# ---- block 1 ----
Fig. 1: block 1, placed standard cells
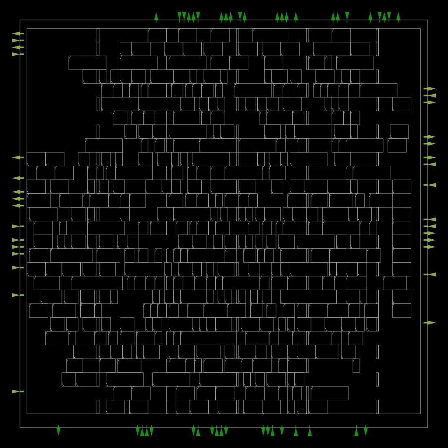

--- src/rtl/pc_fetch.sv ---
// Program-counter fetch sequencer: IDLE/RUN/HALT control with absolute or
// PC-relative branch resolution through an external LUT and a saturating retire count.
module pc_fetch #(
  parameter int unsigned PC_W   = 16,
  parameter int unsigned LUT_AW = 8
) (
  input  logic              clk,
  input  logic              rst_n,
  input  logic              start,
  input  logic              stall,
  input  logic              halt,
  input  logic              branch_taken,
  input  logic              branch_rel,
  input  logic [LUT_AW-1:0] lut_idx,
  output logic [LUT_AW-1:0] lut_addr,
  input  logic [PC_W-1:0]   lut_data,
  output logic [PC_W-1:0]   pc,
  output logic              running,
  output logic              done,
  output logic [15:0]       instr_cnt
);

  typedef enum logic [1:0] {
    ST_IDLE = 2'd0,
    ST_RUN  = 2'd1,
    ST_HALT = 2'd2
  } state_e;

  state_e            state_q, state_d;
  logic [PC_W-1:0]   pc_q, pc_d;
  logic [15:0]       cnt_q, cnt_d;
  logic [15:0]       cnt_inc;

  assign lut_addr = lut_idx;

  // Retire count sticks at all-ones instead of wrapping.
  assign cnt_inc = (cnt_q == '1) ? cnt_q : cnt_q + 16'd1;

  always_comb begin
    state_d = state_q;
    pc_d    = pc_q;
    cnt_d   = cnt_q;
    unique case (state_q)
      ST_IDLE, ST_HALT: begin
        if (start) begin
          state_d = ST_RUN;
          pc_d    = '0;
          cnt_d   = '0;
        end
      end
      ST_RUN: begin
        if (!stall) begin
          cnt_d = cnt_inc;
          if (halt) begin
            state_d = ST_HALT;
          end else if (branch_taken) begin
            // Relative targets add lut_data as two's complement; truncation gives the wrap.
            pc_d = branch_rel ? pc_q + lut_data : lut_data;
          end else begin
            pc_d = pc_q + PC_W'(1);
          end
        end
      end
      default: begin
        state_d = ST_IDLE;
      end
    endcase
  end

  always_ff @(posedge clk) begin
    if (!rst_n) begin
      state_q <= ST_IDLE;
      pc_q    <= '0;
      cnt_q   <= '0;
    end else begin
      state_q <= state_d;
      pc_q    <= pc_d;
      cnt_q   <= cnt_d;
    end
  end

  assign pc        = pc_q;
  assign instr_cnt = cnt_q;
  assign running   = (state_q == ST_RUN);
  assign done      = (state_q == ST_HALT);

endmodule
--- config.mk ---
export PLATFORM = sky130hd
export DESIGN_NAME = pc_fetch
export DESIGN_NICKNAME = d
export VERILOG_FILES = /design/src/rtl/pc_fetch.sv
export SDC_FILE = /design/constraint.sdc
export NUM_CORES = 1
export LEC_CHECK = 0
export CAP_MARGIN = 20
export CORE_MARGIN = 1
export CORE_UTILIZATION = 45
export CTS_CLUSTER_DIAMETER = 40
export DETAILED_ROUTE_END_ITERATION = 12
export GPL_ROUTABILITY_DRIVEN = 0
export PLACE_DENSITY = 0.75
export SETUP_SLACK_MARGIN = 0.02
export SLEW_MARGIN = 20
export SYNTH_ARGS = -nofsm -noshare
export SYNTH_HDL_FRONTEND = slang
export SYNTH_SLANG_ARGS = --single-unit
--- constraint.sdc ---
create_clock -name clk -period 3.2 [get_ports clk]
set_input_delay 0.64 -clock clk [delete_from_list [all_inputs] [get_ports clk]]
set_output_delay 0.64 -clock clk [all_outputs]
set_load 0.01 [all_outputs]
# ---- block 2 ----
File: src/rtl/sqrt_reconstruct.sv
// Rebuilds a radicand D = Q*Q + R from a square-root result using a fixed-latency
// shift-add multiply followed by a signed remainder add.
module sqrt_reconstruct #(
    parameter int unsigned DW = 16,
    localparam int unsigned CW = $clog2(DW) + 1
) (
    input  logic          clk,
    input  logic          rst,
    input  logic          start,
    input  logic [DW-1:0] Root,
    input  logic [DW-1:0] Rem,
    output logic [DW-1:0] Data_out,
    output logic          Overflow,
    output logic          Busy,
    output logic          Ready
);

    typedef enum logic [2:0] {
        StIdle,
        StLoad,
        StMult,
        StAdd,
        StDone
    } state_e;

    state_e          state_q, state_d;
    logic [2*DW-1:0] mcand_q, mcand_d;
    logic [DW-1:0]   mplier_q, mplier_d;
    logic [2*DW:0]   rem_q, rem_d;
    logic [2*DW:0]   acc_q, acc_d;
    logic [CW-1:0]   cnt_q, cnt_d;
    logic [DW-1:0]   data_q, data_d;
    logic            ovf_q, ovf_d;

    always_comb begin
        state_d  = state_q;
        mcand_d  = mcand_q;
        mplier_d = mplier_q;
        rem_d    = rem_q;
        acc_d    = acc_q;
        cnt_d    = cnt_q;
        data_d   = data_q;
        ovf_d    = ovf_q;

        unique case (state_q)
            StIdle: begin
                if (start) state_d = StLoad;
            end
            StLoad: begin
                mcand_d  = {{DW{1'b0}}, Root};
                mplier_d = Root;
                rem_d    = {{(DW + 1){Rem[DW-1]}}, Rem};
                acc_d    = '0;
                cnt_d    = '0;
                state_d  = StMult;
            end
            StMult: begin
                if (mplier_q[0]) acc_d = acc_q + {1'b0, mcand_q};
                mcand_d  = mcand_q << 1;
                mplier_d = mplier_q >> 1;
                cnt_d    = cnt_q + CW'(1);
                // Fixed DW iterations; no early exit on a zero multiplier.
                if (cnt_q == CW'(DW - 1)) state_d = StAdd;
            end
            StAdd: begin
                acc_d   = acc_q + rem_q;
                // Outputs are registered alongside the final sum so they are
                // already valid during the DONE cycle that pulses Ready.
                data_d  = acc_d[DW-1:0];
                ovf_d   = acc_d[2*DW] | (|acc_d[2*DW-1:DW]);
                state_d = StDone;
            end
            StDone: begin
                state_d = StIdle;
            end
            default: begin
                state_d = StIdle;
            end
        endcase
    end

    always_ff @(posedge clk) begin
        if (!rst) begin
            state_q  <= StIdle;
            mcand_q  <= '0;
            mplier_q <= '0;
            rem_q    <= '0;
            acc_q    <= '0;
            cnt_q    <= '0;
            data_q   <= '0;
            ovf_q    <= 1'b0;
        end else begin
            state_q  <= state_d;
            mcand_q  <= mcand_d;
            mplier_q <= mplier_d;
            rem_q    <= rem_d;
            acc_q    <= acc_d;
            cnt_q    <= cnt_d;
            data_q   <= data_d;
            ovf_q    <= ovf_d;
        end
    end

    assign Data_out = data_q;
    assign Overflow = ovf_q;
    assign Busy     = (state_q == StLoad) || (state_q == StMult) || (state_q == StAdd);
    assign Ready    = (state_q == StDone);

endmodule

File: config.mk
export PLATFORM = sky130hd
export DESIGN_NAME = sqrt_reconstruct
export DESIGN_NICKNAME = d
export VERILOG_FILES = /design/src/rtl/sqrt_reconstruct.sv
export SDC_FILE = /design/constraint.sdc
export NUM_CORES = 1
export LEC_CHECK = 0
export ABC_AREA = 1
export CAP_MARGIN = 5
export CORE_MARGIN = 1.5
export CORE_UTILIZATION = 50
export DETAILED_ROUTE_END_ITERATION = 6
export DONT_BUFFER_PORTS = 1
export GPL_ROUTABILITY_DRIVEN = 0
export PLACE_DENSITY = 0.74
export SETUP_SLACK_MARGIN = 0.05
export SYNTH_ARGS = -nofsm -noshare
export SYNTH_HDL_FRONTEND = slang
export SYNTH_SLANG_ARGS = --single-unit
File: constraint.sdc
create_clock -name clk -period 2.61 [get_ports clk]
set_input_delay 0.783 -clock clk [delete_from_list [all_inputs] [get_ports clk]]
set_output_delay 0.783 -clock clk [all_outputs]
set_load 0.1 [all_outputs]
# ---- block 3 ----
`config.mk`:
```
export PLATFORM = sky130hd
export DESIGN_NAME = branch_checkpoint_allocator
export DESIGN_NICKNAME = d
export VERILOG_FILES = /design/src/rtl/mips_core_pkg.sv /design/src/rtl/branch_checkpoint_allocator.sv
export SDC_FILE = /design/constraint.sdc
export NUM_CORES = 1
export LEC_CHECK = 0
export CAP_MARGIN = 15
export CORE_MARGIN = 2
export CORE_UTILIZATION = 56
export CTS_CLUSTER_DIAMETER = 100
export DETAILED_ROUTE_END_ITERATION = 12
export PLACE_DENSITY = 0.86
export SYNTH_ARGS = -nofsm -noshare
export SYNTH_HDL_FRONTEND = slang
export SYNTH_SLANG_ARGS = --single-unit
```
`constraint.sdc`:
```
create_clock -name clk -period 9.3 [get_ports clk]
set_clock_uncertainty 0.05 [all_clocks]
set_input_delay 0.93 -clock clk [delete_from_list [all_inputs] [get_ports clk]]
set_output_delay 0.93 -clock clk [all_outputs]
set_load 0.02 [all_outputs]
```
`src/rtl/mips_core_pkg.sv`:
```
// Shared core definitions: branch checkpoint sizing and the branch tag carried
// from decode through execute and into the hazard controller.
package mips_core_pkg;

    localparam int CKPT_NUM_DEFAULT = 4;
    localparam int CKPT_ID_W        = $clog2(CKPT_NUM_DEFAULT);

    // A branch is named by its slot plus the wrap color it was allocated under.
    typedef struct packed {
        logic                 color;
        logic [CKPT_ID_W-1:0] id;
    } branch_tag_t;

endpackage

```
`src/rtl/branch_checkpoint_allocator.sv`:
```
// Circular allocator of branch checkpoint slots: in-order grant at tail,
// out-of-order resolution, in-order retirement at head, and squash on mispredict.
module branch_checkpoint_allocator
    import mips_core_pkg::*;
#(
    parameter int NUM_CKPT = CKPT_NUM_DEFAULT,
    localparam int ID_W    = $clog2(NUM_CKPT)
) (
    input  logic                clk,
    input  logic                rst_n,
    input  logic                alloc_req,
    output logic                alloc_gnt,
    output logic [ID_W-1:0]     alloc_id,
    output logic                alloc_color,
    output logic                full,
    input  logic                res_valid,
    input  logic [ID_W-1:0]     res_id,
    input  logic                res_color,
    input  logic                res_mispredict,
    output logic                squash_valid,
    output logic [NUM_CKPT-1:0] squash_mask,
    output logic [NUM_CKPT-1:0] live_mask,
    output logic [ID_W:0]       count
);

    localparam logic [ID_W:0]       PTR_ONE    = {{ID_W{1'b0}}, 1'b1};
    localparam logic [ID_W:0]       FULL_COUNT = (ID_W+1)'(NUM_CKPT);
    localparam logic [NUM_CKPT-1:0] SLOT_ONE   = {{(NUM_CKPT-1){1'b0}}, 1'b1};
    localparam logic [NUM_CKPT-1:0] SLOT_NONE  = {NUM_CKPT{1'b0}};

    // Live slots farther from head than ref_idx; live slots always form a
    // contiguous run starting at head, so distance from head gives age.
    function automatic logic [NUM_CKPT-1:0] younger_mask(
        input logic [NUM_CKPT-1:0] live,
        input logic [ID_W-1:0]     head_idx,
        input logic [ID_W-1:0]     ref_idx
    );
        logic [ID_W-1:0] ref_dist;
        logic [ID_W-1:0] slot_dist;
        younger_mask = {NUM_CKPT{1'b0}};
        ref_dist     = ref_idx - head_idx;
        for (int i = 0; i < NUM_CKPT; i++) begin
            slot_dist       = ID_W'(i) - head_idx;
            younger_mask[i] = live[i] & (slot_dist > ref_dist);
        end
    endfunction

    function automatic logic [ID_W:0] pop_count(input logic [NUM_CKPT-1:0] mask);
        pop_count = {(ID_W+1){1'b0}};
        for (int i = 0; i < NUM_CKPT; i++) begin
            pop_count = pop_count + {{ID_W{1'b0}}, mask[i]};
        end
    endfunction

    logic [ID_W:0]       head_r;
    logic [ID_W:0]       tail_r;
    logic [NUM_CKPT-1:0] live_r;
    logic [NUM_CKPT-1:0] resolved_r;
    logic [NUM_CKPT-1:0] color_r;
    logic [ID_W:0]       count_r;
    logic                squash_valid_r;
    logic [NUM_CKPT-1:0] squash_mask_r;

    logic [ID_W:0]       head_n_s;
    logic [ID_W:0]       tail_n_s;
    logic [NUM_CKPT-1:0] live_n_s;
    logic [NUM_CKPT-1:0] resolved_n_s;
    logic [NUM_CKPT-1:0] color_n_s;
    logic [ID_W:0]       count_n_s;

    logic [ID_W-1:0]     head_idx_s;
    logic [ID_W-1:0]     tail_idx_s;
    logic                full_s;
    logic                res_accept_s;
    logic                mispredict_s;
    logic                gnt_s;
    logic                retire_s;
    logic [NUM_CKPT-1:0] squash_s;
    logic [NUM_CKPT-1:0] gnt_bit_s;
    logic [NUM_CKPT-1:0] retire_bit_s;
    logic [NUM_CKPT-1:0] res_bit_s;
    logic [ID_W:0]       gnt_inc_s;
    logic [ID_W:0]       retire_dec_s;

    assign head_idx_s   = head_r[ID_W-1:0];
    assign tail_idx_s   = tail_r[ID_W-1:0];
    assign full_s       = (count_r == FULL_COUNT);

    // A stale tag (slot reused under the other color) or a dead slot is dropped.
    assign res_accept_s = res_valid & live_r[res_id] & (color_r[res_id] == res_color);
    assign mispredict_s = res_accept_s & res_mispredict;
    assign gnt_s        = rst_n & alloc_req & ~full_s & ~mispredict_s;
    assign retire_s     = live_r[head_idx_s] & resolved_r[head_idx_s];

    assign squash_s     = mispredict_s ? younger_mask(live_r, head_idx_s, res_id) : SLOT_NONE;
    assign gnt_bit_s    = gnt_s ? (SLOT_ONE << tail_idx_s) : SLOT_NONE;
    assign retire_bit_s = retire_s ? (SLOT_ONE << head_idx_s) : SLOT_NONE;
    assign res_bit_s    = res_accept_s ? (SLOT_ONE << res_id) : SLOT_NONE;
    assign gnt_inc_s    = gnt_s ? PTR_ONE : {(ID_W+1){1'b0}};
    assign retire_dec_s = retire_s ? PTR_ONE : {(ID_W+1){1'b0}};

    // The granted slot is never live, so it can't collide with retire or squash bits.
    assign live_n_s     = (live_r & ~retire_bit_s & ~squash_s) | gnt_bit_s;
    assign resolved_n_s = (resolved_r | res_bit_s) & ~gnt_bit_s;
    assign color_n_s    = tail_r[ID_W] ? (color_r | gnt_bit_s) : (color_r & ~gnt_bit_s);
    assign count_n_s    = count_r + gnt_inc_s - retire_dec_s - pop_count(squash_s);

    // Pointer advance: a mispredict rewinds tail to just past the offending branch.
    always_comb begin
        head_n_s = head_r;
        tail_n_s = tail_r;
        if (retire_s) begin
            head_n_s = head_r + PTR_ONE;
        end else begin
            head_n_s = head_r;
        end
        if (mispredict_s) begin
            tail_n_s = {color_r[res_id], res_id} + PTR_ONE;
        end else if (gnt_s) begin
            tail_n_s = tail_r + PTR_ONE;
        end else begin
            tail_n_s = tail_r;
        end
    end

    // Checkpoint state and registered status outputs.
    always_ff @(posedge clk) begin
        if (!rst_n) begin
            head_r         <= {(ID_W+1){1'b0}};
            tail_r         <= {(ID_W+1){1'b0}};
            live_r         <= SLOT_NONE;
            resolved_r     <= SLOT_NONE;
            color_r        <= SLOT_NONE;
            count_r        <= {(ID_W+1){1'b0}};
            squash_valid_r <= 1'b0;
            squash_mask_r  <= SLOT_NONE;
        end else begin
            head_r         <= head_n_s;
            tail_r         <= tail_n_s;
            live_r         <= live_n_s;
            resolved_r     <= resolved_n_s;
            color_r        <= color_n_s;
            count_r        <= count_n_s;
            squash_valid_r <= mispredict_s;
            squash_mask_r  <= squash_s;
        end
    end

    assign alloc_gnt    = gnt_s;
    assign alloc_id     = tail_idx_s;
    assign alloc_color  = tail_r[ID_W];
    assign full         = full_s;
    assign squash_valid = squash_valid_r;
    assign squash_mask  = squash_mask_r;
    assign live_mask    = live_r;
    assign count        = count_r;

endmodule

```
# ---- block 4 ----
[src/rtl/key_op_selector.sv]
// key_op_selector: push-button front end for the Lab2 calculator datapath.
// Raw active-low KEY[2:0] go through a 2-flop synchronizer, a per-key
// debouncer, press-edge detection and a press/hold FSM. The FSM produces a
// registered OpCode and a one-cycle op_valid per accepted press.
// Build option: define KEY_OPERAND_LATCH_EN to snapshot sw_x/sw_y into
// A_lat/B_lat on the accepted press; left undefined, A_lat/B_lat follow the
// switches combinationally.
module key_op_selector #(
   parameter int N               = 4,
   parameter int DEBOUNCE_CYCLES = 500000
) (
   input  logic         clk,
   input  logic         rst,
   input  logic [2:0]   KEY,
   input  logic [N-1:0] sw_x,
   input  logic [N-1:0] sw_y,
   output logic [3:0]   op_sel,
   output logic [N-1:0] A_lat,
   output logic [N-1:0] B_lat,
   output logic         op_valid,
   output logic         busy
);

   typedef enum logic [3:0] {
      OP_ADD  = 4'b0000,
      OP_SUB  = 4'b0001,
      OP_MULT = 4'b0010,
      OP_NONE = 4'b1111
   } op_code_e;

   typedef enum logic {
      S_IDLE,
      S_HELD
   } state_e;

   localparam int CW = $clog2(DEBOUNCE_CYCLES + 1);
   // Counter value from which the next increment would reach DEBOUNCE_CYCLES.
   localparam logic [CW-1:0] CNT_LAST = CW'(DEBOUNCE_CYCLES - 1);

   logic [2:0]    r_sync1;
   logic [2:0]    r_sync2;
   logic [CW-1:0] r_cnt [3];
   logic [2:0]    r_stable;
   logic [2:0]    r_stable_d;
   logic [2:0]    r_press;

   state_e        r_state;
   state_e        w_state_nxt;
   op_code_e      r_op;
   op_code_e      w_op_nxt;
   logic          r_op_valid;
   logic          w_op_valid_nxt;
   logic          w_accept;

   // Two-flop synchronizer; reset to the released (high) level.
   always_ff @(posedge clk) begin
      if (rst) begin
         r_sync1 <= '1;
         r_sync2 <= '1;
      end else begin
         r_sync1 <= KEY;
         r_sync2 <= r_sync1;
      end
   end

   // Per-key debounce: the stable level flips only after the synchronized
   // level has disagreed with it for DEBOUNCE_CYCLES consecutive cycles.
   always_ff @(posedge clk) begin
      if (rst) begin
         for (int unsigned i = 0; i < 3; i++) begin
            r_cnt[i] <= '0;
         end
         r_stable <= '1;
      end else begin
         for (int unsigned i = 0; i < 3; i++) begin
            if (r_sync2[i] == r_stable[i]) begin
               r_cnt[i] <= '0;
            end else if (r_cnt[i] == CNT_LAST) begin
               r_stable[i] <= r_sync2[i];
               r_cnt[i]    <= '0;
            end else begin
               r_cnt[i] <= r_cnt[i] + CW'(1);
            end
         end
      end
   end

   // Registered single-cycle press strobe on each stable 1->0 transition.
   always_ff @(posedge clk) begin
      if (rst) begin
         r_stable_d <= '1;
         r_press    <= '0;
      end else begin
         r_stable_d <= r_stable;
         r_press    <= r_stable_d & ~r_stable;
      end
   end

   // FSM state and registered outputs.
   always_ff @(posedge clk) begin
      if (rst) begin
         r_state    <= S_IDLE;
         r_op       <= OP_NONE;
         r_op_valid <= 1'b0;
      end else begin
         r_state    <= w_state_nxt;
         r_op       <= w_op_nxt;
         r_op_valid <= w_op_valid_nxt;
      end
   end

   // Next-state logic: accept one press by priority Add > Sub > Mult in IDLE,
   // ignore everything in HELD until all keys are debounced as released.
   always_comb begin
      w_state_nxt    = r_state;
      w_op_nxt       = r_op;
      w_op_valid_nxt = 1'b0;
      w_accept       = 1'b0;
      case (r_state)
         S_IDLE: begin
            if (|r_press) begin
               w_accept       = 1'b1;
               w_op_valid_nxt = 1'b1;
               w_state_nxt    = S_HELD;
               if (r_press[2]) begin
                  w_op_nxt = OP_ADD;
               end else if (r_press[1]) begin
                  w_op_nxt = OP_SUB;
               end else begin
                  w_op_nxt = OP_MULT;
               end
            end
         end
         S_HELD: begin
            if (&r_stable) begin
               w_state_nxt = S_IDLE;
            end
         end
         default: begin
            w_state_nxt = S_IDLE;
         end
      endcase
   end

`ifdef KEY_OPERAND_LATCH_EN
   logic [N-1:0] r_a;
   logic [N-1:0] r_b;

   // Operand snapshot taken on the same edge that raises op_valid.
   always_ff @(posedge clk) begin
      if (rst) begin
         r_a <= '0;
         r_b <= '0;
      end else if (w_accept) begin
         r_a <= sw_x;
         r_b <= sw_y;
      end
   end

   assign A_lat = r_a;
   assign B_lat = r_b;
`else
   logic w_accept_unused;

   assign w_accept_unused = w_accept;
   assign A_lat           = sw_x;
   assign B_lat           = sw_y;
`endif

   assign op_sel   = r_op;
   assign op_valid = r_op_valid;
   assign busy     = (r_state == S_HELD);

endmodule

[config.mk]
export PLATFORM = sky130hd
export DESIGN_NAME = key_op_selector
export DESIGN_NICKNAME = d
export VERILOG_FILES = /design/src/rtl/key_op_selector.sv
export SDC_FILE = /design/constraint.sdc
export NUM_CORES = 1
export LEC_CHECK = 0
export CAP_MARGIN = 5
export CORE_MARGIN = 3
export CORE_UTILIZATION = 50
export CTS_CLUSTER_DIAMETER = 30
export DETAILED_ROUTE_END_ITERATION = 8
export PLACE_DENSITY = 0.68
export SYNTH_ARGS = -nofsm -noshare
export SYNTH_HDL_FRONTEND = slang
export SYNTH_SLANG_ARGS = --single-unit
[constraint.sdc]
create_clock -name clk -period 2.2 [get_ports clk]
set_input_delay 0.44 -clock clk [delete_from_list [all_inputs] [get_ports clk]]
set_output_delay 0.44 -clock clk [all_outputs]
set_load 0.005 [all_outputs]
# ---- block 5 ----
## src/rtl/counter_pkg.sv

```systemverilog
// Shared types and helpers for the cascaded counter: direction/mode encodings
// and a width-agnostic minimum used for clipping load values.
package counter_pkg;

  typedef enum logic {
    DIR_DN = 1'b0,
    DIR_UP = 1'b1
  } cnt_dir_e;

  typedef enum logic {
    MODE_WRAP = 1'b0,
    MODE_SAT  = 1'b1
  } cnt_mode_e;

  // Operands are zero-extended by the caller; stage widths up to 32 bits.
  function automatic logic [31:0] sat_min(input logic [31:0] a, input logic [31:0] b);
    return (a < b) ? a : b;
  endfunction

endpackage

```

## src/rtl/counter_stage.sv

```systemverilog
// One counter stage: DW-bit register, terminal detect, up/down next value,
// clear > load > step priority. A held stage ignores its step.
module counter_stage
  import counter_pkg::*;
#(
  parameter int  DW   = 8,
  parameter type dw_t = logic [DW-1:0]
) (
  input  logic clk,
  input  logic rst_n,
  input  logic step,
  input  logic up,
  input  logic clr,
  input  logic ld,
  input  dw_t  ld_val,
  input  dw_t  max,
  input  logic hold,
  output dw_t  cnt,
  output logic term
);

  cnt_dir_e dir;
  dw_t      nxt;
  dw_t      ld_clip;

  assign dir     = cnt_dir_e'(up);
  assign ld_clip = dw_t'(sat_min(32'(ld_val), 32'(max)));

  always_comb begin
    term = (dir == DIR_UP) ? (cnt >= max) : (cnt == '0);
  end

  // A count left above a lowered max wraps to 0 going up and snaps to max going down.
  always_comb begin
    nxt = cnt;
    if (dir == DIR_UP) begin
      nxt = (cnt < max) ? cnt + dw_t'(1) : '0;
    end else begin
      nxt = ((cnt == '0) || (cnt > max)) ? max : cnt - dw_t'(1);
    end
  end

  always_ff @(posedge clk or negedge rst_n) begin
    if (!rst_n) begin
      cnt <= '0;
    end else if (clr) begin
      cnt <= '0;
    end else if (ld) begin
      cnt <= ld_clip;
    end else if (step && !hold) begin
      cnt <= nxt;
    end
  end

endmodule

```

## src/rtl/counter_cascade.sv

```systemverilog
// Multi-stage cascaded counter: NSTG stages rippling carries upward from
// stage 0, with wrap/saturate mode, per-stage carries and sticky overflow.
module counter_cascade
  import counter_pkg::*;
#(
  parameter int  NSTG = 4,
  parameter int  DW   = 8,
  parameter int  SAT  = 0,
  parameter type dw_t = logic [DW-1:0]
) (
  input  logic             clk,
  input  logic             rst_n,
  input  logic             en,
  input  logic             up,
  input  logic             clr,
  input  logic             ld,
  input  dw_t [NSTG-1:0]   ld_val,
  input  dw_t [NSTG-1:0]   max,
  output dw_t [NSTG-1:0]   cnt,
  output logic [NSTG-1:0]  tc,
  output logic             co,
  output logic             ovf
);

  localparam cnt_mode_e MODE = (SAT != 0) ? MODE_SAT : MODE_WRAP;

  logic [NSTG-1:0] term;
  logic [NSTG-1:0] step;
  logic            hold;

  assign co   = tc[NSTG-1];
  assign hold = (MODE == MODE_SAT) && co;

  for (genvar i = 0; i < NSTG; i++) begin : g_stage
    // Flat AND-reduction per carry rather than a serial chain of tc terms.
    assign tc[i] = en & (&term[i:0]);

    if (i == 0) begin : g_first
      assign step[i] = en;
    end else begin : g_next
      assign step[i] = tc[i-1];
    end

    counter_stage #(
      .DW   (DW),
      .dw_t (dw_t)
    ) u_stage (
      .clk    (clk),
      .rst_n  (rst_n),
      .step   (step[i]),
      .up     (up),
      .clr    (clr),
      .ld     (ld),
      .ld_val (ld_val[i]),
      .max    (max[i]),
      .hold   (hold),
      .cnt    (cnt[i]),
      .term   (term[i])
    );
  end

  always_ff @(posedge clk or negedge rst_n) begin
    if (!rst_n) begin
      ovf <= 1'b0;
    end else if (clr || ld) begin
      ovf <= 1'b0;
    end else if (co) begin
      ovf <= 1'b1;
    end
  end

endmodule

```

## config.mk

```make
export PLATFORM = sky130hd
export DESIGN_NAME = counter_cascade
export DESIGN_NICKNAME = d
export VERILOG_FILES = /design/src/rtl/counter_pkg.sv /design/src/rtl/counter_stage.sv /design/src/rtl/counter_cascade.sv
export SDC_FILE = /design/constraint.sdc
export NUM_CORES = 1
export LEC_CHECK = 0
export ABC_AREA = 1
export CORE_MARGIN = 2
export CORE_UTILIZATION = 55
export CTS_CLUSTER_SIZE = 40
export DETAILED_ROUTE_END_ITERATION = 10
export PLACE_DENSITY_LB_ADDON = 0.1
export RECOVER_POWER = 25
export SYNTH_ARGS = -nofsm -noshare
export SYNTH_HDL_FRONTEND = slang
export SYNTH_HIERARCHICAL = 1
export SYNTH_SLANG_ARGS = --single-unit
```

## constraint.sdc

```tcl
create_clock -name clk -period 3.31 [get_ports clk]
set_clock_uncertainty 0.15 [all_clocks]
set_input_delay 0.4965 -clock clk [delete_from_list [all_inputs] [get_ports clk]]
set_output_delay 0.4965 -clock clk [all_outputs]
set_load 0.005 [all_outputs]
```

Fig. 2: block 1, gate-type map
Bar = 20 µm.
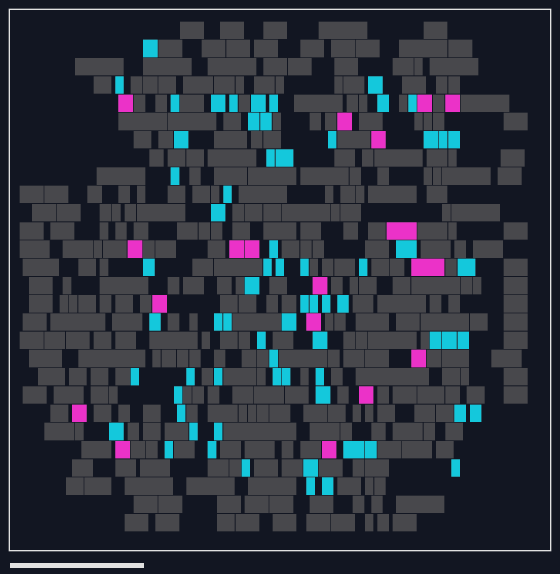
- NAND gates: cyan (cells 68)
- AND and OR gates: magenta (cells 18)

## Picture notes: Fig. 1
area inside the core boundary: 5921 µm²
final std cells w/o fill: 499
sequential share of cell area: 19.00%

==> impl_metrics.csv, block 1 <==
group,metric,value,unit
worst_setup_path,timing.critical_path.to_type,"flop",
clocking,count_of_h_tree_levels_built_during_cts,2,
floorplan,die_y,80.55,µm
synthesis,synthDistinctLibCells,54,
detailed_routing,wl_met1,3.561,mm
clocking,cts_repair_resize_count,2,
clocking,cts-buffers-inserted,5,
pwr,power_clock,0.509,mW
synthesis,enable_flop_cells,0,
grt,antenna_found_initial,0,
floorplan,std_cell_rows,28,
finish,nonClockInverterCount,16,
finish,multi_input_comb_area,1937,µm²
finish,layout.cells.largest_class,"combinational gates",
finish,final-nonclk-buf-share,18.65,%
pwr,sequentialPower,0.440,mW
worst_setup_path,worst_r2r_start,"pc[0]",
worst_hold_path,hold_end,"pc[15]",
worst_setup_path,worst-r2r-setup-slack,440,ps
detailed_routing,avgRoutedWirePerCell,15.81,µm
finish,num_antenna_cells,0,
pwr,pwr-share-seq,37.9,%
worst_setup_path,worstPathCellList,"clkdlybuf4s50_1 > ha_1 > nor2b_4 > o2111a_1 > a2111oi_4 > a211oi_2 > o32a_1 > or4b_4 > a31oi_1",
final_timing,pin_slew_with_the_least_headroom_to_its_limit,691.9,ps
synthesis,synth.mux.area_fraction,4.056,%
clocking,cts.path.max_buffers,2,
status,outcome,"complete, no violations",
detailed_routing,detail_route.iter0.violations,254,
clocking,clkSlewWorstSetupHoldPaths,80,ps
worst_setup_path,worstPathRequired,3430,ps
pwr,comb_cell_power,0.212,mW
synthesis,yosys.area_share.adder,8.382,%
finish,layout.nets,472,
clocking,clk-insertion-delay-late,300,ps
synthesis,synth.net_count,417,
synthesis,yosys_warnings,0,
synthesis,synth-compound-area-share,25.55,%
place,numPlacedInstances,490,
pwr,design_power_total,1.161,mW
finish,n_multi_input_combinational_cell,296,
synthesis,post_synth_instance_area,2776,µm²
synthesis,yosys_area,2776,µm²
synthesis,asyncSetResetFlopFracSynth,0,%
worst_setup_path,timing.critical_path.fanout_max,2,
place,detailed_placement_hpwl,5.665,mm
synthesis,syn_inst,368,
pwr,vdd.ir_drop.worst,0.1480,mV
final_timing,slew_headroom,53.59,%
grt,first_pass_grt_wire_length,12.75,mm
synthesis,synth.cells.most_frequent,"sky130_fd_sc_hd__nand2_1 (37), sky130_fd_sc_hd__dfxtp_1 (34), sky130_fd_sc_hd__nor2_1 (31), sky130_fd_sc_hd__a21oi_1 (27), sky130_fd_sc_hd__o21ai_0 (23)",
grt,gr-max-usage-layer,"met2",
grt,grt_usage,25.08,%
pwr,switching_share,25.71,%
final_timing,final_period_util,96.75,%
clocking,post_cts.repair.setup_buffers,0,
synthesis,ys_cells,368,
finish,sh_comb_area,54.07,%
floorplan,floorplan.core_util,46.89,%
synthesis,synth.cellmix.simpleShare,26.54,%
finish,design.seq.count,34,
final_timing,slew_viol_final,0,
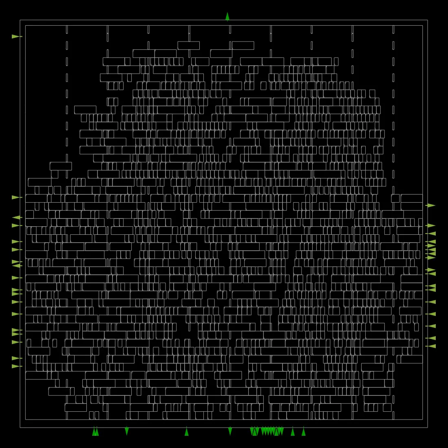
Fig. 3. Placed standard cells (block 2).
area inside the core boundary: 17,900 µm²
# fillers: 1,793

==> impl_metrics.csv, block 2 <==
group,metric,value,unit
synthesis,synth-xor-area-share,0.8669,%
finish,final-nonclk-buf-share,2.334,%
synthesis,synth.most_common_cell,"sky130_fd_sc_hd__nand2_1",
status,outcome,"complete, no violations",
finish,num_antenna_cells,0,
detailed_routing,avgViaCountPerCell,5.583,
place,count_of_buffers_inserted_at_the_top_level_ports,0,
floorplan,die_y,137.9,µm
finish,post-route-cell-area,10080,µm²
detailed_routing,dr_total_vias,9938,
finish,multi_input_comb_area,5904,µm²
detailed_routing,wl_met1,12.52,mm
worst_hold_path,hold_depth,2,
worst_setup_path,worst-r2r-setup-slack,190,ps
finish,layout.core_utilization,56.29,%
synthesis,synth.logic.top_family,"simple AND/OR/NAND/NOR gates",
synthesis,enable_flop_cells,0,
finish,layout.nets,1641,
synthesis,syn_inst,1531,
clocking,clkSinkCount,122,
floorplan,die_width,137.9,µm
synthesis,yosys_warnings,0,
finish,clock_buffer_count,17,
clocking,post_cts.repair.setup_buffers,0,
detailed_routing,met2_length,11.72,mm
finish,layout-drive-gt1-share,6.319,%
final_timing,worst_slack,166.6,ps
grt,grt-ovfl-total,0,
grt,grtUsageMet2,46.16,%
grt,grt_use_met1,41.28,%
worst_setup_path,cp.buffers_inverters,4,
clocking,cts_tree,"yes",
synthesis,synth_area_per_cell,5.939,µm²
finish,sequential_share_of_cell_area,24.30,%
job,max-cap-violations,0,
detailed_routing,dr.pass1.iters,6,
grt,gr-max-usage-layer,"met2",
clocking,cts-buffers-inserted,17,
floorplan,std_cell_rows,49,
synthesis,asyncSetResetFlopFracSynth,0,%
pwr,comb_cell_power,0.787,mW
worst_setup_path,timing.critical_path.fanout_max,18,
pwr,power_frac_comb,15.3,%
worst_setup_path,worstPathCellList,"nor2_1 > inv_2 > nor2_4 > inv_4 > nand2_2 > inv_2 > nand2_4 > buf_12",
worst_setup_path,worstPathRequired,1830,ps
finish,design.seq.count,122,
detailed_routing,route.detailed.drc,0,
final_timing,timing.hold.ws,466.7,ps
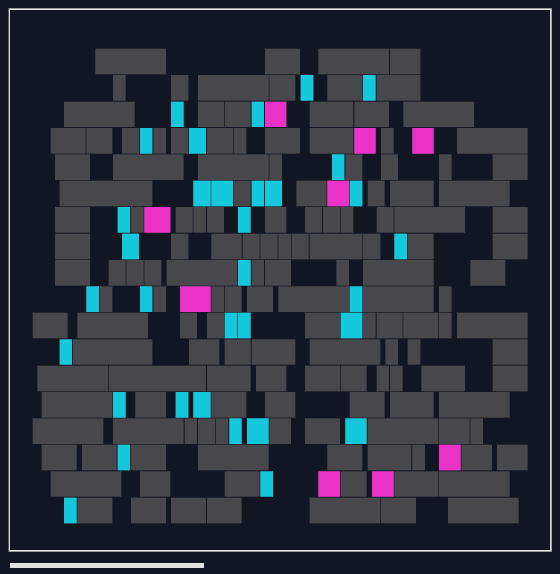
Fig. 4. Gate-type map (block 3).
Bar = 20 µm.
- NAND gates: cyan (cells 33)
- AND and OR gates: magenta (cells 9)

==> impl_metrics.csv, block 3 <==
group,metric,value,unit
status,outcome,"complete, no violations",
place,numPlacedInstances,217,
worst_setup_path,worstPathCellList,"clkdlybuf4s50_1 > mux4_2 > xor2_4 > nor2_1 > o2111ai_2 > fa_1 > inv_1 > fa_1 > inv_1 > fa_1 > ha_1 > xor2_1 > xnor2_1 > and2_1",
final_timing,final_period_minus_worst_setup_slack,5240,ps
finish,n_multi_input_combinational_cell,124,
synthesis,synth_seq_share,33.53,%
finish,design.seq.count,25,
detailed_routing,drt-total-wl,3.406,mm
clocking,count_of_h_tree_levels_built_during_cts,1,
synthesis,synthDistinctLibCells,40,
pwr,dominant_power_group,"registers",
synthesis,synth.cells.most_frequent,"sky130_fd_sc_hd__dfxtp_1 (25), sky130_fd_sc_hd__nand2_1 (24), sky130_fd_sc_hd__inv_1 (14), sky130_fd_sc_hd__nor2_1 (11), sky130_fd_sc_hd__o21ai_0 (10)",
detailed_routing,dr_total_vias,1279,
finish,multi_input_comb_area,894.6,µm²
synthesis,synth_area_per_cell,8.678,µm²
finish,nonClockInverterCount,14,
finish,final-nonclk-buf-share,13.71,%
worst_setup_path,timing.critical_path.to_type,"flop",
job,tool_warnings,29,
place,gp_routability_congestion,0.9178,
finish,post-route-cell-area,1752,µm²
worst_setup_path,arrival_time_of_data_at_the_critical_path_endpoint,5440,ps
final_timing,tns,0,ps
synthesis,synth.area.top_cells,"sky130_fd_sc_hd__dfxtp_1 (34%), sky130_fd_sc_hd__ha_1 (7.5%), sky130_fd_sc_hd__nand2_1 (6.0%)",
grt,grt-ovfl-total,0,
finish,layout.cells.non_filler,221,
synthesis,synth.net_count,192,
worst_setup_path,critical-path-max-stage-delay,670,ps
clocking,post_cts.repair.setup_buffers,0,
pwr,switching_share,29.32,%
clocking,cts_tree,"yes",
worst_setup_path,timing.critical_path.fanout_max,13,
detailed_routing,wl_met1,1.508,mm
floorplan,tap_cell_count,30,
finish,final.signal_buffer_count,24,
synthesis,asyncSetResetFlopFracSynth,0,%
synthesis,synth-xor-area-share,6.538,%
final_timing,slew_headroom,37.54,%
final_timing,fmaxAchievable,190.8,MHz
pwr,power_frac_clock,25.6,%
grt,first_pass_grt_wire_length,5.775,mm
finish,num_antenna_cells,0,
detailed_routing,avgRoutedWirePerCell,15.41,µm
worst_setup_path,crit_start,"res_id[0]",
job,max-cap-violations,0,
pwr,comb_cell_power,0.0375,mW
clocking,cts-buffers-inserted,3,
finish,layout.nets,212,
synthesis,ys_cells,172,
synthesis,synth.mux.area_fraction,5.951,%
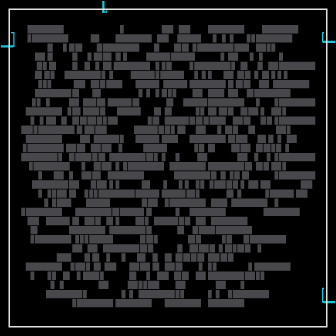
Fig. 5. I/O nets highlighted (block 4).
- sw_x: cyan (bits 4; direction input; end cells 0; buffers 0; wire 14.9 µm)
count of buffers inserted at the top-level ports: 10
number of top-level pins: 27

==> impl_metrics.csv, block 4 <==
group,metric,value,unit
detailed_routing,route.detailed.drc,0,
synthesis,synth-xor-area-share,9.018,%
finish,layout.cells.largest_class,"registers",
finish,num_antenna_cells,0,
finish,layout.core_utilization,60.80,%
job,tool_warnings,26,
synthesis,synthDistinctLibCells,41,
detailed_routing,drt-total-wl,6.837,mm
grt,grt_usage,16.85,%
grt,grt_pass1_vias,2602,
place,detailed_placement_hpwl,5.011,mm
clocking,cts_tree,"yes",
pwr,power-per-cell-area,653.4,nW/µm²
detailed_routing,detailroute.wirelength.met3,285,µm
finish,n_multi_input_combinational_cell,323,
clocking,clkSinkCount,77,
job,max-cap-violations,0,
detailed_routing,dr.pass1.iters,4,
finish,clock_tree_area_fraction,4.722,%
grt,grt_max_degree,20,
worst_setup_path,crit_family,"simple AND/OR/NAND/NOR gates",
worst_setup_path,timing.critical_path.to_type,"flop",
worst_setup_path,timing.critical_path.fanout_max,19,
synthesis,synth.most_common_cell,"sky130_fd_sc_hd__edfxtp_1",
synthesis,synth_flops,77,
worst_setup_path,timing.critical_path.slowest_stage_cell,"sky130_fd_sc_hd__or4b_1",
final_timing,timing.hold.ws,414.6,ps
worst_setup_path,cp.buffers_inverters,1,
final_timing,setup_violations,0,
pwr,switching_share,22.09,%
final_timing,fmaxAchievable,487.9,MHz
worst_setup_path,critical-path-max-stage-delay,530,ps
floorplan,die_y,94.15,µm
pwr,power_frac_clock,39.5,%
clocking,cts_repair_resize_count,0,
final_timing,slew_viol_final,0,
final_timing,tns,0,ps
finish,lay_top_cells,"sky130_fd_sc_hd__edfxtp_1 (57), sky130_fd_sc_hd__conb_1 (57), sky130_fd_sc_hd__nor2_1 (53)",
synthesis,synth.logic.top_family,"simple AND/OR/NAND/NOR gates",
clocking,post_cts_hold_buffer_count,0,
final_timing,worst_slack,150.4,ps
synthesis,synth.cellmix.simpleShare,24.96,%
detailed_routing,highest_layer_used_for_signal_routing,"met4",
finish,sequential_share_of_cell_area,46.89,%
synthesis,enable_flop_cells,57,
pwr,pwr-share-seq,56.5,%
clocking,ctsRootBufferMaster,"sky130_fd_sc_hd__clkbuf_8",
grt,use_met3,3.125,%
worst_setup_path,crit_start,"r_cnt[2][11]",
worst_setup_path,path_class,"reg -> reg",
synthesis,synth_largest_type_area_fraction,44.06,%
grt,grt-ovfl-total,0,
synthesis,synth.mux.area_fraction,0,%
worst_setup_path,worst_r2r_start,"r_cnt[2][11]",
pwr,power_frac_comb,4.1,%
pwr,power_clock,1.16,mW
floorplan,tap_cell_count,99,
detailed_routing,avgRoutedWirePerCell,12.48,µm
grt,gr-max-usage-layer,"met2",
finish,final-nonclk-buf-share,4.278,%
finish,clock_buffer_count,9,
place,post_dp_cell_area,4292,µm²
finish,largest-register,"r_cnt",
finish,fillCellCount,660,
clocking,clkSlewWorstSetupHoldPaths,80,ps
status,outcome,"complete, no violations",
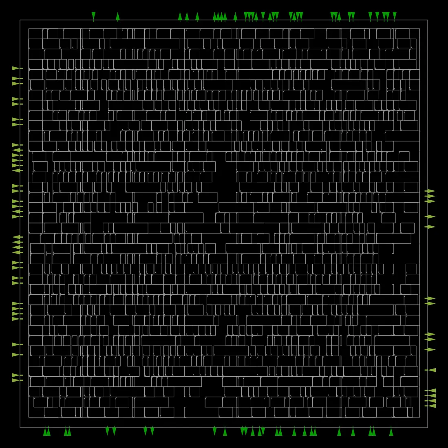
Fig. 6. Placed standard cells (block 5).
Final Util: 73.37%
final std cells w/o fill: 1,351

==> impl_metrics.csv, block 5 <==
group,metric,value,unit
status,violations,"max-capacitance violations, max-slew violations",
synthesis,synth_area_per_cell,5.840,µm²
status,outcome,"finished with violations",
place,post_dp_cell_area,7725,µm²
finish,layout_top_cell_excl_fill_tap,"sky130_fd_sc_hd__nand2_1",
synthesis,ys_cells,1026,
finish,n_multi_input_combinational_cell,816,
synthesis,synth_largest_type_area_fraction,22.93,%
synthesis,synth.area.top_cells,"sky130_fd_sc_hd__nand2_1 (23%), sky130_fd_sc_hd__ha_1 (14%), sky130_fd_sc_hd__dfrtp_1 (14%)",
pwr,power_clock,0.321,mW
job,max-cap-violations,1,
synthesis,synth-xor-area-share,4.677,%
place,numPlacedInstances,1340,
finish,syn2layout_area_growth,31.57,%
final_timing,slew_viol_final,34,
worst_setup_path,arrival_time_of_data_at_the_critical_path_endpoint,2520,ps

==> layout pictures side by side <==
Cell density map.
Plate I
8 x 8 tiles, from black (low) to pale yellow (high), 0 to 100% covered.
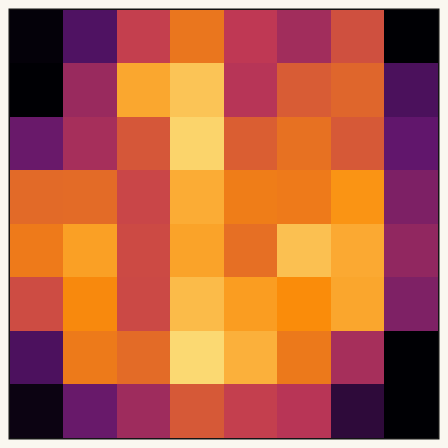
Plate II
14 x 14 tiles, from black (low) to pale yellow (high), 0 to 100% covered.
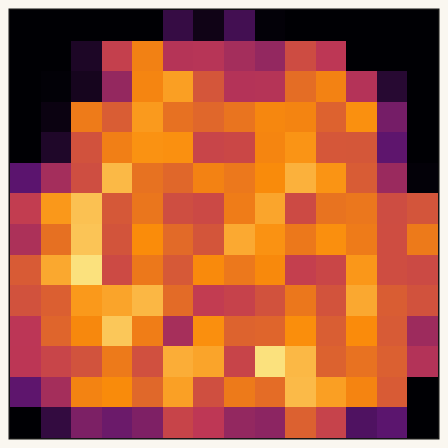
Plate III
11 x 11 tiles, from black (low) to pale yellow (high), 0 to 100% covered.
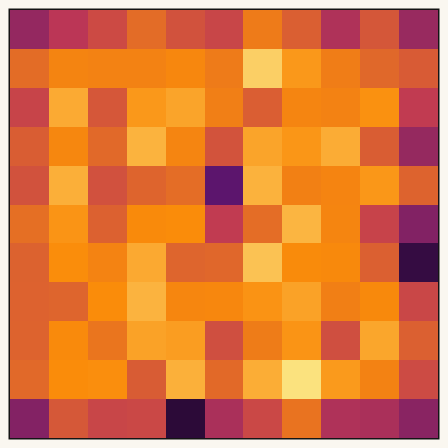
Plate IV
11 x 11 tiles, from black (low) to pale yellow (high), 0 to 100% covered.
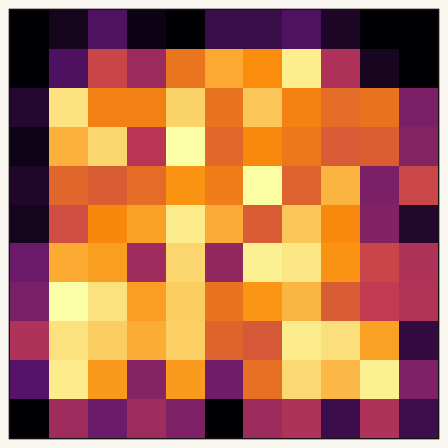
Plate V
9 x 9 tiles, from black (low) to pale yellow (high), 0 to 100% covered.
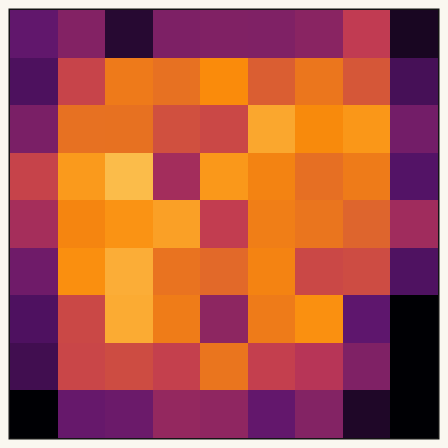
block 1 -> Plate I
block 5 -> Plate III
block 4 -> Plate V
block 3 -> Plate IV
block 2 -> Plate II

Key to Plate II:
- mean over tiles: 52%
- tiles over 75% full: 17%
- emptiest ninth of the die: north-west


# ---- block 6 ----
**config.mk**
```make
export PLATFORM = sky130hd
export DESIGN_NAME = hazard_control_unit
export DESIGN_NICKNAME = d
export VERILOG_FILES = /design/src/rtl/hazard_control_unit.sv
export SDC_FILE = /design/constraint.sdc
export NUM_CORES = 1
export LEC_CHECK = 0
export CAP_MARGIN = 20
export CORE_UTILIZATION = 52
export CTS_CLUSTER_DIAMETER = 50
export DETAILED_ROUTE_END_ITERATION = 12
export PLACE_DENSITY = 0.83
export SLEW_MARGIN = 20
export SYNTH_ARGS = -nofsm -noshare
export SYNTH_HDL_FRONTEND = slang
export SYNTH_SLANG_ARGS = --single-unit
```
**constraint.sdc**
```tcl
create_clock -name clk -period 5.28 [get_ports clk]
set_input_delay 0.792 -clock clk [delete_from_list [all_inputs] [get_ports clk]]
set_output_delay 0.792 -clock clk [all_outputs]
set_load 0.005 [all_outputs]
```
**src/rtl/hazard_control_unit.sv**
```systemverilog
// Pipeline hazard controller: load-use / branch-operand stall sequencing,
// control-hazard squash and saturating stall/flush event counters.
module hazard_control_unit #(
  parameter int LOAD_USE_STALLS = 1,
  parameter int CNT_W           = 16
) (
  input  logic             clk,
  input  logic             reset,
  input  logic [4:0]       if_id_rs,
  input  logic [4:0]       if_id_rt,
  input  logic             id_is_branch,
  input  logic             id_ex_mem_read,
  input  logic             id_ex_reg_write,
  input  logic [4:0]       id_ex_destination_reg,
  input  logic             branch_taken,
  input  logic             jump,
  output logic             Data_Hazard,
  output logic             Control_Hazard,
  output logic             pc_write,
  output logic             if_id_write,
  output logic             if_id_flush,
  output logic [CNT_W-1:0] stall_count,
  output logic [CNT_W-1:0] flush_count
);

  typedef enum logic {RUN, STALL} state_t;

  localparam logic [3:0]       LU_LEN    = 4'(LOAD_USE_STALLS);
  localparam logic [3:0]       LU_BR_LEN = 4'(LOAD_USE_STALLS + 1);
  localparam logic [CNT_W-1:0] CNT_MAX   = {CNT_W{1'b1}};

  state_t     state, state_next;
  logic [3:0] stall_cnt, stall_cnt_next;
  logic [3:0] stall_len;
  logic       dep_rs, dep_rt, dep, load_use, branch_dep, stall_req;

  assign dep_rs     = (id_ex_destination_reg != 5'd0) && (id_ex_destination_reg == if_id_rs);
  assign dep_rt     = (id_ex_destination_reg != 5'd0) && (id_ex_destination_reg == if_id_rt);
  assign dep        = dep_rs || dep_rt;
  assign load_use   = id_ex_mem_read && dep;
  assign branch_dep = id_is_branch && id_ex_reg_write && !id_ex_mem_read && dep;

  always_comb begin
    state_next     = state;
    stall_cnt_next = stall_cnt;
    stall_req      = 1'b0;
    stall_len      = 4'd1;
    case (state)
      RUN: begin
        if (load_use || branch_dep) begin
          stall_req = 1'b1;
          if (load_use)
            stall_len = id_is_branch ? LU_BR_LEN : LU_LEN;
          // A single bubble needs no sequencing: the bubble in EX clears the condition.
          if (stall_len > 4'd1) begin
            state_next     = STALL;
            stall_cnt_next = stall_len - 4'd1;
          end
        end
      end
      STALL: begin
        stall_req = 1'b1;
        if (stall_cnt == 4'd1) begin
          state_next     = RUN;
          stall_cnt_next = 4'd0;
        end else begin
          stall_cnt_next = stall_cnt - 4'd1;
        end
      end
      default: begin
        state_next     = RUN;
        stall_cnt_next = 4'd0;
      end
    endcase
  end

  // Stall always wins over a redirect so a branch never resolves on stale operands.
  assign Data_Hazard    = reset || !stall_req;
  assign Control_Hazard = !reset && (branch_taken || jump) && Data_Hazard;
  assign pc_write       = Data_Hazard;
  assign if_id_write    = Data_Hazard;
  assign if_id_flush    = Control_Hazard;

  always_ff @(posedge clk or posedge reset) begin
    if (reset) begin
      state       <= RUN;
      stall_cnt   <= 4'd0;
      stall_count <= '0;
      flush_count <= '0;
    end else begin
      state     <= state_next;
      stall_cnt <= stall_cnt_next;
      if (!Data_Hazard && stall_count != CNT_MAX)
        stall_count <= stall_count + 1'b1;
      if (if_id_flush && flush_count != CNT_MAX)
        flush_count <= flush_count + 1'b1;
    end
  end

endmodule

```
# ---- block 7 ----
$ cat src/rtl/finv_seq_if.sv
// Handshake bundle between the issue stage and the sequential reciprocal unit.
// The operand side uses valid/ready. The result side uses valid/ready plus an exception flag.
interface finv_seq_if;
    logic        in_valid;
    logic        in_ready;
    logic [31:0] x;
    logic        out_valid;
    logic        out_ready;
    logic [31:0] y;
    logic        exception;

    modport master (
        output in_valid, x, out_ready,
        input  in_ready, out_valid, y, exception
    );

    modport slave (
        input  in_valid, x, out_ready,
        output in_ready, out_valid, y, exception
    );
endinterface

$ cat src/rtl/finv_seq.sv
// Sequential IEEE-754 binary32 reciprocal, y = 1/x.
// The significand a = 1.m is held in Q2.25 fixed point. The initial guess is 3/2 - a/2.
// One Newton-step datapath, x' = x*(2 - a*x), is reused for ITER cycles.
// Every 54-bit product is rounded half-even back to Q2.25.
module finv_seq #(
    parameter int ITER = 4
) (
    input  logic       clk,
    input  logic       rstn,
    finv_seq_if.slave  bus
);

    typedef enum logic [2:0] {
        ST_IDLE,
        ST_NORM,
        ST_ITER,
        ST_ROUND,
        ST_DONE
    } state_t;

    localparam logic [26:0] Q_ONE        = 27'd1 << 25;
    localparam logic [26:0] Q_TWO        = 27'd1 << 26;
    localparam logic [26:0] Q_THREE_HALF = 27'd3 << 24;

    state_t             state;
    logic [2:0]         cnt;
    logic [31:0]        x_reg;
    logic signed [10:0] exp_eff;
    logic [26:0]        a_reg;
    logic [26:0]        xk;
    logic               out_valid_r;
    logic [31:0]        y_r;
    logic               exc_r;

    // Fields of the latched operand
    logic        sgn;
    logic [7:0]  e;
    logic [22:0] m;
    assign sgn = x_reg[31];
    assign e   = x_reg[30:23];
    assign m   = x_reg[22:0];

    logic is_nan, is_inf, is_zero;
    assign is_nan  = (e == 8'hFF) && (m != 23'd0);
    assign is_inf  = (e == 8'hFF) && (m == 23'd0);
    assign is_zero = (e == 8'd0)  && (m == 23'd0);

    // Locate the leading one of a denormal fraction so it can be moved to the hidden-bit position
    logic [4:0] lead;
    always_comb begin
        lead = 5'd0;
        for (int i = 0; i < 23; i++) begin
            if (m[i]) lead = 5'(i);
        end
    end

    logic [4:0]         shift;
    logic [22:0]        mant_dec;
    logic signed [10:0] e_dec;
    logic [26:0]        a_dec;
    logic [26:0]        x0;

    assign shift    = 5'd23 - lead;
    assign mant_dec = (e == 8'd0) ? (m << shift) : m;
    assign e_dec    = (e == 8'd0) ? (11'sd1 - $signed({6'd0, shift})) : $signed({3'd0, e});
    assign a_dec    = {2'b01, mant_dec, 2'b00};
    assign x0       = Q_THREE_HALF - (a_dec >> 1);

    // Round a Q4.50 product back to Q2.25, half-even on the guard bit
    function automatic logic [26:0] round_q(input logic [53:0] p);
        logic up;
        up = p[24] & ((|p[23:0]) | p[25]);
        return 27'(p[53:25] + 29'(up));
    endfunction

    logic [53:0] prod_ax;
    logic [53:0] prod_xd;
    logic [26:0] ax;
    logic [26:0] dk;
    logic [26:0] x_next;

    assign prod_ax = 54'(a_reg) * 54'(xk);
    assign ax      = round_q(prod_ax);
    assign dk      = Q_TWO - ax;
    assign prod_xd = 54'(xk) * 54'(dk);
    assign x_next  = round_q(prod_xd);

    // Pack the converged reciprocal into binary32: normalize, round to 23 bits, then range-check the exponent
    logic signed [10:0] f;
    logic [22:0]        mant;
    logic               rnd_up;
    logic [23:0]        mant_r;
    logic [22:0]        mant_fin;
    logic [31:0]        res;
    logic               res_exc;
    always_comb begin
        f        = 11'sd0;
        mant     = 23'd0;
        rnd_up   = 1'b0;
        mant_fin = 23'd0;
        res      = 32'd0;
        res_exc  = 1'b0;
        if (a_reg == Q_ONE) begin
            f = 11'sd254 - exp_eff;
        end else if (xk[25]) begin
            f      = 11'sd254 - exp_eff;
            mant   = xk[24:2];
            rnd_up = xk[1] & (xk[0] | xk[2]);
        end else if (xk[24]) begin
            f      = 11'sd253 - exp_eff;
            mant   = xk[23:1];
            rnd_up = xk[0] & xk[1];
        end else begin
            f    = 11'sd252 - exp_eff;
            mant = xk[22:0];
        end
        mant_r = {1'b0, mant} + 24'(rnd_up);
        if (mant_r[23]) begin
            f        = f + 11'sd1;
            mant_fin = 23'd0;
        end else begin
            mant_fin = mant_r[22:0];
        end
        if (f >= 11'sd255) begin
            res     = {sgn, 8'hFF, 23'd0};
            res_exc = 1'b1;
        end else if (f <= 11'sd0) begin
            res     = {sgn, 31'd0};
            res_exc = 1'b0;
        end else begin
            res     = {sgn, f[7:0], mant_fin};
            res_exc = 1'b0;
        end
    end

    // Control FSM and all datapath registers; outputs are registered and change only on state transitions
    always_ff @(posedge clk or negedge rstn) begin
        if (!rstn) begin
            state       <= ST_IDLE;
            cnt         <= 3'd0;
            x_reg       <= 32'd0;
            exp_eff     <= 11'sd0;
            a_reg       <= 27'd0;
            xk          <= 27'd0;
            out_valid_r <= 1'b0;
            y_r         <= 32'd0;
            exc_r       <= 1'b0;
        end else begin
            case (state)
                ST_IDLE: begin
                    if (bus.in_valid) begin
                        x_reg <= bus.x;
                        state <= ST_NORM;
                    end
                end
                ST_NORM: begin
                    if (is_nan) begin
                        y_r         <= {sgn, 8'hFF, 1'b1, m[21:0]};
                        exc_r       <= 1'b0;
                        out_valid_r <= 1'b1;
                        state       <= ST_DONE;
                    end else if (is_inf) begin
                        y_r         <= {sgn, 31'd0};
                        exc_r       <= 1'b0;
                        out_valid_r <= 1'b1;
                        state       <= ST_DONE;
                    end else if (is_zero) begin
                        y_r         <= {sgn, 8'hFF, 23'd0};
                        exc_r       <= 1'b1;
                        out_valid_r <= 1'b1;
                        state       <= ST_DONE;
                    end else begin
                        a_reg   <= a_dec;
                        xk      <= x0;
                        exp_eff <= e_dec;
                        cnt     <= 3'(ITER);
                        state   <= ST_ITER;
                    end
                end
                ST_ITER: begin
                    xk  <= x_next;
                    cnt <= cnt - 3'd1;
                    if (cnt == 3'd1) state <= ST_ROUND;
                end
                ST_ROUND: begin
                    y_r         <= res;
                    exc_r       <= res_exc;
                    out_valid_r <= 1'b1;
                    state       <= ST_DONE;
                end
                ST_DONE: begin
                    if (bus.out_ready) begin
                        out_valid_r <= 1'b0;
                        state       <= ST_IDLE;
                    end
                end
                default: state <= ST_IDLE;
            endcase
        end
    end

    assign bus.in_ready  = (state == ST_IDLE);
    assign bus.out_valid = out_valid_r;
    assign bus.y         = y_r;
    assign bus.exception = exc_r;

endmodule

$ cat src/flat_wrapper.sv
// flat-port wrapper written by rule: the top's interface ports become plain ports
module finv_seq_flat 
#(
    parameter int ITER = 4
)
  (clk, rstn, bus_in_valid, bus_x, bus_out_ready, bus_in_ready, bus_out_valid, bus_y, bus_exception);
  finv_seq_if bus_i ();
  input  logic clk;
  input  logic rstn;
  input wire logic [$bits(bus_i.in_valid)-1:0] bus_in_valid;
  input wire logic [$bits(bus_i.x)-1:0] bus_x;
  input wire logic [$bits(bus_i.out_ready)-1:0] bus_out_ready;
  output wire logic [$bits(bus_i.in_ready)-1:0] bus_in_ready;
  output wire logic [$bits(bus_i.out_valid)-1:0] bus_out_valid;
  output wire logic [$bits(bus_i.y)-1:0] bus_y;
  output wire logic [$bits(bus_i.exception)-1:0] bus_exception;
  assign bus_i.in_valid = bus_in_valid;
  assign bus_i.x = bus_x;
  assign bus_i.out_ready = bus_out_ready;
  assign bus_in_ready = bus_i.in_ready;
  assign bus_out_valid = bus_i.out_valid;
  assign bus_y = bus_i.y;
  assign bus_exception = bus_i.exception;
  finv_seq #(.ITER(ITER)) u_core (.clk(clk), .rstn(rstn), .bus(bus_i));
endmodule
$ cat config.mk
export PLATFORM = sky130hd
export DESIGN_NAME = finv_seq_flat
export DESIGN_NICKNAME = d
export VERILOG_FILES = /design/src/rtl/finv_seq_if.sv /design/src/rtl/finv_seq.sv /design/src/flat_wrapper.sv
export SDC_FILE = /design/constraint.sdc
export NUM_CORES = 2
export LEC_CHECK = 0
export CAP_MARGIN = 0
export CORE_MARGIN = 5
export CORE_UTILIZATION = 40
export DETAILED_ROUTE_END_ITERATION = 16
export SETUP_SLACK_MARGIN = 0.15
export SYNTH_ARGS = -nofsm -noshare
export SYNTH_HDL_FRONTEND = slang
export SYNTH_SLANG_ARGS = --single-unit
$ cat constraint.sdc
create_clock -name clk -period 16.57 [get_ports clk]
set_clock_uncertainty 0.05 [all_clocks]
set_input_delay 4.971 -clock clk [delete_from_list [all_inputs] [get_ports clk]]
set_output_delay 4.971 -clock clk [all_outputs]
set_load 0.03 [all_outputs]
Fig. 7: block 7, met3 routing
Bar = 100 µm.
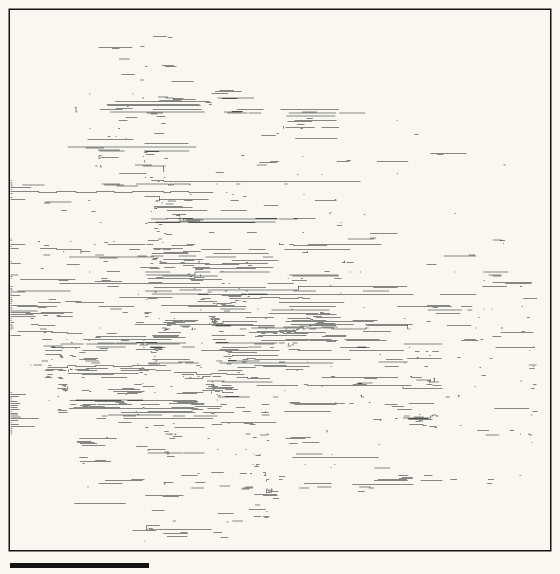
- wire length on this layer: 11,800 µm
- main direction: horizontal
- nets with wire on the layer: 559
- longest straight run: 155 µm

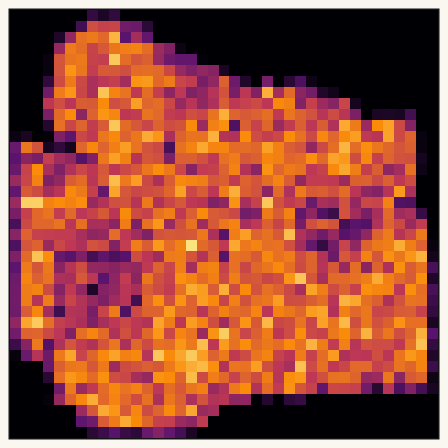
Fig. 8. Cell density map (block 7).
39 x 39 tiles, from black (low) to pale yellow (high), 0 to 100% covered.
- emptiest ninth of the die: north-east
- fullest tile: 94%
- densest ninth of the die: center
- nearly empty tiles: 23%
fp_density: 40.28%
Final Util: 46.96%
area inside the core boundary: 141,800 µm²

==> impl_metrics.csv, block 7 <==
group,metric,value,unit
place,dpl_worst_slack,-657.8,ps
clocking,cts.path.max_buffers,2,
status,outcome,"complete, no violations",
grt,grt_max_degree,78,
finish,layout.cells.largest_class,"combinational gates",
finish,fillCellCount,13818,
finish,num_antenna_cells,2,
floorplan,num_io_pins,71,
job,max-cap-violations,0,
finish,layout_top_cell_excl_fill_tap,"sky130_fd_sc_hd__inv_1",
finish,clock_tree_area_fraction,0.8307,%
floorplan,die_width,387.8,µm
grt,first_pass_grt_wire_length,295.3,mm
finish,nonClockInverterCount,1470,
synthesis,synthDistinctLibCells,111,
synthesis,synth.area.top_cells,"sky130_fd_sc_hd__fa_1 (41%), sky130_fd_sc_hd__inv_1 (9.6%), sky130_fd_sc_hd__ha_1 (8.4%)",
synthesis,asyncSetResetFlopFracSynth,100.0,%
grt,use_met3,3.257,%
synthesis,synth_area_per_cell,8.337,µm²
clocking,clkSinkCount,132,
finish,sequential_share_of_cell_area,5.035,%
worst_setup_path,worst_r2r_start,"u_core.xk[11]",
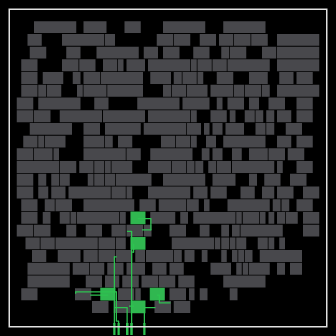
Fig. 9. I/O nets highlighted (block 6).
- if_id_rt: green (bits 5; direction input; end cells 5; buffers 5; wire 82.6 µm)

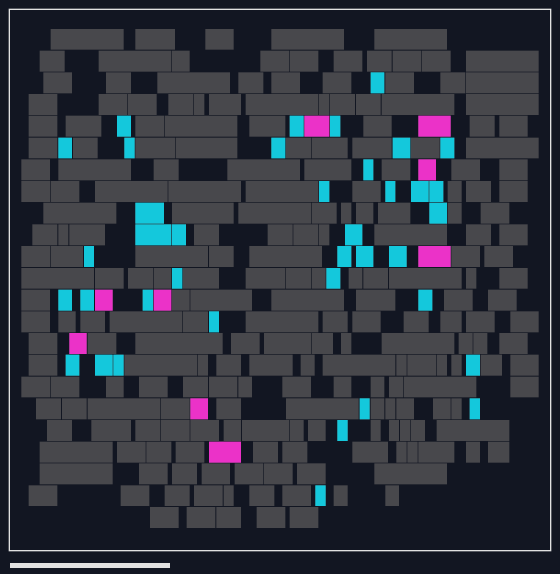
Fig. 10. Gate-type map (block 6).
Bar = 20 µm.
- NAND gates: cyan (cells 38)
- AND and OR gates: magenta (cells 9)
Comb/total area: 41.30%
Top cell excl fill/tap: sky130_fd_sc_hd__clkdlybuf4s50_1
final std cells w/o fill: 321

==> impl_metrics.csv, block 6 <==
group,metric,value,unit
finish,final-nonclk-buf-share,20.20,%
status,outcome,"complete, no violations",
synthesis,enable_flop_cells,0,
worst_hold_path,min_from,"flush_count[8]",
worst_setup_path,crit_family,"buffers and inverters",
synthesis,synth_area_per_cell,10.60,µm²
detailed_routing,avgViaCountPerCell,5.517,
synthesis,synth-xor-area-share,14.49,%
grt,gr-max-usage-layer,"met2",
final_timing,final_period_minus_worst_setup_slack,3953,ps
detailed_routing,detail_route.iter0.violations,82,
finish,final.signal_buffer_count,60,
finish,sequential_share_of_cell_area,31.41,%
detailed_routing,dr.pass1.iters,4,
synthesis,yosys.area_share.adder,2.237,%
detailed_routing,antenna_violating_nets_post_route,0,
worst_setup_path,timing.critical_path.to_type,"output pin",
finish,layout.core_utilization,72.65,%
worst_hold_path,hold_end,"flush_count[8]",
place,count_of_buffers_inserted_at_the_top_level_ports,58,
synthesis,synth.most_common_cell,"sky130_fd_sc_hd__dfrtp_1",
finish,layout.cells.largest_class,"combinational gates",
detailed_routing,dr_total_vias,1771,
floorplan,floorplan.die_area,4568,µm²
job,max-cap-violations,0,
worst_setup_path,worst_r2r_start,"stall_count[3]",
detailed_routing,drt-total-wl,4.628,mm
place,dpl_worst_slack,1291,ps
clocking,clkSinkCount,37,
worst_setup_path,arrival_time_of_data_at_the_critical_path_endpoint,3160,ps
finish,layout-drive-gt1-share,15.13,%
worst_setup_path,crit-reg2reg-capture,"stall_count[1]",
finish,nonClockInverterCount,8,
clocking,cts-buffers-inserted,5,
finish,n_multi_input_combinational_cell,158,
floorplan,core_area,4058,µm²
final_timing,worst_slack,1327,ps
final_timing,final_period_util,74.87,%

## Gallery

Placed standard cells.
image #1
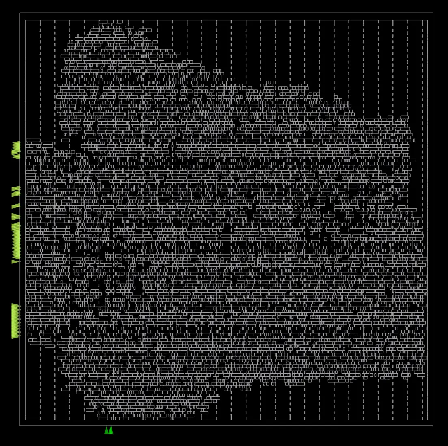
image #2
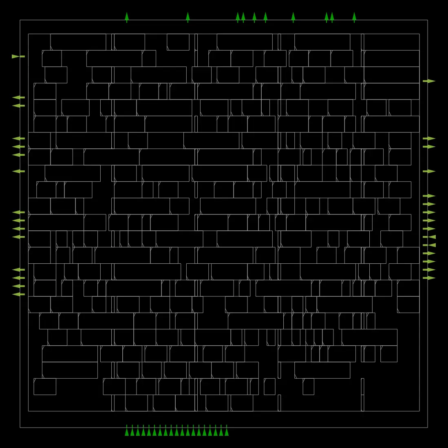
image #2 -> block 6
image #1 -> block 7
Of these, highest utilization: image #2
Of these, most cells: image #1


# ---- block 8 ----
Fig. 11: block 8, met3 routing
Bar = 20 µm.
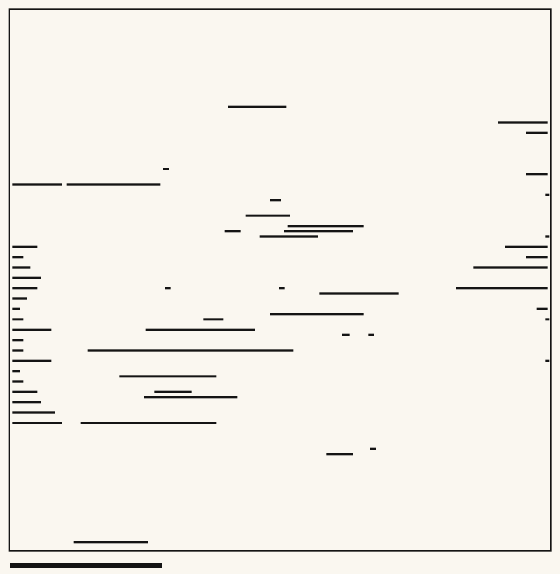

`src/rtl/shift_sequencer.sv`:
```
// Shares one external left-shift unit between two requesters; splits large amounts into
// passes of at most 2^SH_AMT_W-1 and handles logical right shifts via operand bit reversal.
module shift_sequencer #(
    parameter int unsigned DATA_W    = 8,
    parameter int unsigned SH_AMT_W  = 3,
    parameter int unsigned REQ_AMT_W = 4
) (
    input  logic                 clk,
    input  logic                 rst_n,
    input  logic                 req0_valid,
    output logic                 req0_ready,
    input  logic [DATA_W-1:0]    req0_data,
    input  logic [REQ_AMT_W-1:0] req0_amt,
    input  logic                 req0_dir,
    input  logic                 req1_valid,
    output logic                 req1_ready,
    input  logic [DATA_W-1:0]    req1_data,
    input  logic [REQ_AMT_W-1:0] req1_amt,
    input  logic                 req1_dir,
    output logic                 resp_valid,
    input  logic                 resp_ready,
    output logic [DATA_W-1:0]    resp_data,
    output logic                 resp_id,
    output logic [SH_AMT_W-1:0]  sh_a,
    output logic [DATA_W-1:0]    sh_b,
    input  logic [DATA_W-1:0]    sh_result,
    output logic                 busy
);
    localparam logic [1:0] IDLE  = 2'd0;
    localparam logic [1:0] SHIFT = 2'd1;
    localparam logic [1:0] DONE  = 2'd2;

    localparam logic [REQ_AMT_W-1:0] MAX_STEP = REQ_AMT_W'((1 << SH_AMT_W) - 1);

    function automatic logic [DATA_W-1:0] bit_rev(input logic [DATA_W-1:0] v);
        logic [DATA_W-1:0] r;
        for (int i = 0; i < DATA_W; i++) begin
            r[i] = v[DATA_W-1-i];
        end
        return r;
    endfunction

    logic [1:0]           state_q, state_d;
    logic                 rr_ptr_q, rr_ptr_d;
    logic [DATA_W-1:0]    work_q, work_d;
    logic [REQ_AMT_W-1:0] rem_q, rem_d;
    logic                 id_q, id_d;
    logic                 dir_q, dir_d;
    logic [DATA_W-1:0]    resp_data_q, resp_data_d;
    logic                 resp_id_q, resp_id_d;

    logic                 grant;
    logic                 idle;
    logic [DATA_W-1:0]    sel_data;
    logic [REQ_AMT_W-1:0] sel_amt;
    logic                 sel_dir;
    logic [SH_AMT_W-1:0]  step;
    logic [REQ_AMT_W-1:0] rem_next;

    always_comb begin
        grant      = (req0_valid && req1_valid) ? rr_ptr_q : req1_valid;
        // Ready is combinational, so gate it with reset to keep all outputs low during reset.
        idle       = (state_q == IDLE) && rst_n;
        req0_ready = idle && req0_valid && !grant;
        req1_ready = idle && req1_valid && grant;

        sel_data = grant ? req1_data : req0_data;
        sel_amt  = grant ? req1_amt  : req0_amt;
        sel_dir  = grant ? req1_dir  : req0_dir;

        step     = (rem_q > MAX_STEP) ? MAX_STEP[SH_AMT_W-1:0] : rem_q[SH_AMT_W-1:0];
        rem_next = rem_q - REQ_AMT_W'(step);

        state_d     = state_q;
        rr_ptr_d    = rr_ptr_q;
        work_d      = work_q;
        rem_d       = rem_q;
        id_d        = id_q;
        dir_d       = dir_q;
        resp_data_d = resp_data_q;
        resp_id_d   = resp_id_q;
        sh_a        = '0;
        sh_b        = '0;

        case (state_q)
            IDLE: begin
                if (req0_ready || req1_ready) begin
                    id_d   = grant;
                    dir_d  = sel_dir;
                    rem_d  = sel_amt;
                    work_d = sel_dir ? bit_rev(sel_data) : sel_data;
                    if (sel_amt != '0) begin
                        state_d = SHIFT;
                    end else begin
                        // Zero amount: result equals the operand in either direction.
                        state_d     = DONE;
                        resp_data_d = sel_data;
                        resp_id_d   = grant;
                    end
                end
            end
            SHIFT: begin
                sh_a   = step;
                sh_b   = work_q;
                work_d = sh_result;
                rem_d  = rem_next;
                if (rem_next == '0) begin
                    state_d     = DONE;
                    resp_data_d = dir_q ? bit_rev(sh_result) : sh_result;
                    resp_id_d   = id_q;
                end
            end
            DONE: begin
                if (resp_ready) begin
                    state_d     = IDLE;
                    rr_ptr_d    = ~id_q;
                    resp_data_d = '0;
                    resp_id_d   = 1'b0;
                end
            end
            default: state_d = IDLE;
        endcase
    end

    always_ff @(posedge clk or negedge rst_n) begin
        if (!rst_n) begin
            state_q     <= IDLE;
            rr_ptr_q    <= 1'b0;
            work_q      <= '0;
            rem_q       <= '0;
            id_q        <= 1'b0;
            dir_q       <= 1'b0;
            resp_data_q <= '0;
            resp_id_q   <= 1'b0;
        end else begin
            state_q     <= state_d;
            rr_ptr_q    <= rr_ptr_d;
            work_q      <= work_d;
            rem_q       <= rem_d;
            id_q        <= id_d;
            dir_q       <= dir_d;
            resp_data_q <= resp_data_d;
            resp_id_q   <= resp_id_d;
        end
    end

    assign resp_valid = (state_q == DONE);
    assign resp_data  = resp_data_q;
    assign resp_id    = resp_id_q;
    assign busy       = (state_q != IDLE);

endmodule

```
`config.mk`:
```
export PLATFORM = sky130hd
export DESIGN_NAME = shift_sequencer
export DESIGN_NICKNAME = d
export VERILOG_FILES = /design/src/rtl/shift_sequencer.sv
export SDC_FILE = /design/constraint.sdc
export NUM_CORES = 1
export LEC_CHECK = 0
export ABC_AREA = 1
export CAP_MARGIN = 20
export CORE_UTILIZATION = 40
export DETAILED_ROUTE_END_ITERATION = 7
export GPL_ROUTABILITY_DRIVEN = 0
export HOLD_SLACK_MARGIN = 0.15
export PLACE_DENSITY = 0.79
export SLEW_MARGIN = 20
export SYNTH_ARGS = -nofsm -noshare
export SYNTH_HDL_FRONTEND = slang
export SYNTH_SLANG_ARGS = --single-unit
```
`constraint.sdc`:
```
create_clock -name clk -period 2.3 [get_ports clk]
set_input_delay 0.345 -clock clk [delete_from_list [all_inputs] [get_ports clk]]
set_output_delay 0.345 -clock clk [all_outputs]
set_load 0.005 [all_outputs]
```
# ---- block 9 ----
## src/rtl/dct_feed_sequencer.sv

```systemverilog
// rtl/dct_feed_sequencer.sv - ping-pong sample buffer and skewed DCT-II feed for a 4-PE systolic column
module dct_feed_sequencer #(
  parameter int DW  = 16,
  parameter int NPT = 4
) (
  input  logic                 clk,
  input  logic                 rst,
  input  logic                 s_valid,
  output logic                 s_ready,
  input  logic signed [DW-1:0] s_data,
  output logic                 arr_clr,
  output logic signed [DW-1:0] in_north0,
  output logic signed [DW-1:0] in_west0,
  output logic signed [DW-1:0] in_west1,
  output logic signed [DW-1:0] in_west2,
  output logic signed [DW-1:0] in_west3,
  output logic                 busy,
  output logic                 res_valid
);

  if (DW != 16 || NPT != 4) begin : g_param_check
    $error("dct_feed_sequencer: only DW=16 and NPT=4 are supported");
  end

  typedef enum logic [1:0] {
    ST_IDLE,
    ST_CLEAR,
    ST_FEED,
    ST_REPORT
  } state_t;

  // Last feed step: PE3 sees its final coefficient NPT-1 cycles after PE0.
  localparam logic [2:0] FEED_LAST = 3'd6;

  // Q1.14 DCT-II basis C[k][n]
  function automatic logic signed [15:0] basis(input logic [1:0] k, input logic [1:0] n);
    logic signed [15:0] c;
    case (k)
      2'd0: c = 16'sd8192;
      2'd1: begin
        case (n)
          2'd0:    c = 16'sd10703;
          2'd1:    c = 16'sd4433;
          2'd2:    c = -16'sd4433;
          default: c = -16'sd10703;
        endcase
      end
      2'd2: c = (n == 2'd0 || n == 2'd3) ? 16'sd8192 : -16'sd8192;
      default: begin
        case (n)
          2'd0:    c = 16'sd4433;
          2'd1:    c = -16'sd10703;
          2'd2:    c = 16'sd10703;
          default: c = -16'sd4433;
        endcase
      end
    endcase
    return c;
  endfunction

  // Row k is skewed by k cycles so PEk meets x[n] together with C[k][n].
  function automatic logic signed [15:0] west_coef(input logic [1:0] k, input logic [2:0] t);
    logic [2:0] n;
    n = t - {1'b0, k};
    if (t >= {1'b0, k} && n <= 3'd3) begin
      return basis(k, n[1:0]);
    end
    return '0;
  endfunction

  state_t               state_q, state_d;
  logic [2:0]           t_q, t_d;
  logic [1:0]           full_q, full_d;
  logic                 wr_bank_q, wr_bank_d;
  logic [1:0]           wr_idx_q, wr_idx_d;
  logic                 rd_bank_q, rd_bank_d;
  logic                 s_ready_q, s_ready_d;
  logic                 arr_clr_q, arr_clr_d;
  logic                 busy_q, busy_d;
  logic                 res_valid_q, res_valid_d;
  logic signed [DW-1:0] north_q, north_d;
  logic signed [DW-1:0] west0_q, west0_d;
  logic signed [DW-1:0] west1_q, west1_d;
  logic signed [DW-1:0] west2_q, west2_d;
  logic signed [DW-1:0] west3_q, west3_d;

  logic signed [DW-1:0] bank_mem [2][NPT];
  logic                 accept;

  assign accept = s_valid & s_ready_q;

  // Next-state, bank bookkeeping and registered-output values
  always_comb begin
    full_d      = full_q;
    wr_bank_d   = wr_bank_q;
    wr_idx_d    = wr_idx_q;
    rd_bank_d   = rd_bank_q;
    state_d     = state_q;
    t_d         = t_q;
    north_d     = '0;
    west0_d     = '0;
    west1_d     = '0;
    west2_d     = '0;
    west3_d     = '0;

    if (accept) begin
      wr_idx_d = wr_idx_q + 2'd1;
      if (wr_idx_q == 2'(NPT - 1)) begin
        full_d[wr_bank_q] = 1'b1;
        wr_bank_d         = ~wr_bank_q;
      end
    end

    // IDLE looks at full_d so a block completing this cycle starts CLEAR next cycle;
    // REPORT does the same for the other bank to keep blocks back-to-back.
    case (state_q)
      ST_IDLE: begin
        if (full_d[rd_bank_q]) state_d = ST_CLEAR;
      end
      ST_CLEAR: begin
        state_d = ST_FEED;
        t_d     = '0;
      end
      ST_FEED: begin
        if (t_q == FEED_LAST) state_d = ST_REPORT;
        else                  t_d     = t_q + 3'd1;
      end
      ST_REPORT: begin
        full_d[rd_bank_q] = 1'b0;
        rd_bank_d         = ~rd_bank_q;
        state_d           = full_d[~rd_bank_q] ? ST_CLEAR : ST_IDLE;
      end
      default: state_d = ST_IDLE;
    endcase

    s_ready_d   = ~full_d[wr_bank_d];
    arr_clr_d   = (state_d == ST_CLEAR);
    busy_d      = (state_d != ST_IDLE);
    res_valid_d = (state_d == ST_REPORT);

    if (state_d == ST_FEED) begin
      if (t_d < 3'(NPT)) north_d = bank_mem[rd_bank_q][t_d[1:0]];
      west0_d = west_coef(2'd0, t_d);
      west1_d = west_coef(2'd1, t_d);
      west2_d = west_coef(2'd2, t_d);
      west3_d = west_coef(2'd3, t_d);
    end
  end

  // Control state and registered outputs; reset discards both banks
  always_ff @(posedge clk or posedge rst) begin
    if (rst) begin
      state_q     <= ST_IDLE;
      t_q         <= '0;
      full_q      <= '0;
      wr_bank_q   <= 1'b0;
      wr_idx_q    <= '0;
      rd_bank_q   <= 1'b0;
      s_ready_q   <= 1'b0;
      arr_clr_q   <= 1'b0;
      busy_q      <= 1'b0;
      res_valid_q <= 1'b0;
      north_q     <= '0;
      west0_q     <= '0;
      west1_q     <= '0;
      west2_q     <= '0;
      west3_q     <= '0;
    end else begin
      state_q     <= state_d;
      t_q         <= t_d;
      full_q      <= full_d;
      wr_bank_q   <= wr_bank_d;
      wr_idx_q    <= wr_idx_d;
      rd_bank_q   <= rd_bank_d;
      s_ready_q   <= s_ready_d;
      arr_clr_q   <= arr_clr_d;
      busy_q      <= busy_d;
      res_valid_q <= res_valid_d;
      north_q     <= north_d;
      west0_q     <= west0_d;
      west1_q     <= west1_d;
      west2_q     <= west2_d;
      west3_q     <= west3_d;
    end
  end

  // Sample storage; contents only matter once a bank is marked full
  always_ff @(posedge clk) begin
    if (accept) bank_mem[wr_bank_q][wr_idx_q] <= s_data;
  end

  assign s_ready   = s_ready_q;
  assign arr_clr   = arr_clr_q;
  assign busy      = busy_q;
  assign res_valid = res_valid_q;
  assign in_north0 = north_q;
  assign in_west0  = west0_q;
  assign in_west1  = west1_q;
  assign in_west2  = west2_q;
  assign in_west3  = west3_q;

endmodule

```

## config.mk

```make
export PLATFORM = sky130hd
export DESIGN_NAME = dct_feed_sequencer
export DESIGN_NICKNAME = d
export VERILOG_FILES = /design/src/rtl/dct_feed_sequencer.sv
export SDC_FILE = /design/constraint.sdc
export NUM_CORES = 1
export LEC_CHECK = 0
export ABC_CLOCK_PERIOD_IN_PS = 2550
export CAP_MARGIN = 10
export CORE_MARGIN = 2
export CORE_UTILIZATION = 40
export CTS_CLUSTER_DIAMETER = 200
export DETAILED_ROUTE_END_ITERATION = 6
export SLEW_MARGIN = 25
export SYNTH_ARGS = -nofsm -noshare
export SYNTH_HDL_FRONTEND = slang
export SYNTH_SLANG_ARGS = --single-unit
```

## constraint.sdc

```tcl
create_clock -name clk -period 2.55 [get_ports clk]
set_input_delay 0.51 -clock clk [delete_from_list [all_inputs] [get_ports clk]]
set_output_delay 0.51 -clock clk [all_outputs]
set_load 0.02 [all_outputs]
```

# ---- block 10 ----
## src/rtl/logicnet_lut_loader.sv

```systemverilog
`timescale 1ns/1ps
// Runtime-loadable LogicNet LUT neuron: serial table load into a 2^IN_BITS x OUT_BITS RAM,
// then registered single-cycle lookups. dbg_state exposes the control FSM.
module logicnet_lut_loader #(
  parameter int IN_BITS  = 6,
  parameter int OUT_BITS = 2
) (
  input  logic                clk,
  input  logic                rst,
  input  logic                cfg_start,
  input  logic                cfg_valid,
  output logic                cfg_ready,
  input  logic [OUT_BITS-1:0] cfg_data,
  input  logic                cfg_last,
  output logic                load_done,
  output logic                load_err,
  input  logic                q_valid,
  output logic                q_ready,
  input  logic [IN_BITS-1:0]  q_addr,
  output logic                r_valid,
  output logic [OUT_BITS-1:0] r_data,
  output logic [1:0]          dbg_state
);

  // Handshakes: a beat/query transfers on a rising edge where valid & ready are both high.
  // Ready depends only on state and cfg_start, so a producer may hold valid while waiting.

  localparam int DEPTH = 1 << IN_BITS;
  localparam logic [IN_BITS:0] LAST_N = (IN_BITS+1)'(DEPTH - 1);
  localparam logic [IN_BITS:0] ONE_N  = (IN_BITS+1)'(1);

  typedef enum logic [1:0] {
    S_EMPTY = 2'd0,
    S_LOAD  = 2'd1,
    S_RUN   = 2'd2,
    S_ERR   = 2'd3
  } state_t;

  state_t               state, state_nxt;
  logic [IN_BITS:0]     n, n_nxt;
  logic                 load_done_nxt, load_err_nxt;
  logic                 cfg_acc, q_acc, terminal;
  logic [IN_BITS-1:0]   wr_addr;
  logic [OUT_BITS-1:0]  mem [DEPTH];

  assign cfg_ready = (state == S_LOAD);
  assign q_ready   = (state == S_RUN) && !cfg_start;
  assign cfg_acc   = cfg_valid && cfg_ready;
  assign q_acc     = q_valid && q_ready;
  assign terminal  = (n == LAST_N);
  assign dbg_state = state;

  // The generator enumerates entries with the first input bit as the MSB of the beat index.
  always_comb begin
    wr_addr = '0;
    for (int i = 0; i < IN_BITS; i++) begin
      wr_addr[i] = n[IN_BITS-1-i];
    end
  end

  always_comb begin
    state_nxt     = state;
    n_nxt         = n;
    load_done_nxt = 1'b0;
    load_err_nxt  = load_err;
    case (state)
      S_LOAD: begin
        if (cfg_acc) begin
          n_nxt = n + ONE_N;
          if (cfg_last && terminal) begin
            state_nxt     = S_RUN;
            load_done_nxt = 1'b1;
          end else if (cfg_last || terminal) begin
            state_nxt    = S_ERR;
            load_err_nxt = 1'b1;
          end
        end
      end
      default: begin
        if (cfg_start) begin
          state_nxt    = S_LOAD;
          n_nxt        = '0;
          load_err_nxt = 1'b0;
        end
      end
    endcase
  end

  always_ff @(posedge clk or posedge rst) begin
    if (rst) begin
      state     <= S_EMPTY;
      n         <= '0;
      load_done <= 1'b0;
      load_err  <= 1'b0;
      r_valid   <= 1'b0;
      r_data    <= '0;
    end else begin
      state     <= state_nxt;
      n         <= n_nxt;
      load_done <= load_done_nxt;
      load_err  <= load_err_nxt;
      r_valid   <= q_acc;
      if (q_acc) begin
        r_data <= mem[q_addr];
      end
    end
  end

  // Table RAM carries no reset; it is only read after a complete load.
  always_ff @(posedge clk) begin
    if (cfg_acc) begin
      mem[wr_addr] <= cfg_data;
    end
  end

endmodule

```

## config.mk

```make
export PLATFORM = sky130hd
export DESIGN_NAME = logicnet_lut_loader
export DESIGN_NICKNAME = d
export VERILOG_FILES = /design/src/rtl/logicnet_lut_loader.sv
export SDC_FILE = /design/constraint.sdc
export NUM_CORES = 1
export LEC_CHECK = 0
export ABC_AREA = 1
export CORE_ASPECT_RATIO = 0.8
export CORE_UTILIZATION = 35
export DETAILED_ROUTE_END_ITERATION = 7
export SKIP_CTS_REPAIR_TIMING = 1
export SYNTH_ARGS = -nofsm -noshare
export SYNTH_HDL_FRONTEND = slang
export SYNTH_SLANG_ARGS = --single-unit
```

## constraint.sdc

```tcl
create_clock -name clk -period 1.8 [get_ports clk]
set_input_delay 0.36 -clock clk [delete_from_list [all_inputs] [get_ports clk]]
set_output_delay 0.36 -clock clk [all_outputs]
set_load 0.1 [all_outputs]
```

# ---- block 11 ----
`src/rtl/seg_display_ctrl.sv`:
```
// seg_display_ctrl: latches the CPU's display value (syscall 34) or selects
// one of three performance counters, then scans the selected 32-bit value
// as 8 hex digits across a common-anode seven-segment display.
module seg_display_ctrl #(
  parameter int unsigned SCAN_DIV = 100000
) (
  input  logic        clk,
  input  logic        rst,
  input  logic        led_cpu_enable,
  input  logic [31:0] led_data_in,
  input  logic [31:0] total_cycles,
  input  logic [31:0] condi_branch_num,
  input  logic [31:0] uncondi_branch_num,
  input  logic [1:0]  disp_sel,
  output logic [7:0]  an,
  output logic [7:0]  seg,
  output logic [31:0] disp_value,
  output logic        led_valid
);

  // Smallest width that holds SCAN_DIV-1 (SCAN_DIV >= 2 guarantees >= 1 bit).
  localparam int unsigned PW = (SCAN_DIV > 1) ? $clog2(SCAN_DIV) : 1;
  localparam logic [PW-1:0] PRE_MAX = PW'(SCAN_DIV - 1);

  typedef enum logic [1:0] {
    SRC_LED     = 2'd0,
    SRC_CYCLES  = 2'd1,
    SRC_CONDI   = 2'd2,
    SRC_UNCONDI = 2'd3
  } src_e;

  logic [31:0]   led_latch_q,  led_latch_d;
  logic          led_valid_q,  led_valid_d;
  logic [31:0]   disp_value_q, disp_value_d;
  logic [1:0]    sel_q,        sel_d;
  logic [PW-1:0] prescaler_q,  prescaler_d;
  logic [2:0]    idx_q,        idx_d;
  logic          active_q,     active_d;
  logic [7:0]    an_q,         an_d;
  logic [7:0]    seg_q,        seg_d;
  logic          tick;
  logic [3:0]    nibble;

  // Hex digit to active-low segments {g,f,e,d,c,b,a}.
  function automatic logic [6:0] hexdecode(input logic [3:0] h);
    case (h)
      4'h0: hexdecode = 7'h40;
      4'h1: hexdecode = 7'h79;
      4'h2: hexdecode = 7'h24;
      4'h3: hexdecode = 7'h30;
      4'h4: hexdecode = 7'h19;
      4'h5: hexdecode = 7'h12;
      4'h6: hexdecode = 7'h02;
      4'h7: hexdecode = 7'h78;
      4'h8: hexdecode = 7'h00;
      4'h9: hexdecode = 7'h10;
      4'hA: hexdecode = 7'h08;
      4'hB: hexdecode = 7'h03;
      4'hC: hexdecode = 7'h46;
      4'hD: hexdecode = 7'h21;
      4'hE: hexdecode = 7'h06;
      default: hexdecode = 7'h0E;
    endcase
  endfunction

  assign tick   = (prescaler_q == PRE_MAX);
  assign nibble = disp_value_q[{idx_q, 2'b00} +: 4];

  // Next-state logic: LED latch, source mux, prescaler/digit index, output stage.
  always_comb begin
    // NOTE: every signal gets a default first so no path leaves it unassigned (no latches).
    led_latch_d  = led_latch_q;
    led_valid_d  = led_valid_q;
    disp_value_d = disp_value_q;
    sel_d        = disp_sel;
    prescaler_d  = prescaler_q + PW'(1);
    idx_d        = idx_q;
    active_d     = active_q;
    an_d         = 8'hFF;
    seg_d        = 8'hFF;

    if (led_cpu_enable) begin
      led_latch_d = led_data_in;
      led_valid_d = 1'b1;
    end

    case (src_e'(disp_sel))
      SRC_LED:     disp_value_d = led_latch_q;
      SRC_CYCLES:  disp_value_d = total_cycles;
      SRC_CONDI:   disp_value_d = condi_branch_num;
      default:     disp_value_d = uncondi_branch_num;
    endcase

    if (tick) begin
      prescaler_d = '0;
      idx_d       = idx_q + 3'd1;
      active_d    = 1'b1;
    end

    // The decimal point marks the rightmost digit when a counter is shown;
    // the registered select keeps dp aligned with the registered value.
    if (active_q) begin
      an_d       = ~(8'b1 << idx_q);
      seg_d[6:0] = hexdecode(nibble);
      seg_d[7]   = !((idx_q == 3'd0) && (sel_q != 2'd0));
    end
  end

  // State register with synchronous active-high reset.
  always_ff @(posedge clk) begin
    // NOTE: sequential state uses non-blocking assignments so all flops update together.
    if (rst) begin
      led_latch_q  <= '0;
      led_valid_q  <= 1'b0;
      disp_value_q <= '0;
      sel_q        <= '0;
      prescaler_q  <= '0;
      idx_q        <= '0;
      active_q     <= 1'b0;
      an_q         <= 8'hFF;
      seg_q        <= 8'hFF;
    end else begin
      led_latch_q  <= led_latch_d;
      led_valid_q  <= led_valid_d;
      disp_value_q <= disp_value_d;
      sel_q        <= sel_d;
      prescaler_q  <= prescaler_d;
      idx_q        <= idx_d;
      active_q     <= active_d;
      an_q         <= an_d;
      seg_q        <= seg_d;
    end
  end

  assign an         = an_q;
  assign seg        = seg_q;
  assign disp_value = disp_value_q;
  assign led_valid  = led_valid_q;

endmodule

```
`config.mk`:
```
export PLATFORM = sky130hd
export DESIGN_NAME = seg_display_ctrl
export DESIGN_NICKNAME = d
export VERILOG_FILES = /design/src/rtl/seg_display_ctrl.sv
export SDC_FILE = /design/constraint.sdc
export NUM_CORES = 1
export LEC_CHECK = 0
export ABC_AREA = 1
export CELL_PAD_IN_SITES_DETAIL_PLACEMENT = 1
export CELL_PAD_IN_SITES_GLOBAL_PLACEMENT = 1
export CORE_UTILIZATION = 28
export CTS_CLUSTER_SIZE = 30
export DETAILED_ROUTE_END_ITERATION = 7
export PLACE_DENSITY = 0.79
export SYNTH_ARGS = -nofsm -noshare
export SYNTH_HDL_FRONTEND = slang
export SYNTH_SLANG_ARGS = --single-unit
```
`constraint.sdc`:
```
create_clock -name clk -period 1.64 [get_ports clk]
set_input_delay 0.246 -clock clk [delete_from_list [all_inputs] [get_ports clk]]
set_output_delay 0.246 -clock clk [all_outputs]
set_load 0.02 [all_outputs]
```
Fig. 12: block 10, I/O nets highlighted
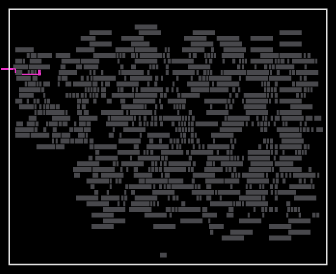
- q_valid: magenta (bits 1; direction input; end cells 1; buffers 1; wire 13.4 µm)
number of top-level pins: 23
count of buffers inserted at the top-level ports: 22

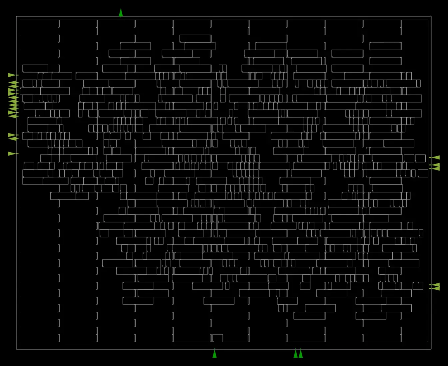
Fig. 13. Placed standard cells (block 10).
# fillers: 1,644
area inside the core boundary: 17,320 µm²
number of flip-flops and latches: 142

==> impl_metrics.csv, block 10 <==
group,metric,value,unit
status,outcome,"complete, no violations",
detailed_routing,dr_total_vias,4450,
finish,sh_comb_area,24.29,%
detailed_routing,drt-total-wl,15.31,mm
worst_setup_path,timing.critical_path.depth,2,
pwr,vdd.ir_drop.worst,0.9656,mV
detailed_routing,antenna_violating_nets_post_route,0,
worst_setup_path,worst-r2r-setup-slack,120,ps
detailed_routing,detail_route.iter0.violations,360,
worst_setup_path,worst_setup_path_start_kind,"flop",
finish,final.signal_buffer_count,49,
finish,syn2layout_area_growth,21.65,%
synthesis,synth_largest_type_area_fraction,62.09,%
synthesis,synth.net_count,605,
pwr,dominant_power_group,"registers",
worst_setup_path,timing.critical_path.slowest_stage_cell,"sky130_fd_sc_hd__dfrtp_4",
final_timing,pin_slew_with_the_least_headroom_to_its_limit,1129,ps
clocking,cts_tree,"yes",
synthesis,synth.cellmix.simpleShare,25.63,%
detailed_routing,wl_met1,6.553,mm
finish,multi_input_comb_area,1829,µm²
finish,num_antenna_cells,0,
pwr,p_sw,2.677,mW
place,gp_routability_congestion,0.8189,
pwr,switching_share,29.62,%
place,dpl_worst_slack,-219.3,ps
final_timing,grt_setup_unrepaired,"no",
detailed_routing,highest_layer_used_for_signal_routing,"met4",
final_timing,timing.hold.ws,193.2,ps
floorplan,std_cell_rows,43,
floorplan,tap_cell_count,225,
finish,register_area,4202,µm²
final_timing,fin_skew,6.422,ps
final_timing,final_period_minus_worst_setup_slack,1745,ps
finish,layout.cells.largest_class,"registers",
worst_setup_path,worstRegToRegCells,5,
synthesis,synth-xor-area-share,0.1415,%
synthesis,synthDistinctLibCells,26,
synthesis,syn_inst,585,
synthesis,largest_area_cell,"sky130_fd_sc_hd__edfxtp_1",
pwr,design_power_total,9.040,mW
detailed_routing,dr.pass1.iters,5,
place,numPlacedInstances,833,
worst_setup_path,timing.critical_path.to_type,"output pin",
finish,layout-drive-gt1-share,16.38,%
finish,sequential_share_of_cell_area,55.79,%
final_timing,slew_viol_final,0,
place,detailed_placement_hpwl,9.728,mm
synthesis,synth.logic.top_family,"simple AND/OR/NAND/NOR gates",
grt,grt_usage,18.25,%
finish,n_multi_input_combinational_cell,394,
worst_setup_path,crit_start,"dbg_state[0]",
pwr,static-leakage-power,2.766,nW
finish,layout.cells.non_filler,866,
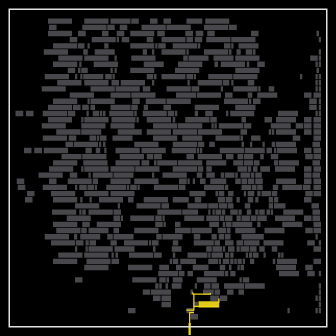
Fig. 14. I/O nets highlighted (block 9).
- s_ready: yellow (bits 1; direction output; end cells 1; buffers 1; wire 39.4 µm)

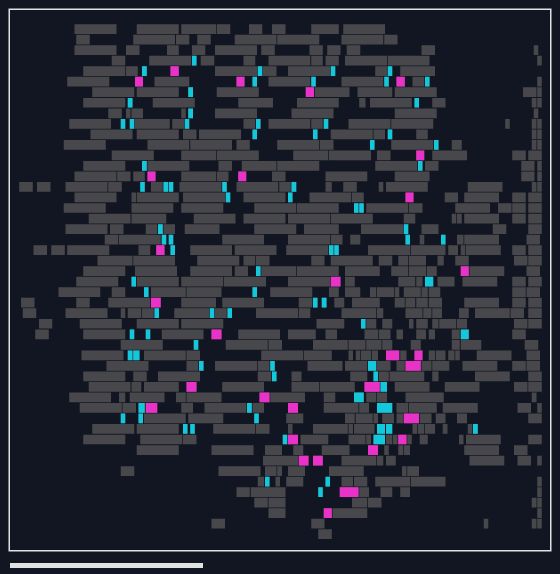
Fig. 15. Gate-type map (block 9).
Bar = 50 µm.
- NAND gates: cyan (cells 83)
- AND and OR gates: magenta (cells 30)

==> impl_metrics.csv, block 9 <==
group,metric,value,unit
status,outcome,"complete, no violations",
floorplan,floorplan.die_area,19480,µm²
final_timing,grt_setup_unrepaired,"no",
finish,clock_buffer_count,22,
worst_setup_path,timing.critical_path.to_type,"flop",
finish,sh_comb_area,22.28,%
synthesis,synth.area.top_cells,"sky130_fd_sc_hd__edfxtp_1 (52%), sky130_fd_sc_hd__dfrtp_1 (15%), sky130_fd_sc_hd__buf_4 (5.8%)",
floorplan,tap_cell_count,229,
finish,layout.cells.largest_class,"registers",
synthesis,synth.most_common_cell,"sky130_fd_sc_hd__edfxtp_1",
synthesis,post_synth_instance_area,7352,µm²
grt,grt_use_met1,20.47,%
detailed_routing,dr.pass1.iters,6,
pwr,static-leakage-power,3.326,nW
floorplan,floorplan.core_util,40.79,%
final_timing,setup_violations,0,
worst_hold_path,worst_hold_path_type,"in -> async",
worst_setup_path,worst_r2r_start,"state_q[0]",
finish,sequential_share_of_cell_area,54.97,%
detailed_routing,drt-total-wl,15.32,mm
finish,layout.core_utilization,49.91,%
clocking,ctsRootBufferMaster,"sky130_fd_sc_hd__clkbuf_16",
synthesis,synthDistinctLibCells,55,
clocking,cts_tree,"yes",
pwr,power_frac_clock,23.3,%
pwr,comb_cell_power,4.40,mW
pwr,dominant_power_group,"combinational logic",
final_timing,final_period_util,95.13,%
worst_setup_path,worstPathRequired,2860,ps
finish,layout.cells.non_filler,848,
worst_setup_path,arrival_time_of_data_at_the_critical_path_endpoint,2730,ps
grt,grt_pass1_vias,4284,
detailed_routing,dr_total_vias,4354,
place,gp_routability_congestion,0.8857,
detailed_routing,avgViaCountPerCell,5.134,
grt,grt_usage,16.18,%
floorplan,core_area,18020,µm²
pwr,pwr-share-seq,35.1,%
pwr,power_frac_comb,41.6,%
clocking,post_cts_hold_buffer_count,0,
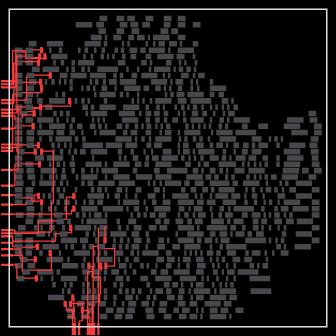
Fig. 16. I/O nets highlighted (block 11).
- led_data_in: red (bits 32; direction input; end cells 32; buffers 32; wire 779 µm)
number of top-level pins: 182
count of buffers inserted at the top-level ports: 181

==> impl_metrics.csv, block 11 <==
group,metric,value,unit
status,violations,"negative setup slack",
final_timing,fin_skew,8.608,ps
clocking,cts-buffers-inserted,9,
final_timing,slew_viol_final,0,
status,outcome,"finished with violations",
final_timing,pin_slew_with_the_least_headroom_to_its_limit,582.6,ps
grt,antenna_found_initial,0,
final_timing,worst_slack,-84.80,ps
finish,design.seq.count,104,
floorplan,die_width,135.5,µm
floorplan,floorplan.core_util,28.77,%
floorplan,core_area,17360,µm²
floorplan,floorplan.die_area,18370,µm²
synthesis,synth.cellmix.simpleShare,30.47,%
grt,grt_use_met1,26.74,%
worst_setup_path,worst_setup_path_start_kind,"flop",
detailed_routing,route.detailed.drc,0,
synthesis,asyncSetResetFlopFracSynth,0,%
worst_setup_path,timing.critical_path.fanout_max,9,
synthesis,syn_inst,711,
final_timing,grt_setup_unrepaired,"yes",
synthesis,dominantRegCellSynth,"sky130_fd_sc_hd__dfxtp_1",
grt,grtUsageMet2,39.88,%
synthesis,yosys_warnings,0,
synthesis,synth_largest_type_area_fraction,41.69,%
finish,lay_top_cells,"sky130_fd_sc_hd__clkdlybuf4s50_1 (173), sky130_fd_sc_hd__nand2_1 (136), sky130_fd_sc_hd__dfxtp_1 (102)",
final_timing,setup_violations,6,
detailed_routing,detailroute.wirelength.met3,741,µm
pwr,power-per-cell-area,759.4,nW/µm²
worst_setup_path,crit_family,"simple AND/OR/NAND/NOR gates",
clocking,cts_tree,"yes",
synthesis,synth_flops,104,
grt,grt_usage,22.34,%
synthesis,synth-xor-area-share,1.403,%
pwr,sequentialPower,2.72,mW
job,tool_warnings,37,
synthesis,largest_area_cell,"sky130_fd_sc_hd__dfxtp_1",
detailed_routing,dr_total_vias,5498,
finish,final-nonclk-buf-share,29.37,%
grt,grt_max_degree,65,
pwr,p_sw,1.713,mW
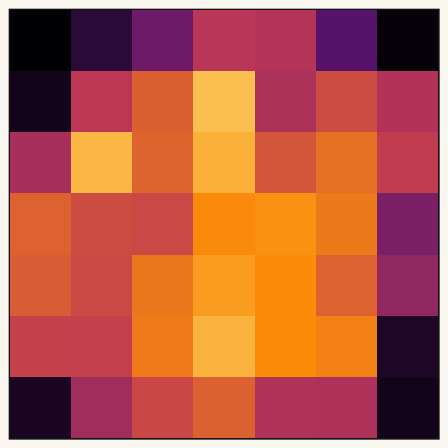
Fig. 17. Cell density map (block 8).
7 x 7 tiles, from black (low) to pale yellow (high), 0 to 100% covered.
- mean over tiles: 51%
- fullest tile: 86%
- nearly empty tiles: 4.1%
- tiles over 75% full: 12%
fp_density: 42.65%
area inside the core boundary: 4444 µm²
Final Util: 59.38%

About Fig. 11:
- nets with wire on the layer: 51
- wire length on this layer: 276 µm
- longest straight run: 26.7 µm
- share of all routed wire: 5.6%

==> impl_metrics.csv, block 8 <==
group,metric,value,unit
status,outcome,"complete, no violations",
finish,final-nonclk-buf-share,26.22,%
finish,nonClockInverterCount,40,
job,tool_warnings,29,
synthesis,syn_inst,283,
synthesis,synth_largest_type_area_fraction,34.32,%
finish,lay_top_cells,"sky130_fd_sc_hd__nand2_1 (94), sky130_fd_sc_hd__clkdlybuf4s50_1 (62), sky130_fd_sc_hd__inv_1 (38)",
worst_setup_path,worst-r2r-setup-slack,440,ps
synthesis,synth_seq_share,34.32,%
finish,layout_top_cell_excl_fill_tap,"sky130_fd_sc_hd__nand2_1",
finish,sequential_share_of_cell_area,24.66,%
floorplan,tap_cell_count,52,
grt,grt_use_met1,29.52,%
worst_setup_path,arrival_time_of_data_at_the_critical_path_endpoint,1830,ps
worst_setup_path,worstRegToRegCells,11,

# ---- block 12 ----
Fig. 18: block 12, I/O nets highlighted
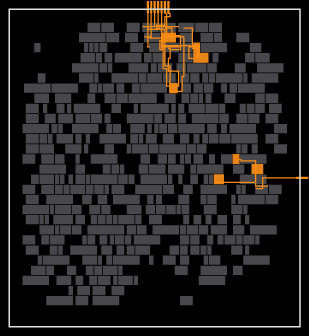

==> config.mk <==
export PLATFORM = sky130hd
export DESIGN_NAME = abp_sender_ack_receiver
export DESIGN_NICKNAME = d
export VERILOG_FILES = /design/src/rtl/abp_sender_ack_receiver.sv
export SDC_FILE = /design/constraint.sdc
export NUM_CORES = 1
export LEC_CHECK = 0
export ABC_CLOCK_PERIOD_IN_PS = 2200
export CORE_ASPECT_RATIO = 1.1
export CORE_MARGIN = 3
export CORE_UTILIZATION = 45
export CTS_BUF_LIST = sky130_fd_sc_hd__clkbuf_4
export DETAILED_ROUTE_END_ITERATION = 8
export GPL_ROUTABILITY_DRIVEN = 1
export PLACE_DENSITY = 0.76
export REMOVE_ABC_BUFFERS = 1
export SYNTH_ARGS = -nofsm -noshare
export SYNTH_HDL_FRONTEND = slang
export SYNTH_SLANG_ARGS = --single-unit
==> constraint.sdc <==
create_clock -name aclk -period 2.2 [get_ports aclk]
set_input_delay 0.44 -clock aclk [delete_from_list [all_inputs] [get_ports aclk]]
set_output_delay 0.44 -clock aclk [all_outputs]
set_load 0.03 [all_outputs]
==> src/rtl/abp_sender_ack_receiver.sv <==
// ABP sender-side ACK frame receiver: checks fixed-length ACK frames from the
// receiver, extracts the alternating bit and compares it with the awaited bit.
module abp_sender_ack_receiver #(
   parameter int FRAME_LEN = 64,
   parameter int CNT_W     = 16
) (
   input  logic             aclk,
   input  logic             areset,
   input  logic             s_axis_tvalid,
   output logic             s_axis_tready,
   input  logic             s_axis_tlast,
   input  logic [7:0]       s_axis_tdata,
   input  logic             expected_bit,
   output logic             ack_valid,
   output logic             ack_bit,
   output logic             ack_match,
   output logic             frame_error,
   output logic             busy,
   output logic [CNT_W-1:0] ack_count,
   output logic [CNT_W-1:0] error_count
);

   localparam int IDX_W = (FRAME_LEN > 2) ? $clog2(FRAME_LEN) : 1;
   localparam logic [IDX_W-1:0] LAST_IDX = IDX_W'(FRAME_LEN - 1);

   typedef enum logic [1:0] {
      RESET_STATE = 2'd0,
      IDLE        = 2'd1,
      COLLECT     = 2'd2,
      DISCARD     = 2'd3
   } state_t;

   state_t           state_r;
   state_t           state_next_s;
   logic [IDX_W-1:0] beat_cnt_r;
   logic [IDX_W-1:0] beat_cnt_next_s;
   logic             bad_r;
   logic             bad_next_s;
   logic             busy_r;
   logic             busy_next_s;
   logic             tready_r;
   logic             ack_valid_r;
   logic             ack_bit_r;
   logic             ack_match_r;
   logic             frame_error_r;
   logic [CNT_W-1:0] ack_count_r;
   logic [CNT_W-1:0] error_count_r;

   logic             beat_s;
   logic             last_idx_s;
   logic             frame_end_s;
   logic             frame_good_s;

   assign beat_s     = s_axis_tvalid & tready_r;
   assign last_idx_s = (beat_cnt_r == LAST_IDX);

   // State register
   always_ff @(posedge aclk) begin
      if (areset) begin
         state_r <= RESET_STATE;
      end else begin
         state_r <= state_next_s;
      end
   end

   // Next-state decode; also flags the terminating beat and its verdict
   always_comb begin
      state_next_s = state_r;
      frame_end_s  = 1'b0;
      frame_good_s = 1'b0;
      case (state_r)
         RESET_STATE: begin
            state_next_s = IDLE;
         end
         IDLE, COLLECT: begin
            if (beat_s) begin
               if (!last_idx_s) begin
                  if (s_axis_tlast) begin
                     state_next_s = IDLE;
                     frame_end_s  = 1'b1;
                  end else begin
                     state_next_s = COLLECT;
                  end
               end else if (s_axis_tlast) begin
                  state_next_s = IDLE;
                  frame_end_s  = 1'b1;
                  frame_good_s = ~bad_r & (s_axis_tdata[7:1] == 7'h00);
               end else begin
                  state_next_s = DISCARD;
               end
            end else begin
               state_next_s = state_r;
            end
         end
         DISCARD: begin
            if (beat_s && s_axis_tlast) begin
               state_next_s = IDLE;
               frame_end_s  = 1'b1;
            end else begin
               state_next_s = DISCARD;
            end
         end
         default: begin
            state_next_s = RESET_STATE;
         end
      endcase
   end

   // Beat counter, bad flag and busy next values
   always_comb begin
      beat_cnt_next_s = beat_cnt_r;
      bad_next_s      = bad_r;
      busy_next_s     = busy_r;
      if (frame_end_s) begin
         beat_cnt_next_s = {IDX_W{1'b0}};
         bad_next_s      = 1'b0;
         busy_next_s     = 1'b0;
      end else if (beat_s && (state_r == IDLE || state_r == COLLECT)) begin
         busy_next_s = 1'b1;
         if (!last_idx_s) begin
            beat_cnt_next_s = beat_cnt_r + IDX_W'(1'b1);
            bad_next_s      = bad_r | (s_axis_tdata != 8'h00);
         end else begin
            beat_cnt_next_s = beat_cnt_r;
            bad_next_s      = 1'b1;
         end
      end else begin
         beat_cnt_next_s = beat_cnt_r;
      end
   end

   // Registered datapath and outputs; a terminating beat produces its pulse next cycle
   always_ff @(posedge aclk) begin
      if (areset) begin
         tready_r      <= 1'b0;
         beat_cnt_r    <= {IDX_W{1'b0}};
         bad_r         <= 1'b0;
         busy_r        <= 1'b0;
         ack_valid_r   <= 1'b0;
         ack_bit_r     <= 1'b0;
         ack_match_r   <= 1'b0;
         frame_error_r <= 1'b0;
         ack_count_r   <= {CNT_W{1'b0}};
         error_count_r <= {CNT_W{1'b0}};
      end else begin
         tready_r      <= 1'b1;
         beat_cnt_r    <= beat_cnt_next_s;
         bad_r         <= bad_next_s;
         busy_r        <= busy_next_s;
         ack_valid_r   <= frame_end_s & frame_good_s;
         frame_error_r <= frame_end_s & ~frame_good_s;
         if (frame_end_s && frame_good_s) begin
            ack_bit_r   <= s_axis_tdata[0];
            ack_match_r <= (s_axis_tdata[0] == expected_bit);
            ack_count_r <= ack_count_r + CNT_W'(1'b1);
         end else if (frame_end_s) begin
            ack_match_r   <= 1'b0;
            error_count_r <= error_count_r + CNT_W'(1'b1);
         end else begin
            ack_match_r <= ack_match_r;
         end
      end
   end

   assign s_axis_tready = tready_r;
   assign ack_valid     = ack_valid_r;
   assign ack_bit       = ack_bit_r;
   assign ack_match     = ack_match_r;
   assign frame_error   = frame_error_r;
   assign busy          = busy_r;
   assign ack_count     = ack_count_r;
   assign error_count   = error_count_r;

endmodule
# ---- block 13 ----
--- config.mk ---
export PLATFORM = sky130hd
export DESIGN_NAME = instruction_fetch
export DESIGN_NICKNAME = d
export VERILOG_FILES = /design/src/rtl/instruction_fetch.sv
export SDC_FILE = /design/constraint.sdc
export NUM_CORES = 1
export LEC_CHECK = 0
export ABC_AREA = 1
export CAP_MARGIN = 20
export CORE_AREA = 2 2 114 61
export CTS_CLUSTER_SIZE = 16
export DETAILED_ROUTE_END_ITERATION = 10
export DIE_AREA = 0 0 116 63
export GPL_TIMING_DRIVEN = 0
export HOLD_SLACK_MARGIN = 0.1
export PLACE_DENSITY = 0.7
export SYNTH_ARGS = -nofsm -noshare
export SYNTH_HDL_FRONTEND = slang
export SYNTH_SLANG_ARGS = --single-unit
--- constraint.sdc ---
create_clock -name clk -period 1.55 [get_ports clk]
set_clock_uncertainty 0.15 [all_clocks]
set_input_delay 0.155 -clock clk [delete_from_list [all_inputs] [get_ports clk]]
set_output_delay 0.155 -clock clk [all_outputs]
set_load 0.01 [all_outputs]
--- src/rtl/instruction_fetch.sv ---
// rtl/instruction_fetch.sv - fetch stage: owns the PC, reads program memory, hands words to decode
// Async-read memory: address and rd are driven in FETCH, the word is captured at the end of that cycle.
module instruction_fetch #(
  parameter int AWIDTH = 5,
  parameter int DWIDTH = 32
) (
  input  logic              clk,
  input  logic              rst_n,
  output logic [AWIDTH-1:0] mem_addr,
  output logic              mem_rd,
  output logic              mem_wr,
  output logic [DWIDTH-1:0] mem_wdata,
  input  logic [DWIDTH-1:0] mem_rdata,
  output logic [DWIDTH-1:0] instr_out,
  output logic [AWIDTH-1:0] instr_pc,
  output logic              instr_valid,
  input  logic              instr_ready,
  input  logic              jump_en,
  input  logic [AWIDTH-1:0] jump_addr,
  input  logic              halt,
  output logic              halted
);

  typedef enum logic [1:0] {ST_RST, ST_FETCH, ST_VALID, ST_HALTED} state_t;

  state_t            state_q, state_d;
  logic [AWIDTH-1:0] pc_q, pc_d;
  logic [AWIDTH-1:0] ipc_q;
  logic [DWIDTH-1:0] instr_q;
  logic              capture;

  always_ff @(posedge clk) begin
    if (!rst_n) begin
      state_q <= ST_RST;
      pc_q    <= '0;
      instr_q <= '0;
      ipc_q   <= '0;
    end else begin
      state_q <= state_d;
      pc_q    <= pc_d;
      if (capture) begin
        instr_q <= mem_rdata;
        ipc_q   <= pc_q;
      end
    end
  end

  // Jump outranks halt everywhere; a held instruction is only released by handshake or jump.
  always_comb begin
    state_d = state_q;
    pc_d    = pc_q;
    capture = 1'b0;
    case (state_q)
      ST_RST: state_d = ST_FETCH;
      ST_FETCH: begin
        if (jump_en) begin
          pc_d = jump_addr;
        end else if (halt) begin
          state_d = ST_HALTED;
        end else begin
          capture = 1'b1;
          pc_d    = pc_q + AWIDTH'(1);
          state_d = ST_VALID;
        end
      end
      ST_VALID: begin
        if (jump_en) begin
          pc_d    = jump_addr;
          state_d = ST_FETCH;
        end else if (instr_ready) begin
          state_d = halt ? ST_HALTED : ST_FETCH;
        end
      end
      ST_HALTED: begin
        if (jump_en) pc_d = jump_addr;
        if (!halt) state_d = ST_FETCH;
      end
      default: state_d = ST_RST;
    endcase
  end

  assign mem_rd      = (state_q == ST_FETCH);
  assign mem_addr    = (state_q == ST_RST) ? '0 : pc_q;
  assign mem_wr      = 1'b0;
  assign mem_wdata   = '0;
  assign instr_out   = instr_q;
  assign instr_pc    = ipc_q;
  assign instr_valid = (state_q == ST_VALID);
  assign halted      = (state_q == ST_HALTED);

endmodule
Fig. 19: block 13, I/O nets highlighted
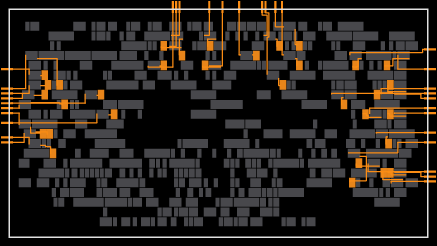
- mem_rdata: orange (bits 32; direction input; end cells 32; buffers 32; wire 570 µm)

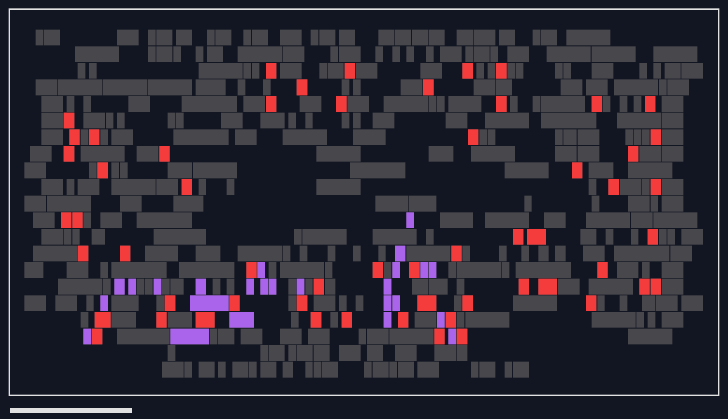
Fig. 20. Gate-type map (block 13).
Bar = 20 µm.
- NAND gates: purple (cells 25)
- inverting AOI/OAI gates: red (cells 57)
Top cell excl fill/tap: sky130_fd_sc_hd__nor2_1
Comb/total area: 29.19%
final std cells w/o fill: 500

==> impl_metrics.csv, block 13 <==
group,metric,value,unit
job,max-cap-violations,0,
synthesis,synth.cellmix.simpleShare,21.09,%
detailed_routing,antenna_violating_nets_post_route,0,
worst_setup_path,critical_path.endpoint,"halted",
job,tool_warnings,32,
synthesis,synth_seq_share,42.54,%
grt,grt_max_degree,13,
synthesis,synth.mux.area_fraction,0,%
clocking,post_cts.repair.setup_buffers,1,
synthesis,asyncSetResetFlopFracSynth,0,%
finish,final.signal_buffer_count,134,
final_timing,grt_setup_unrepaired,"yes",
detailed_routing,avgViaCountPerCell,4.082,
finish,register_area,888.4,µm²
worst_setup_path,timing.critical_path.depth,2,
grt,grt-ovfl-total,0,
final_timing,finalHoldViolCount,0,
pwr,pwr-share-seq,36.6,%
synthesis,yosys_warnings,0,
synthesis,yosys.area_share.adder,3.625,%
floorplan,floorplan.die_area,7308,µm²
pwr,sequentialPower,1.41,mW
finish,syn2layout_area_growth,68.70,%
floorplan,die_y,63,µm
grt,grtUsageMet2,23.68,%
finish,layout-drive-gt1-share,19.61,%
status,outcome,"complete, no violations",
synthesis,synth.area.top_cells,"sky130_fd_sc_hd__dfxtp_1 (43%), sky130_fd_sc_hd__nor2_1 (15%), sky130_fd_sc_hd__buf_4 (13%)",
floorplan,die_width,116,µm
pwr,power_frac_comb,35.0,%
worst_setup_path,crit_start,"state_q[1]",
synthesis,yosys_area,2071,µm²
synthesis,synth-compound-area-share,13.90,%
worst_setup_path,worstPathRequired,1240,ps
finish,nonClockInverterCount,17,
clocking,clkSinkCount,44,
final_timing,tns,0,ps
synthesis,dominantRegCellSynth,"sky130_fd_sc_hd__dfxtp_1",
finish,sequential_share_of_cell_area,25.43,%
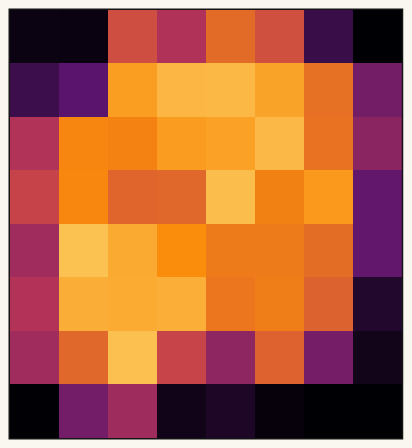
Fig. 21. Cell density map (block 12).
8 x 8 tiles, from black (low) to pale yellow (high), 0 to 100% covered.
- emptiest ninth of the die: south-east
- nearly empty tiles: 7.8%
- mean over tiles: 51%
- tiles over 75% full: 25%
- fullest tile: 87%
area inside the core boundary: 5430 µm²
fp_density: 46.91%
Final Util: 63.80%

About Fig. 18:
- s_axis_tdata: orange (bits 8; direction input; end cells 7; buffers 8; wire 240 µm)

==> impl_metrics.csv, block 12 <==
group,metric,value,unit
grt,first_pass_grt_wire_length,10.67,mm
finish,post-route-cell-area,3465,µm²
place,detailed_placement_hpwl,4.550,mm
finish,syn2layout_area_growth,36.00,%
pwr,p_int,1.077,mW
synthesis,synth_flops,47,
pwr,power-per-cell-area,415.5,nW/µm²
worst_hold_path,min_from,"bad_r",
grt,grt_max_degree,33,
detailed_routing,highest_layer_used_for_signal_routing,"met4",
floorplan,floorplan.die_area,6601,µm²
detailed_routing,route.detailed.drc,0,
status,outcome,"complete, no violations",
synthesis,dominantRegCellSynth,"sky130_fd_sc_hd__dfxtp_1",
place,post_dp_cell_area,3289,µm²
synthesis,ys_cells,295,
detailed_routing,met2_length,3.190,mm
finish,design.seq.count,47,
detailed_routing,detail_route.iter0.violations,106,
worst_setup_path,worstRegToRegCells,7,
place,numPlacedInstances,433,
synthesis,synth.cells.most_frequent,"sky130_fd_sc_hd__dfxtp_1 (47), sky130_fd_sc_hd__nor2_1 (32), sky130_fd_sc_hd__nand3_1 (19), sky130_fd_sc_hd__nor2b_1 (19), sky130_fd_sc_hd__mux2_2 (17)",
pwr,static-leakage-power,1.297,nW
floorplan,num_io_pins,51,
synthesis,yosys_area,2547,µm²
finish,sh_comb_area,45.36,%
pwr,power_frac_comb,10.2,%
synthesis,enable_flop_cells,0,
final_timing,final_period_minus_worst_setup_slack,2138,ps
detailed_routing,wl_met1,2.865,mm
place,dpl_worst_slack,-520.2,ps
synthesis,synthDistinctLibCells,47,
worst_setup_path,worstPathCellList,"clkdlybuf4s50_1 > or3_4 > or4_4 > nor4_4 > mux2_4",
final_timing,pin_slew_with_the_least_headroom_to_its_limit,435.4,ps
finish,layout.nets,386,
worst_setup_path,worst_r2r_start,"state_r[0]",
synthesis,post_synth_instance_area,2547,µm²
pwr,design_power_total,1.439,mW
worst_setup_path,timing.critical_path.slowest_stage_cell,"sky130_fd_sc_hd__or4_4",
clocking,clkSlewWorstSetupHoldPaths,130,ps
synthesis,synth-xor-area-share,1.719,%
detailed_routing,dr_total_vias,2452,
floorplan,tap_cell_count,75,
worst_hold_path,hold_end,"bad_r",


## Gallery

Cell density map.
(a)
15 x 12 tiles, from black (low) to pale yellow (high), 0 to 100% covered.
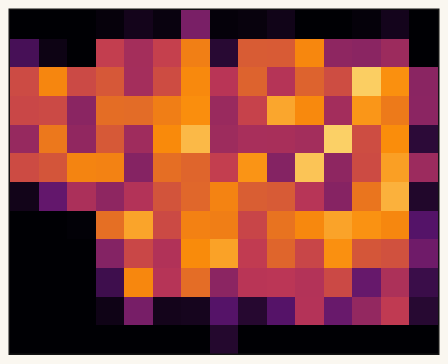
(b)
14 x 14 tiles, from black (low) to pale yellow (high), 0 to 100% covered.
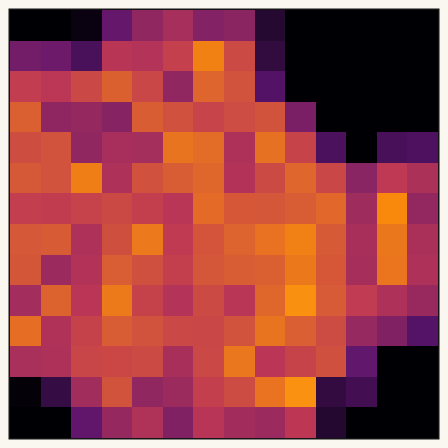
(c)
7 x 7 tiles, from black (low) to pale yellow (high), 0 to 100% covered.
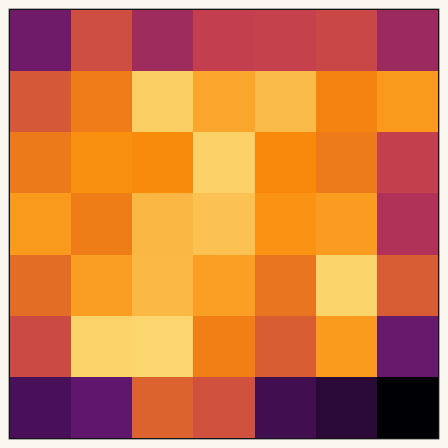
(d)
12 x 6 tiles, from black (low) to pale yellow (high), 0 to 100% covered.
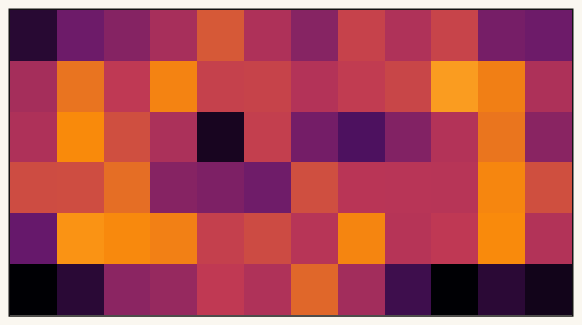
(e)
14 x 14 tiles, from black (low) to pale yellow (high), 0 to 100% covered.
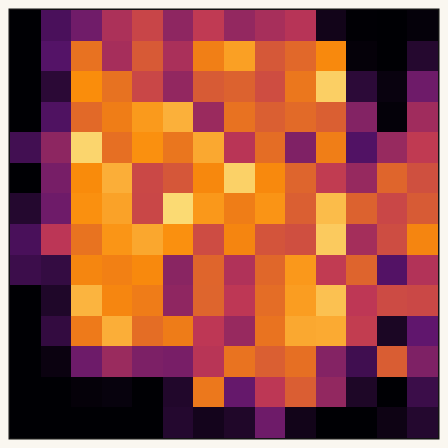
(e) is block 9.
(c) is block 6.
(a) is block 10.
(b) is block 11.
(d) is block 13.
- highest utilization: (c)

Key to (b):
- fullest tile: 76%
- nearly empty tiles: 16%
- emptiest ninth of the die: north-east
- mean over tiles: 42%


==> gallery <==
I/O nets highlighted.
shot_01.png
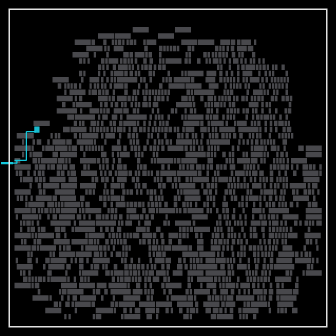
shot_02.png
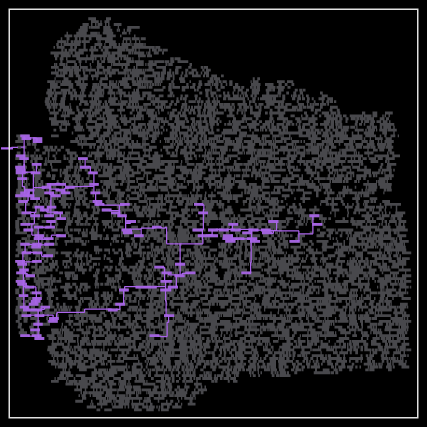
shot_03.png
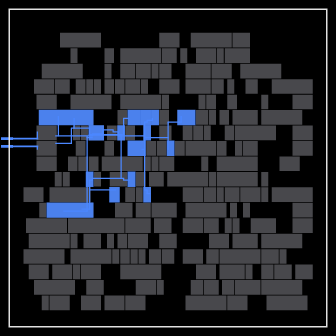
shot_04.png
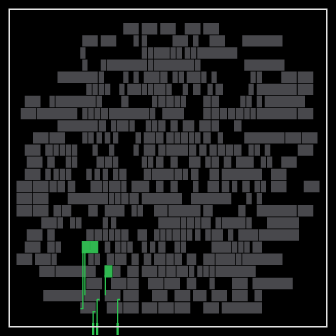
shot_05.png
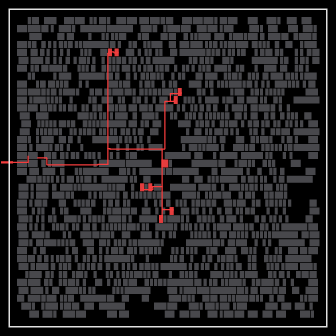
shot_06.png
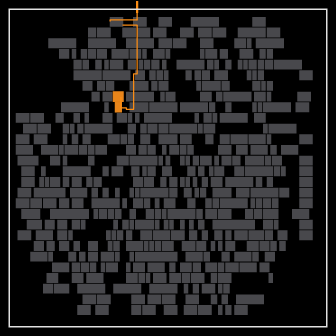
- most cells: shot_02.png
- fewest cells: shot_03.png
shot_02.png -> block 7
shot_03.png -> block 3
shot_06.png -> block 1
shot_05.png -> block 5
shot_01.png -> block 2
shot_04.png -> block 8

Key to shot_03.png:
- res_id: blue (bits 2; direction input; end cells 15; buffers 2; wire 126 µm)

Power and IR drop assume default switching activity.
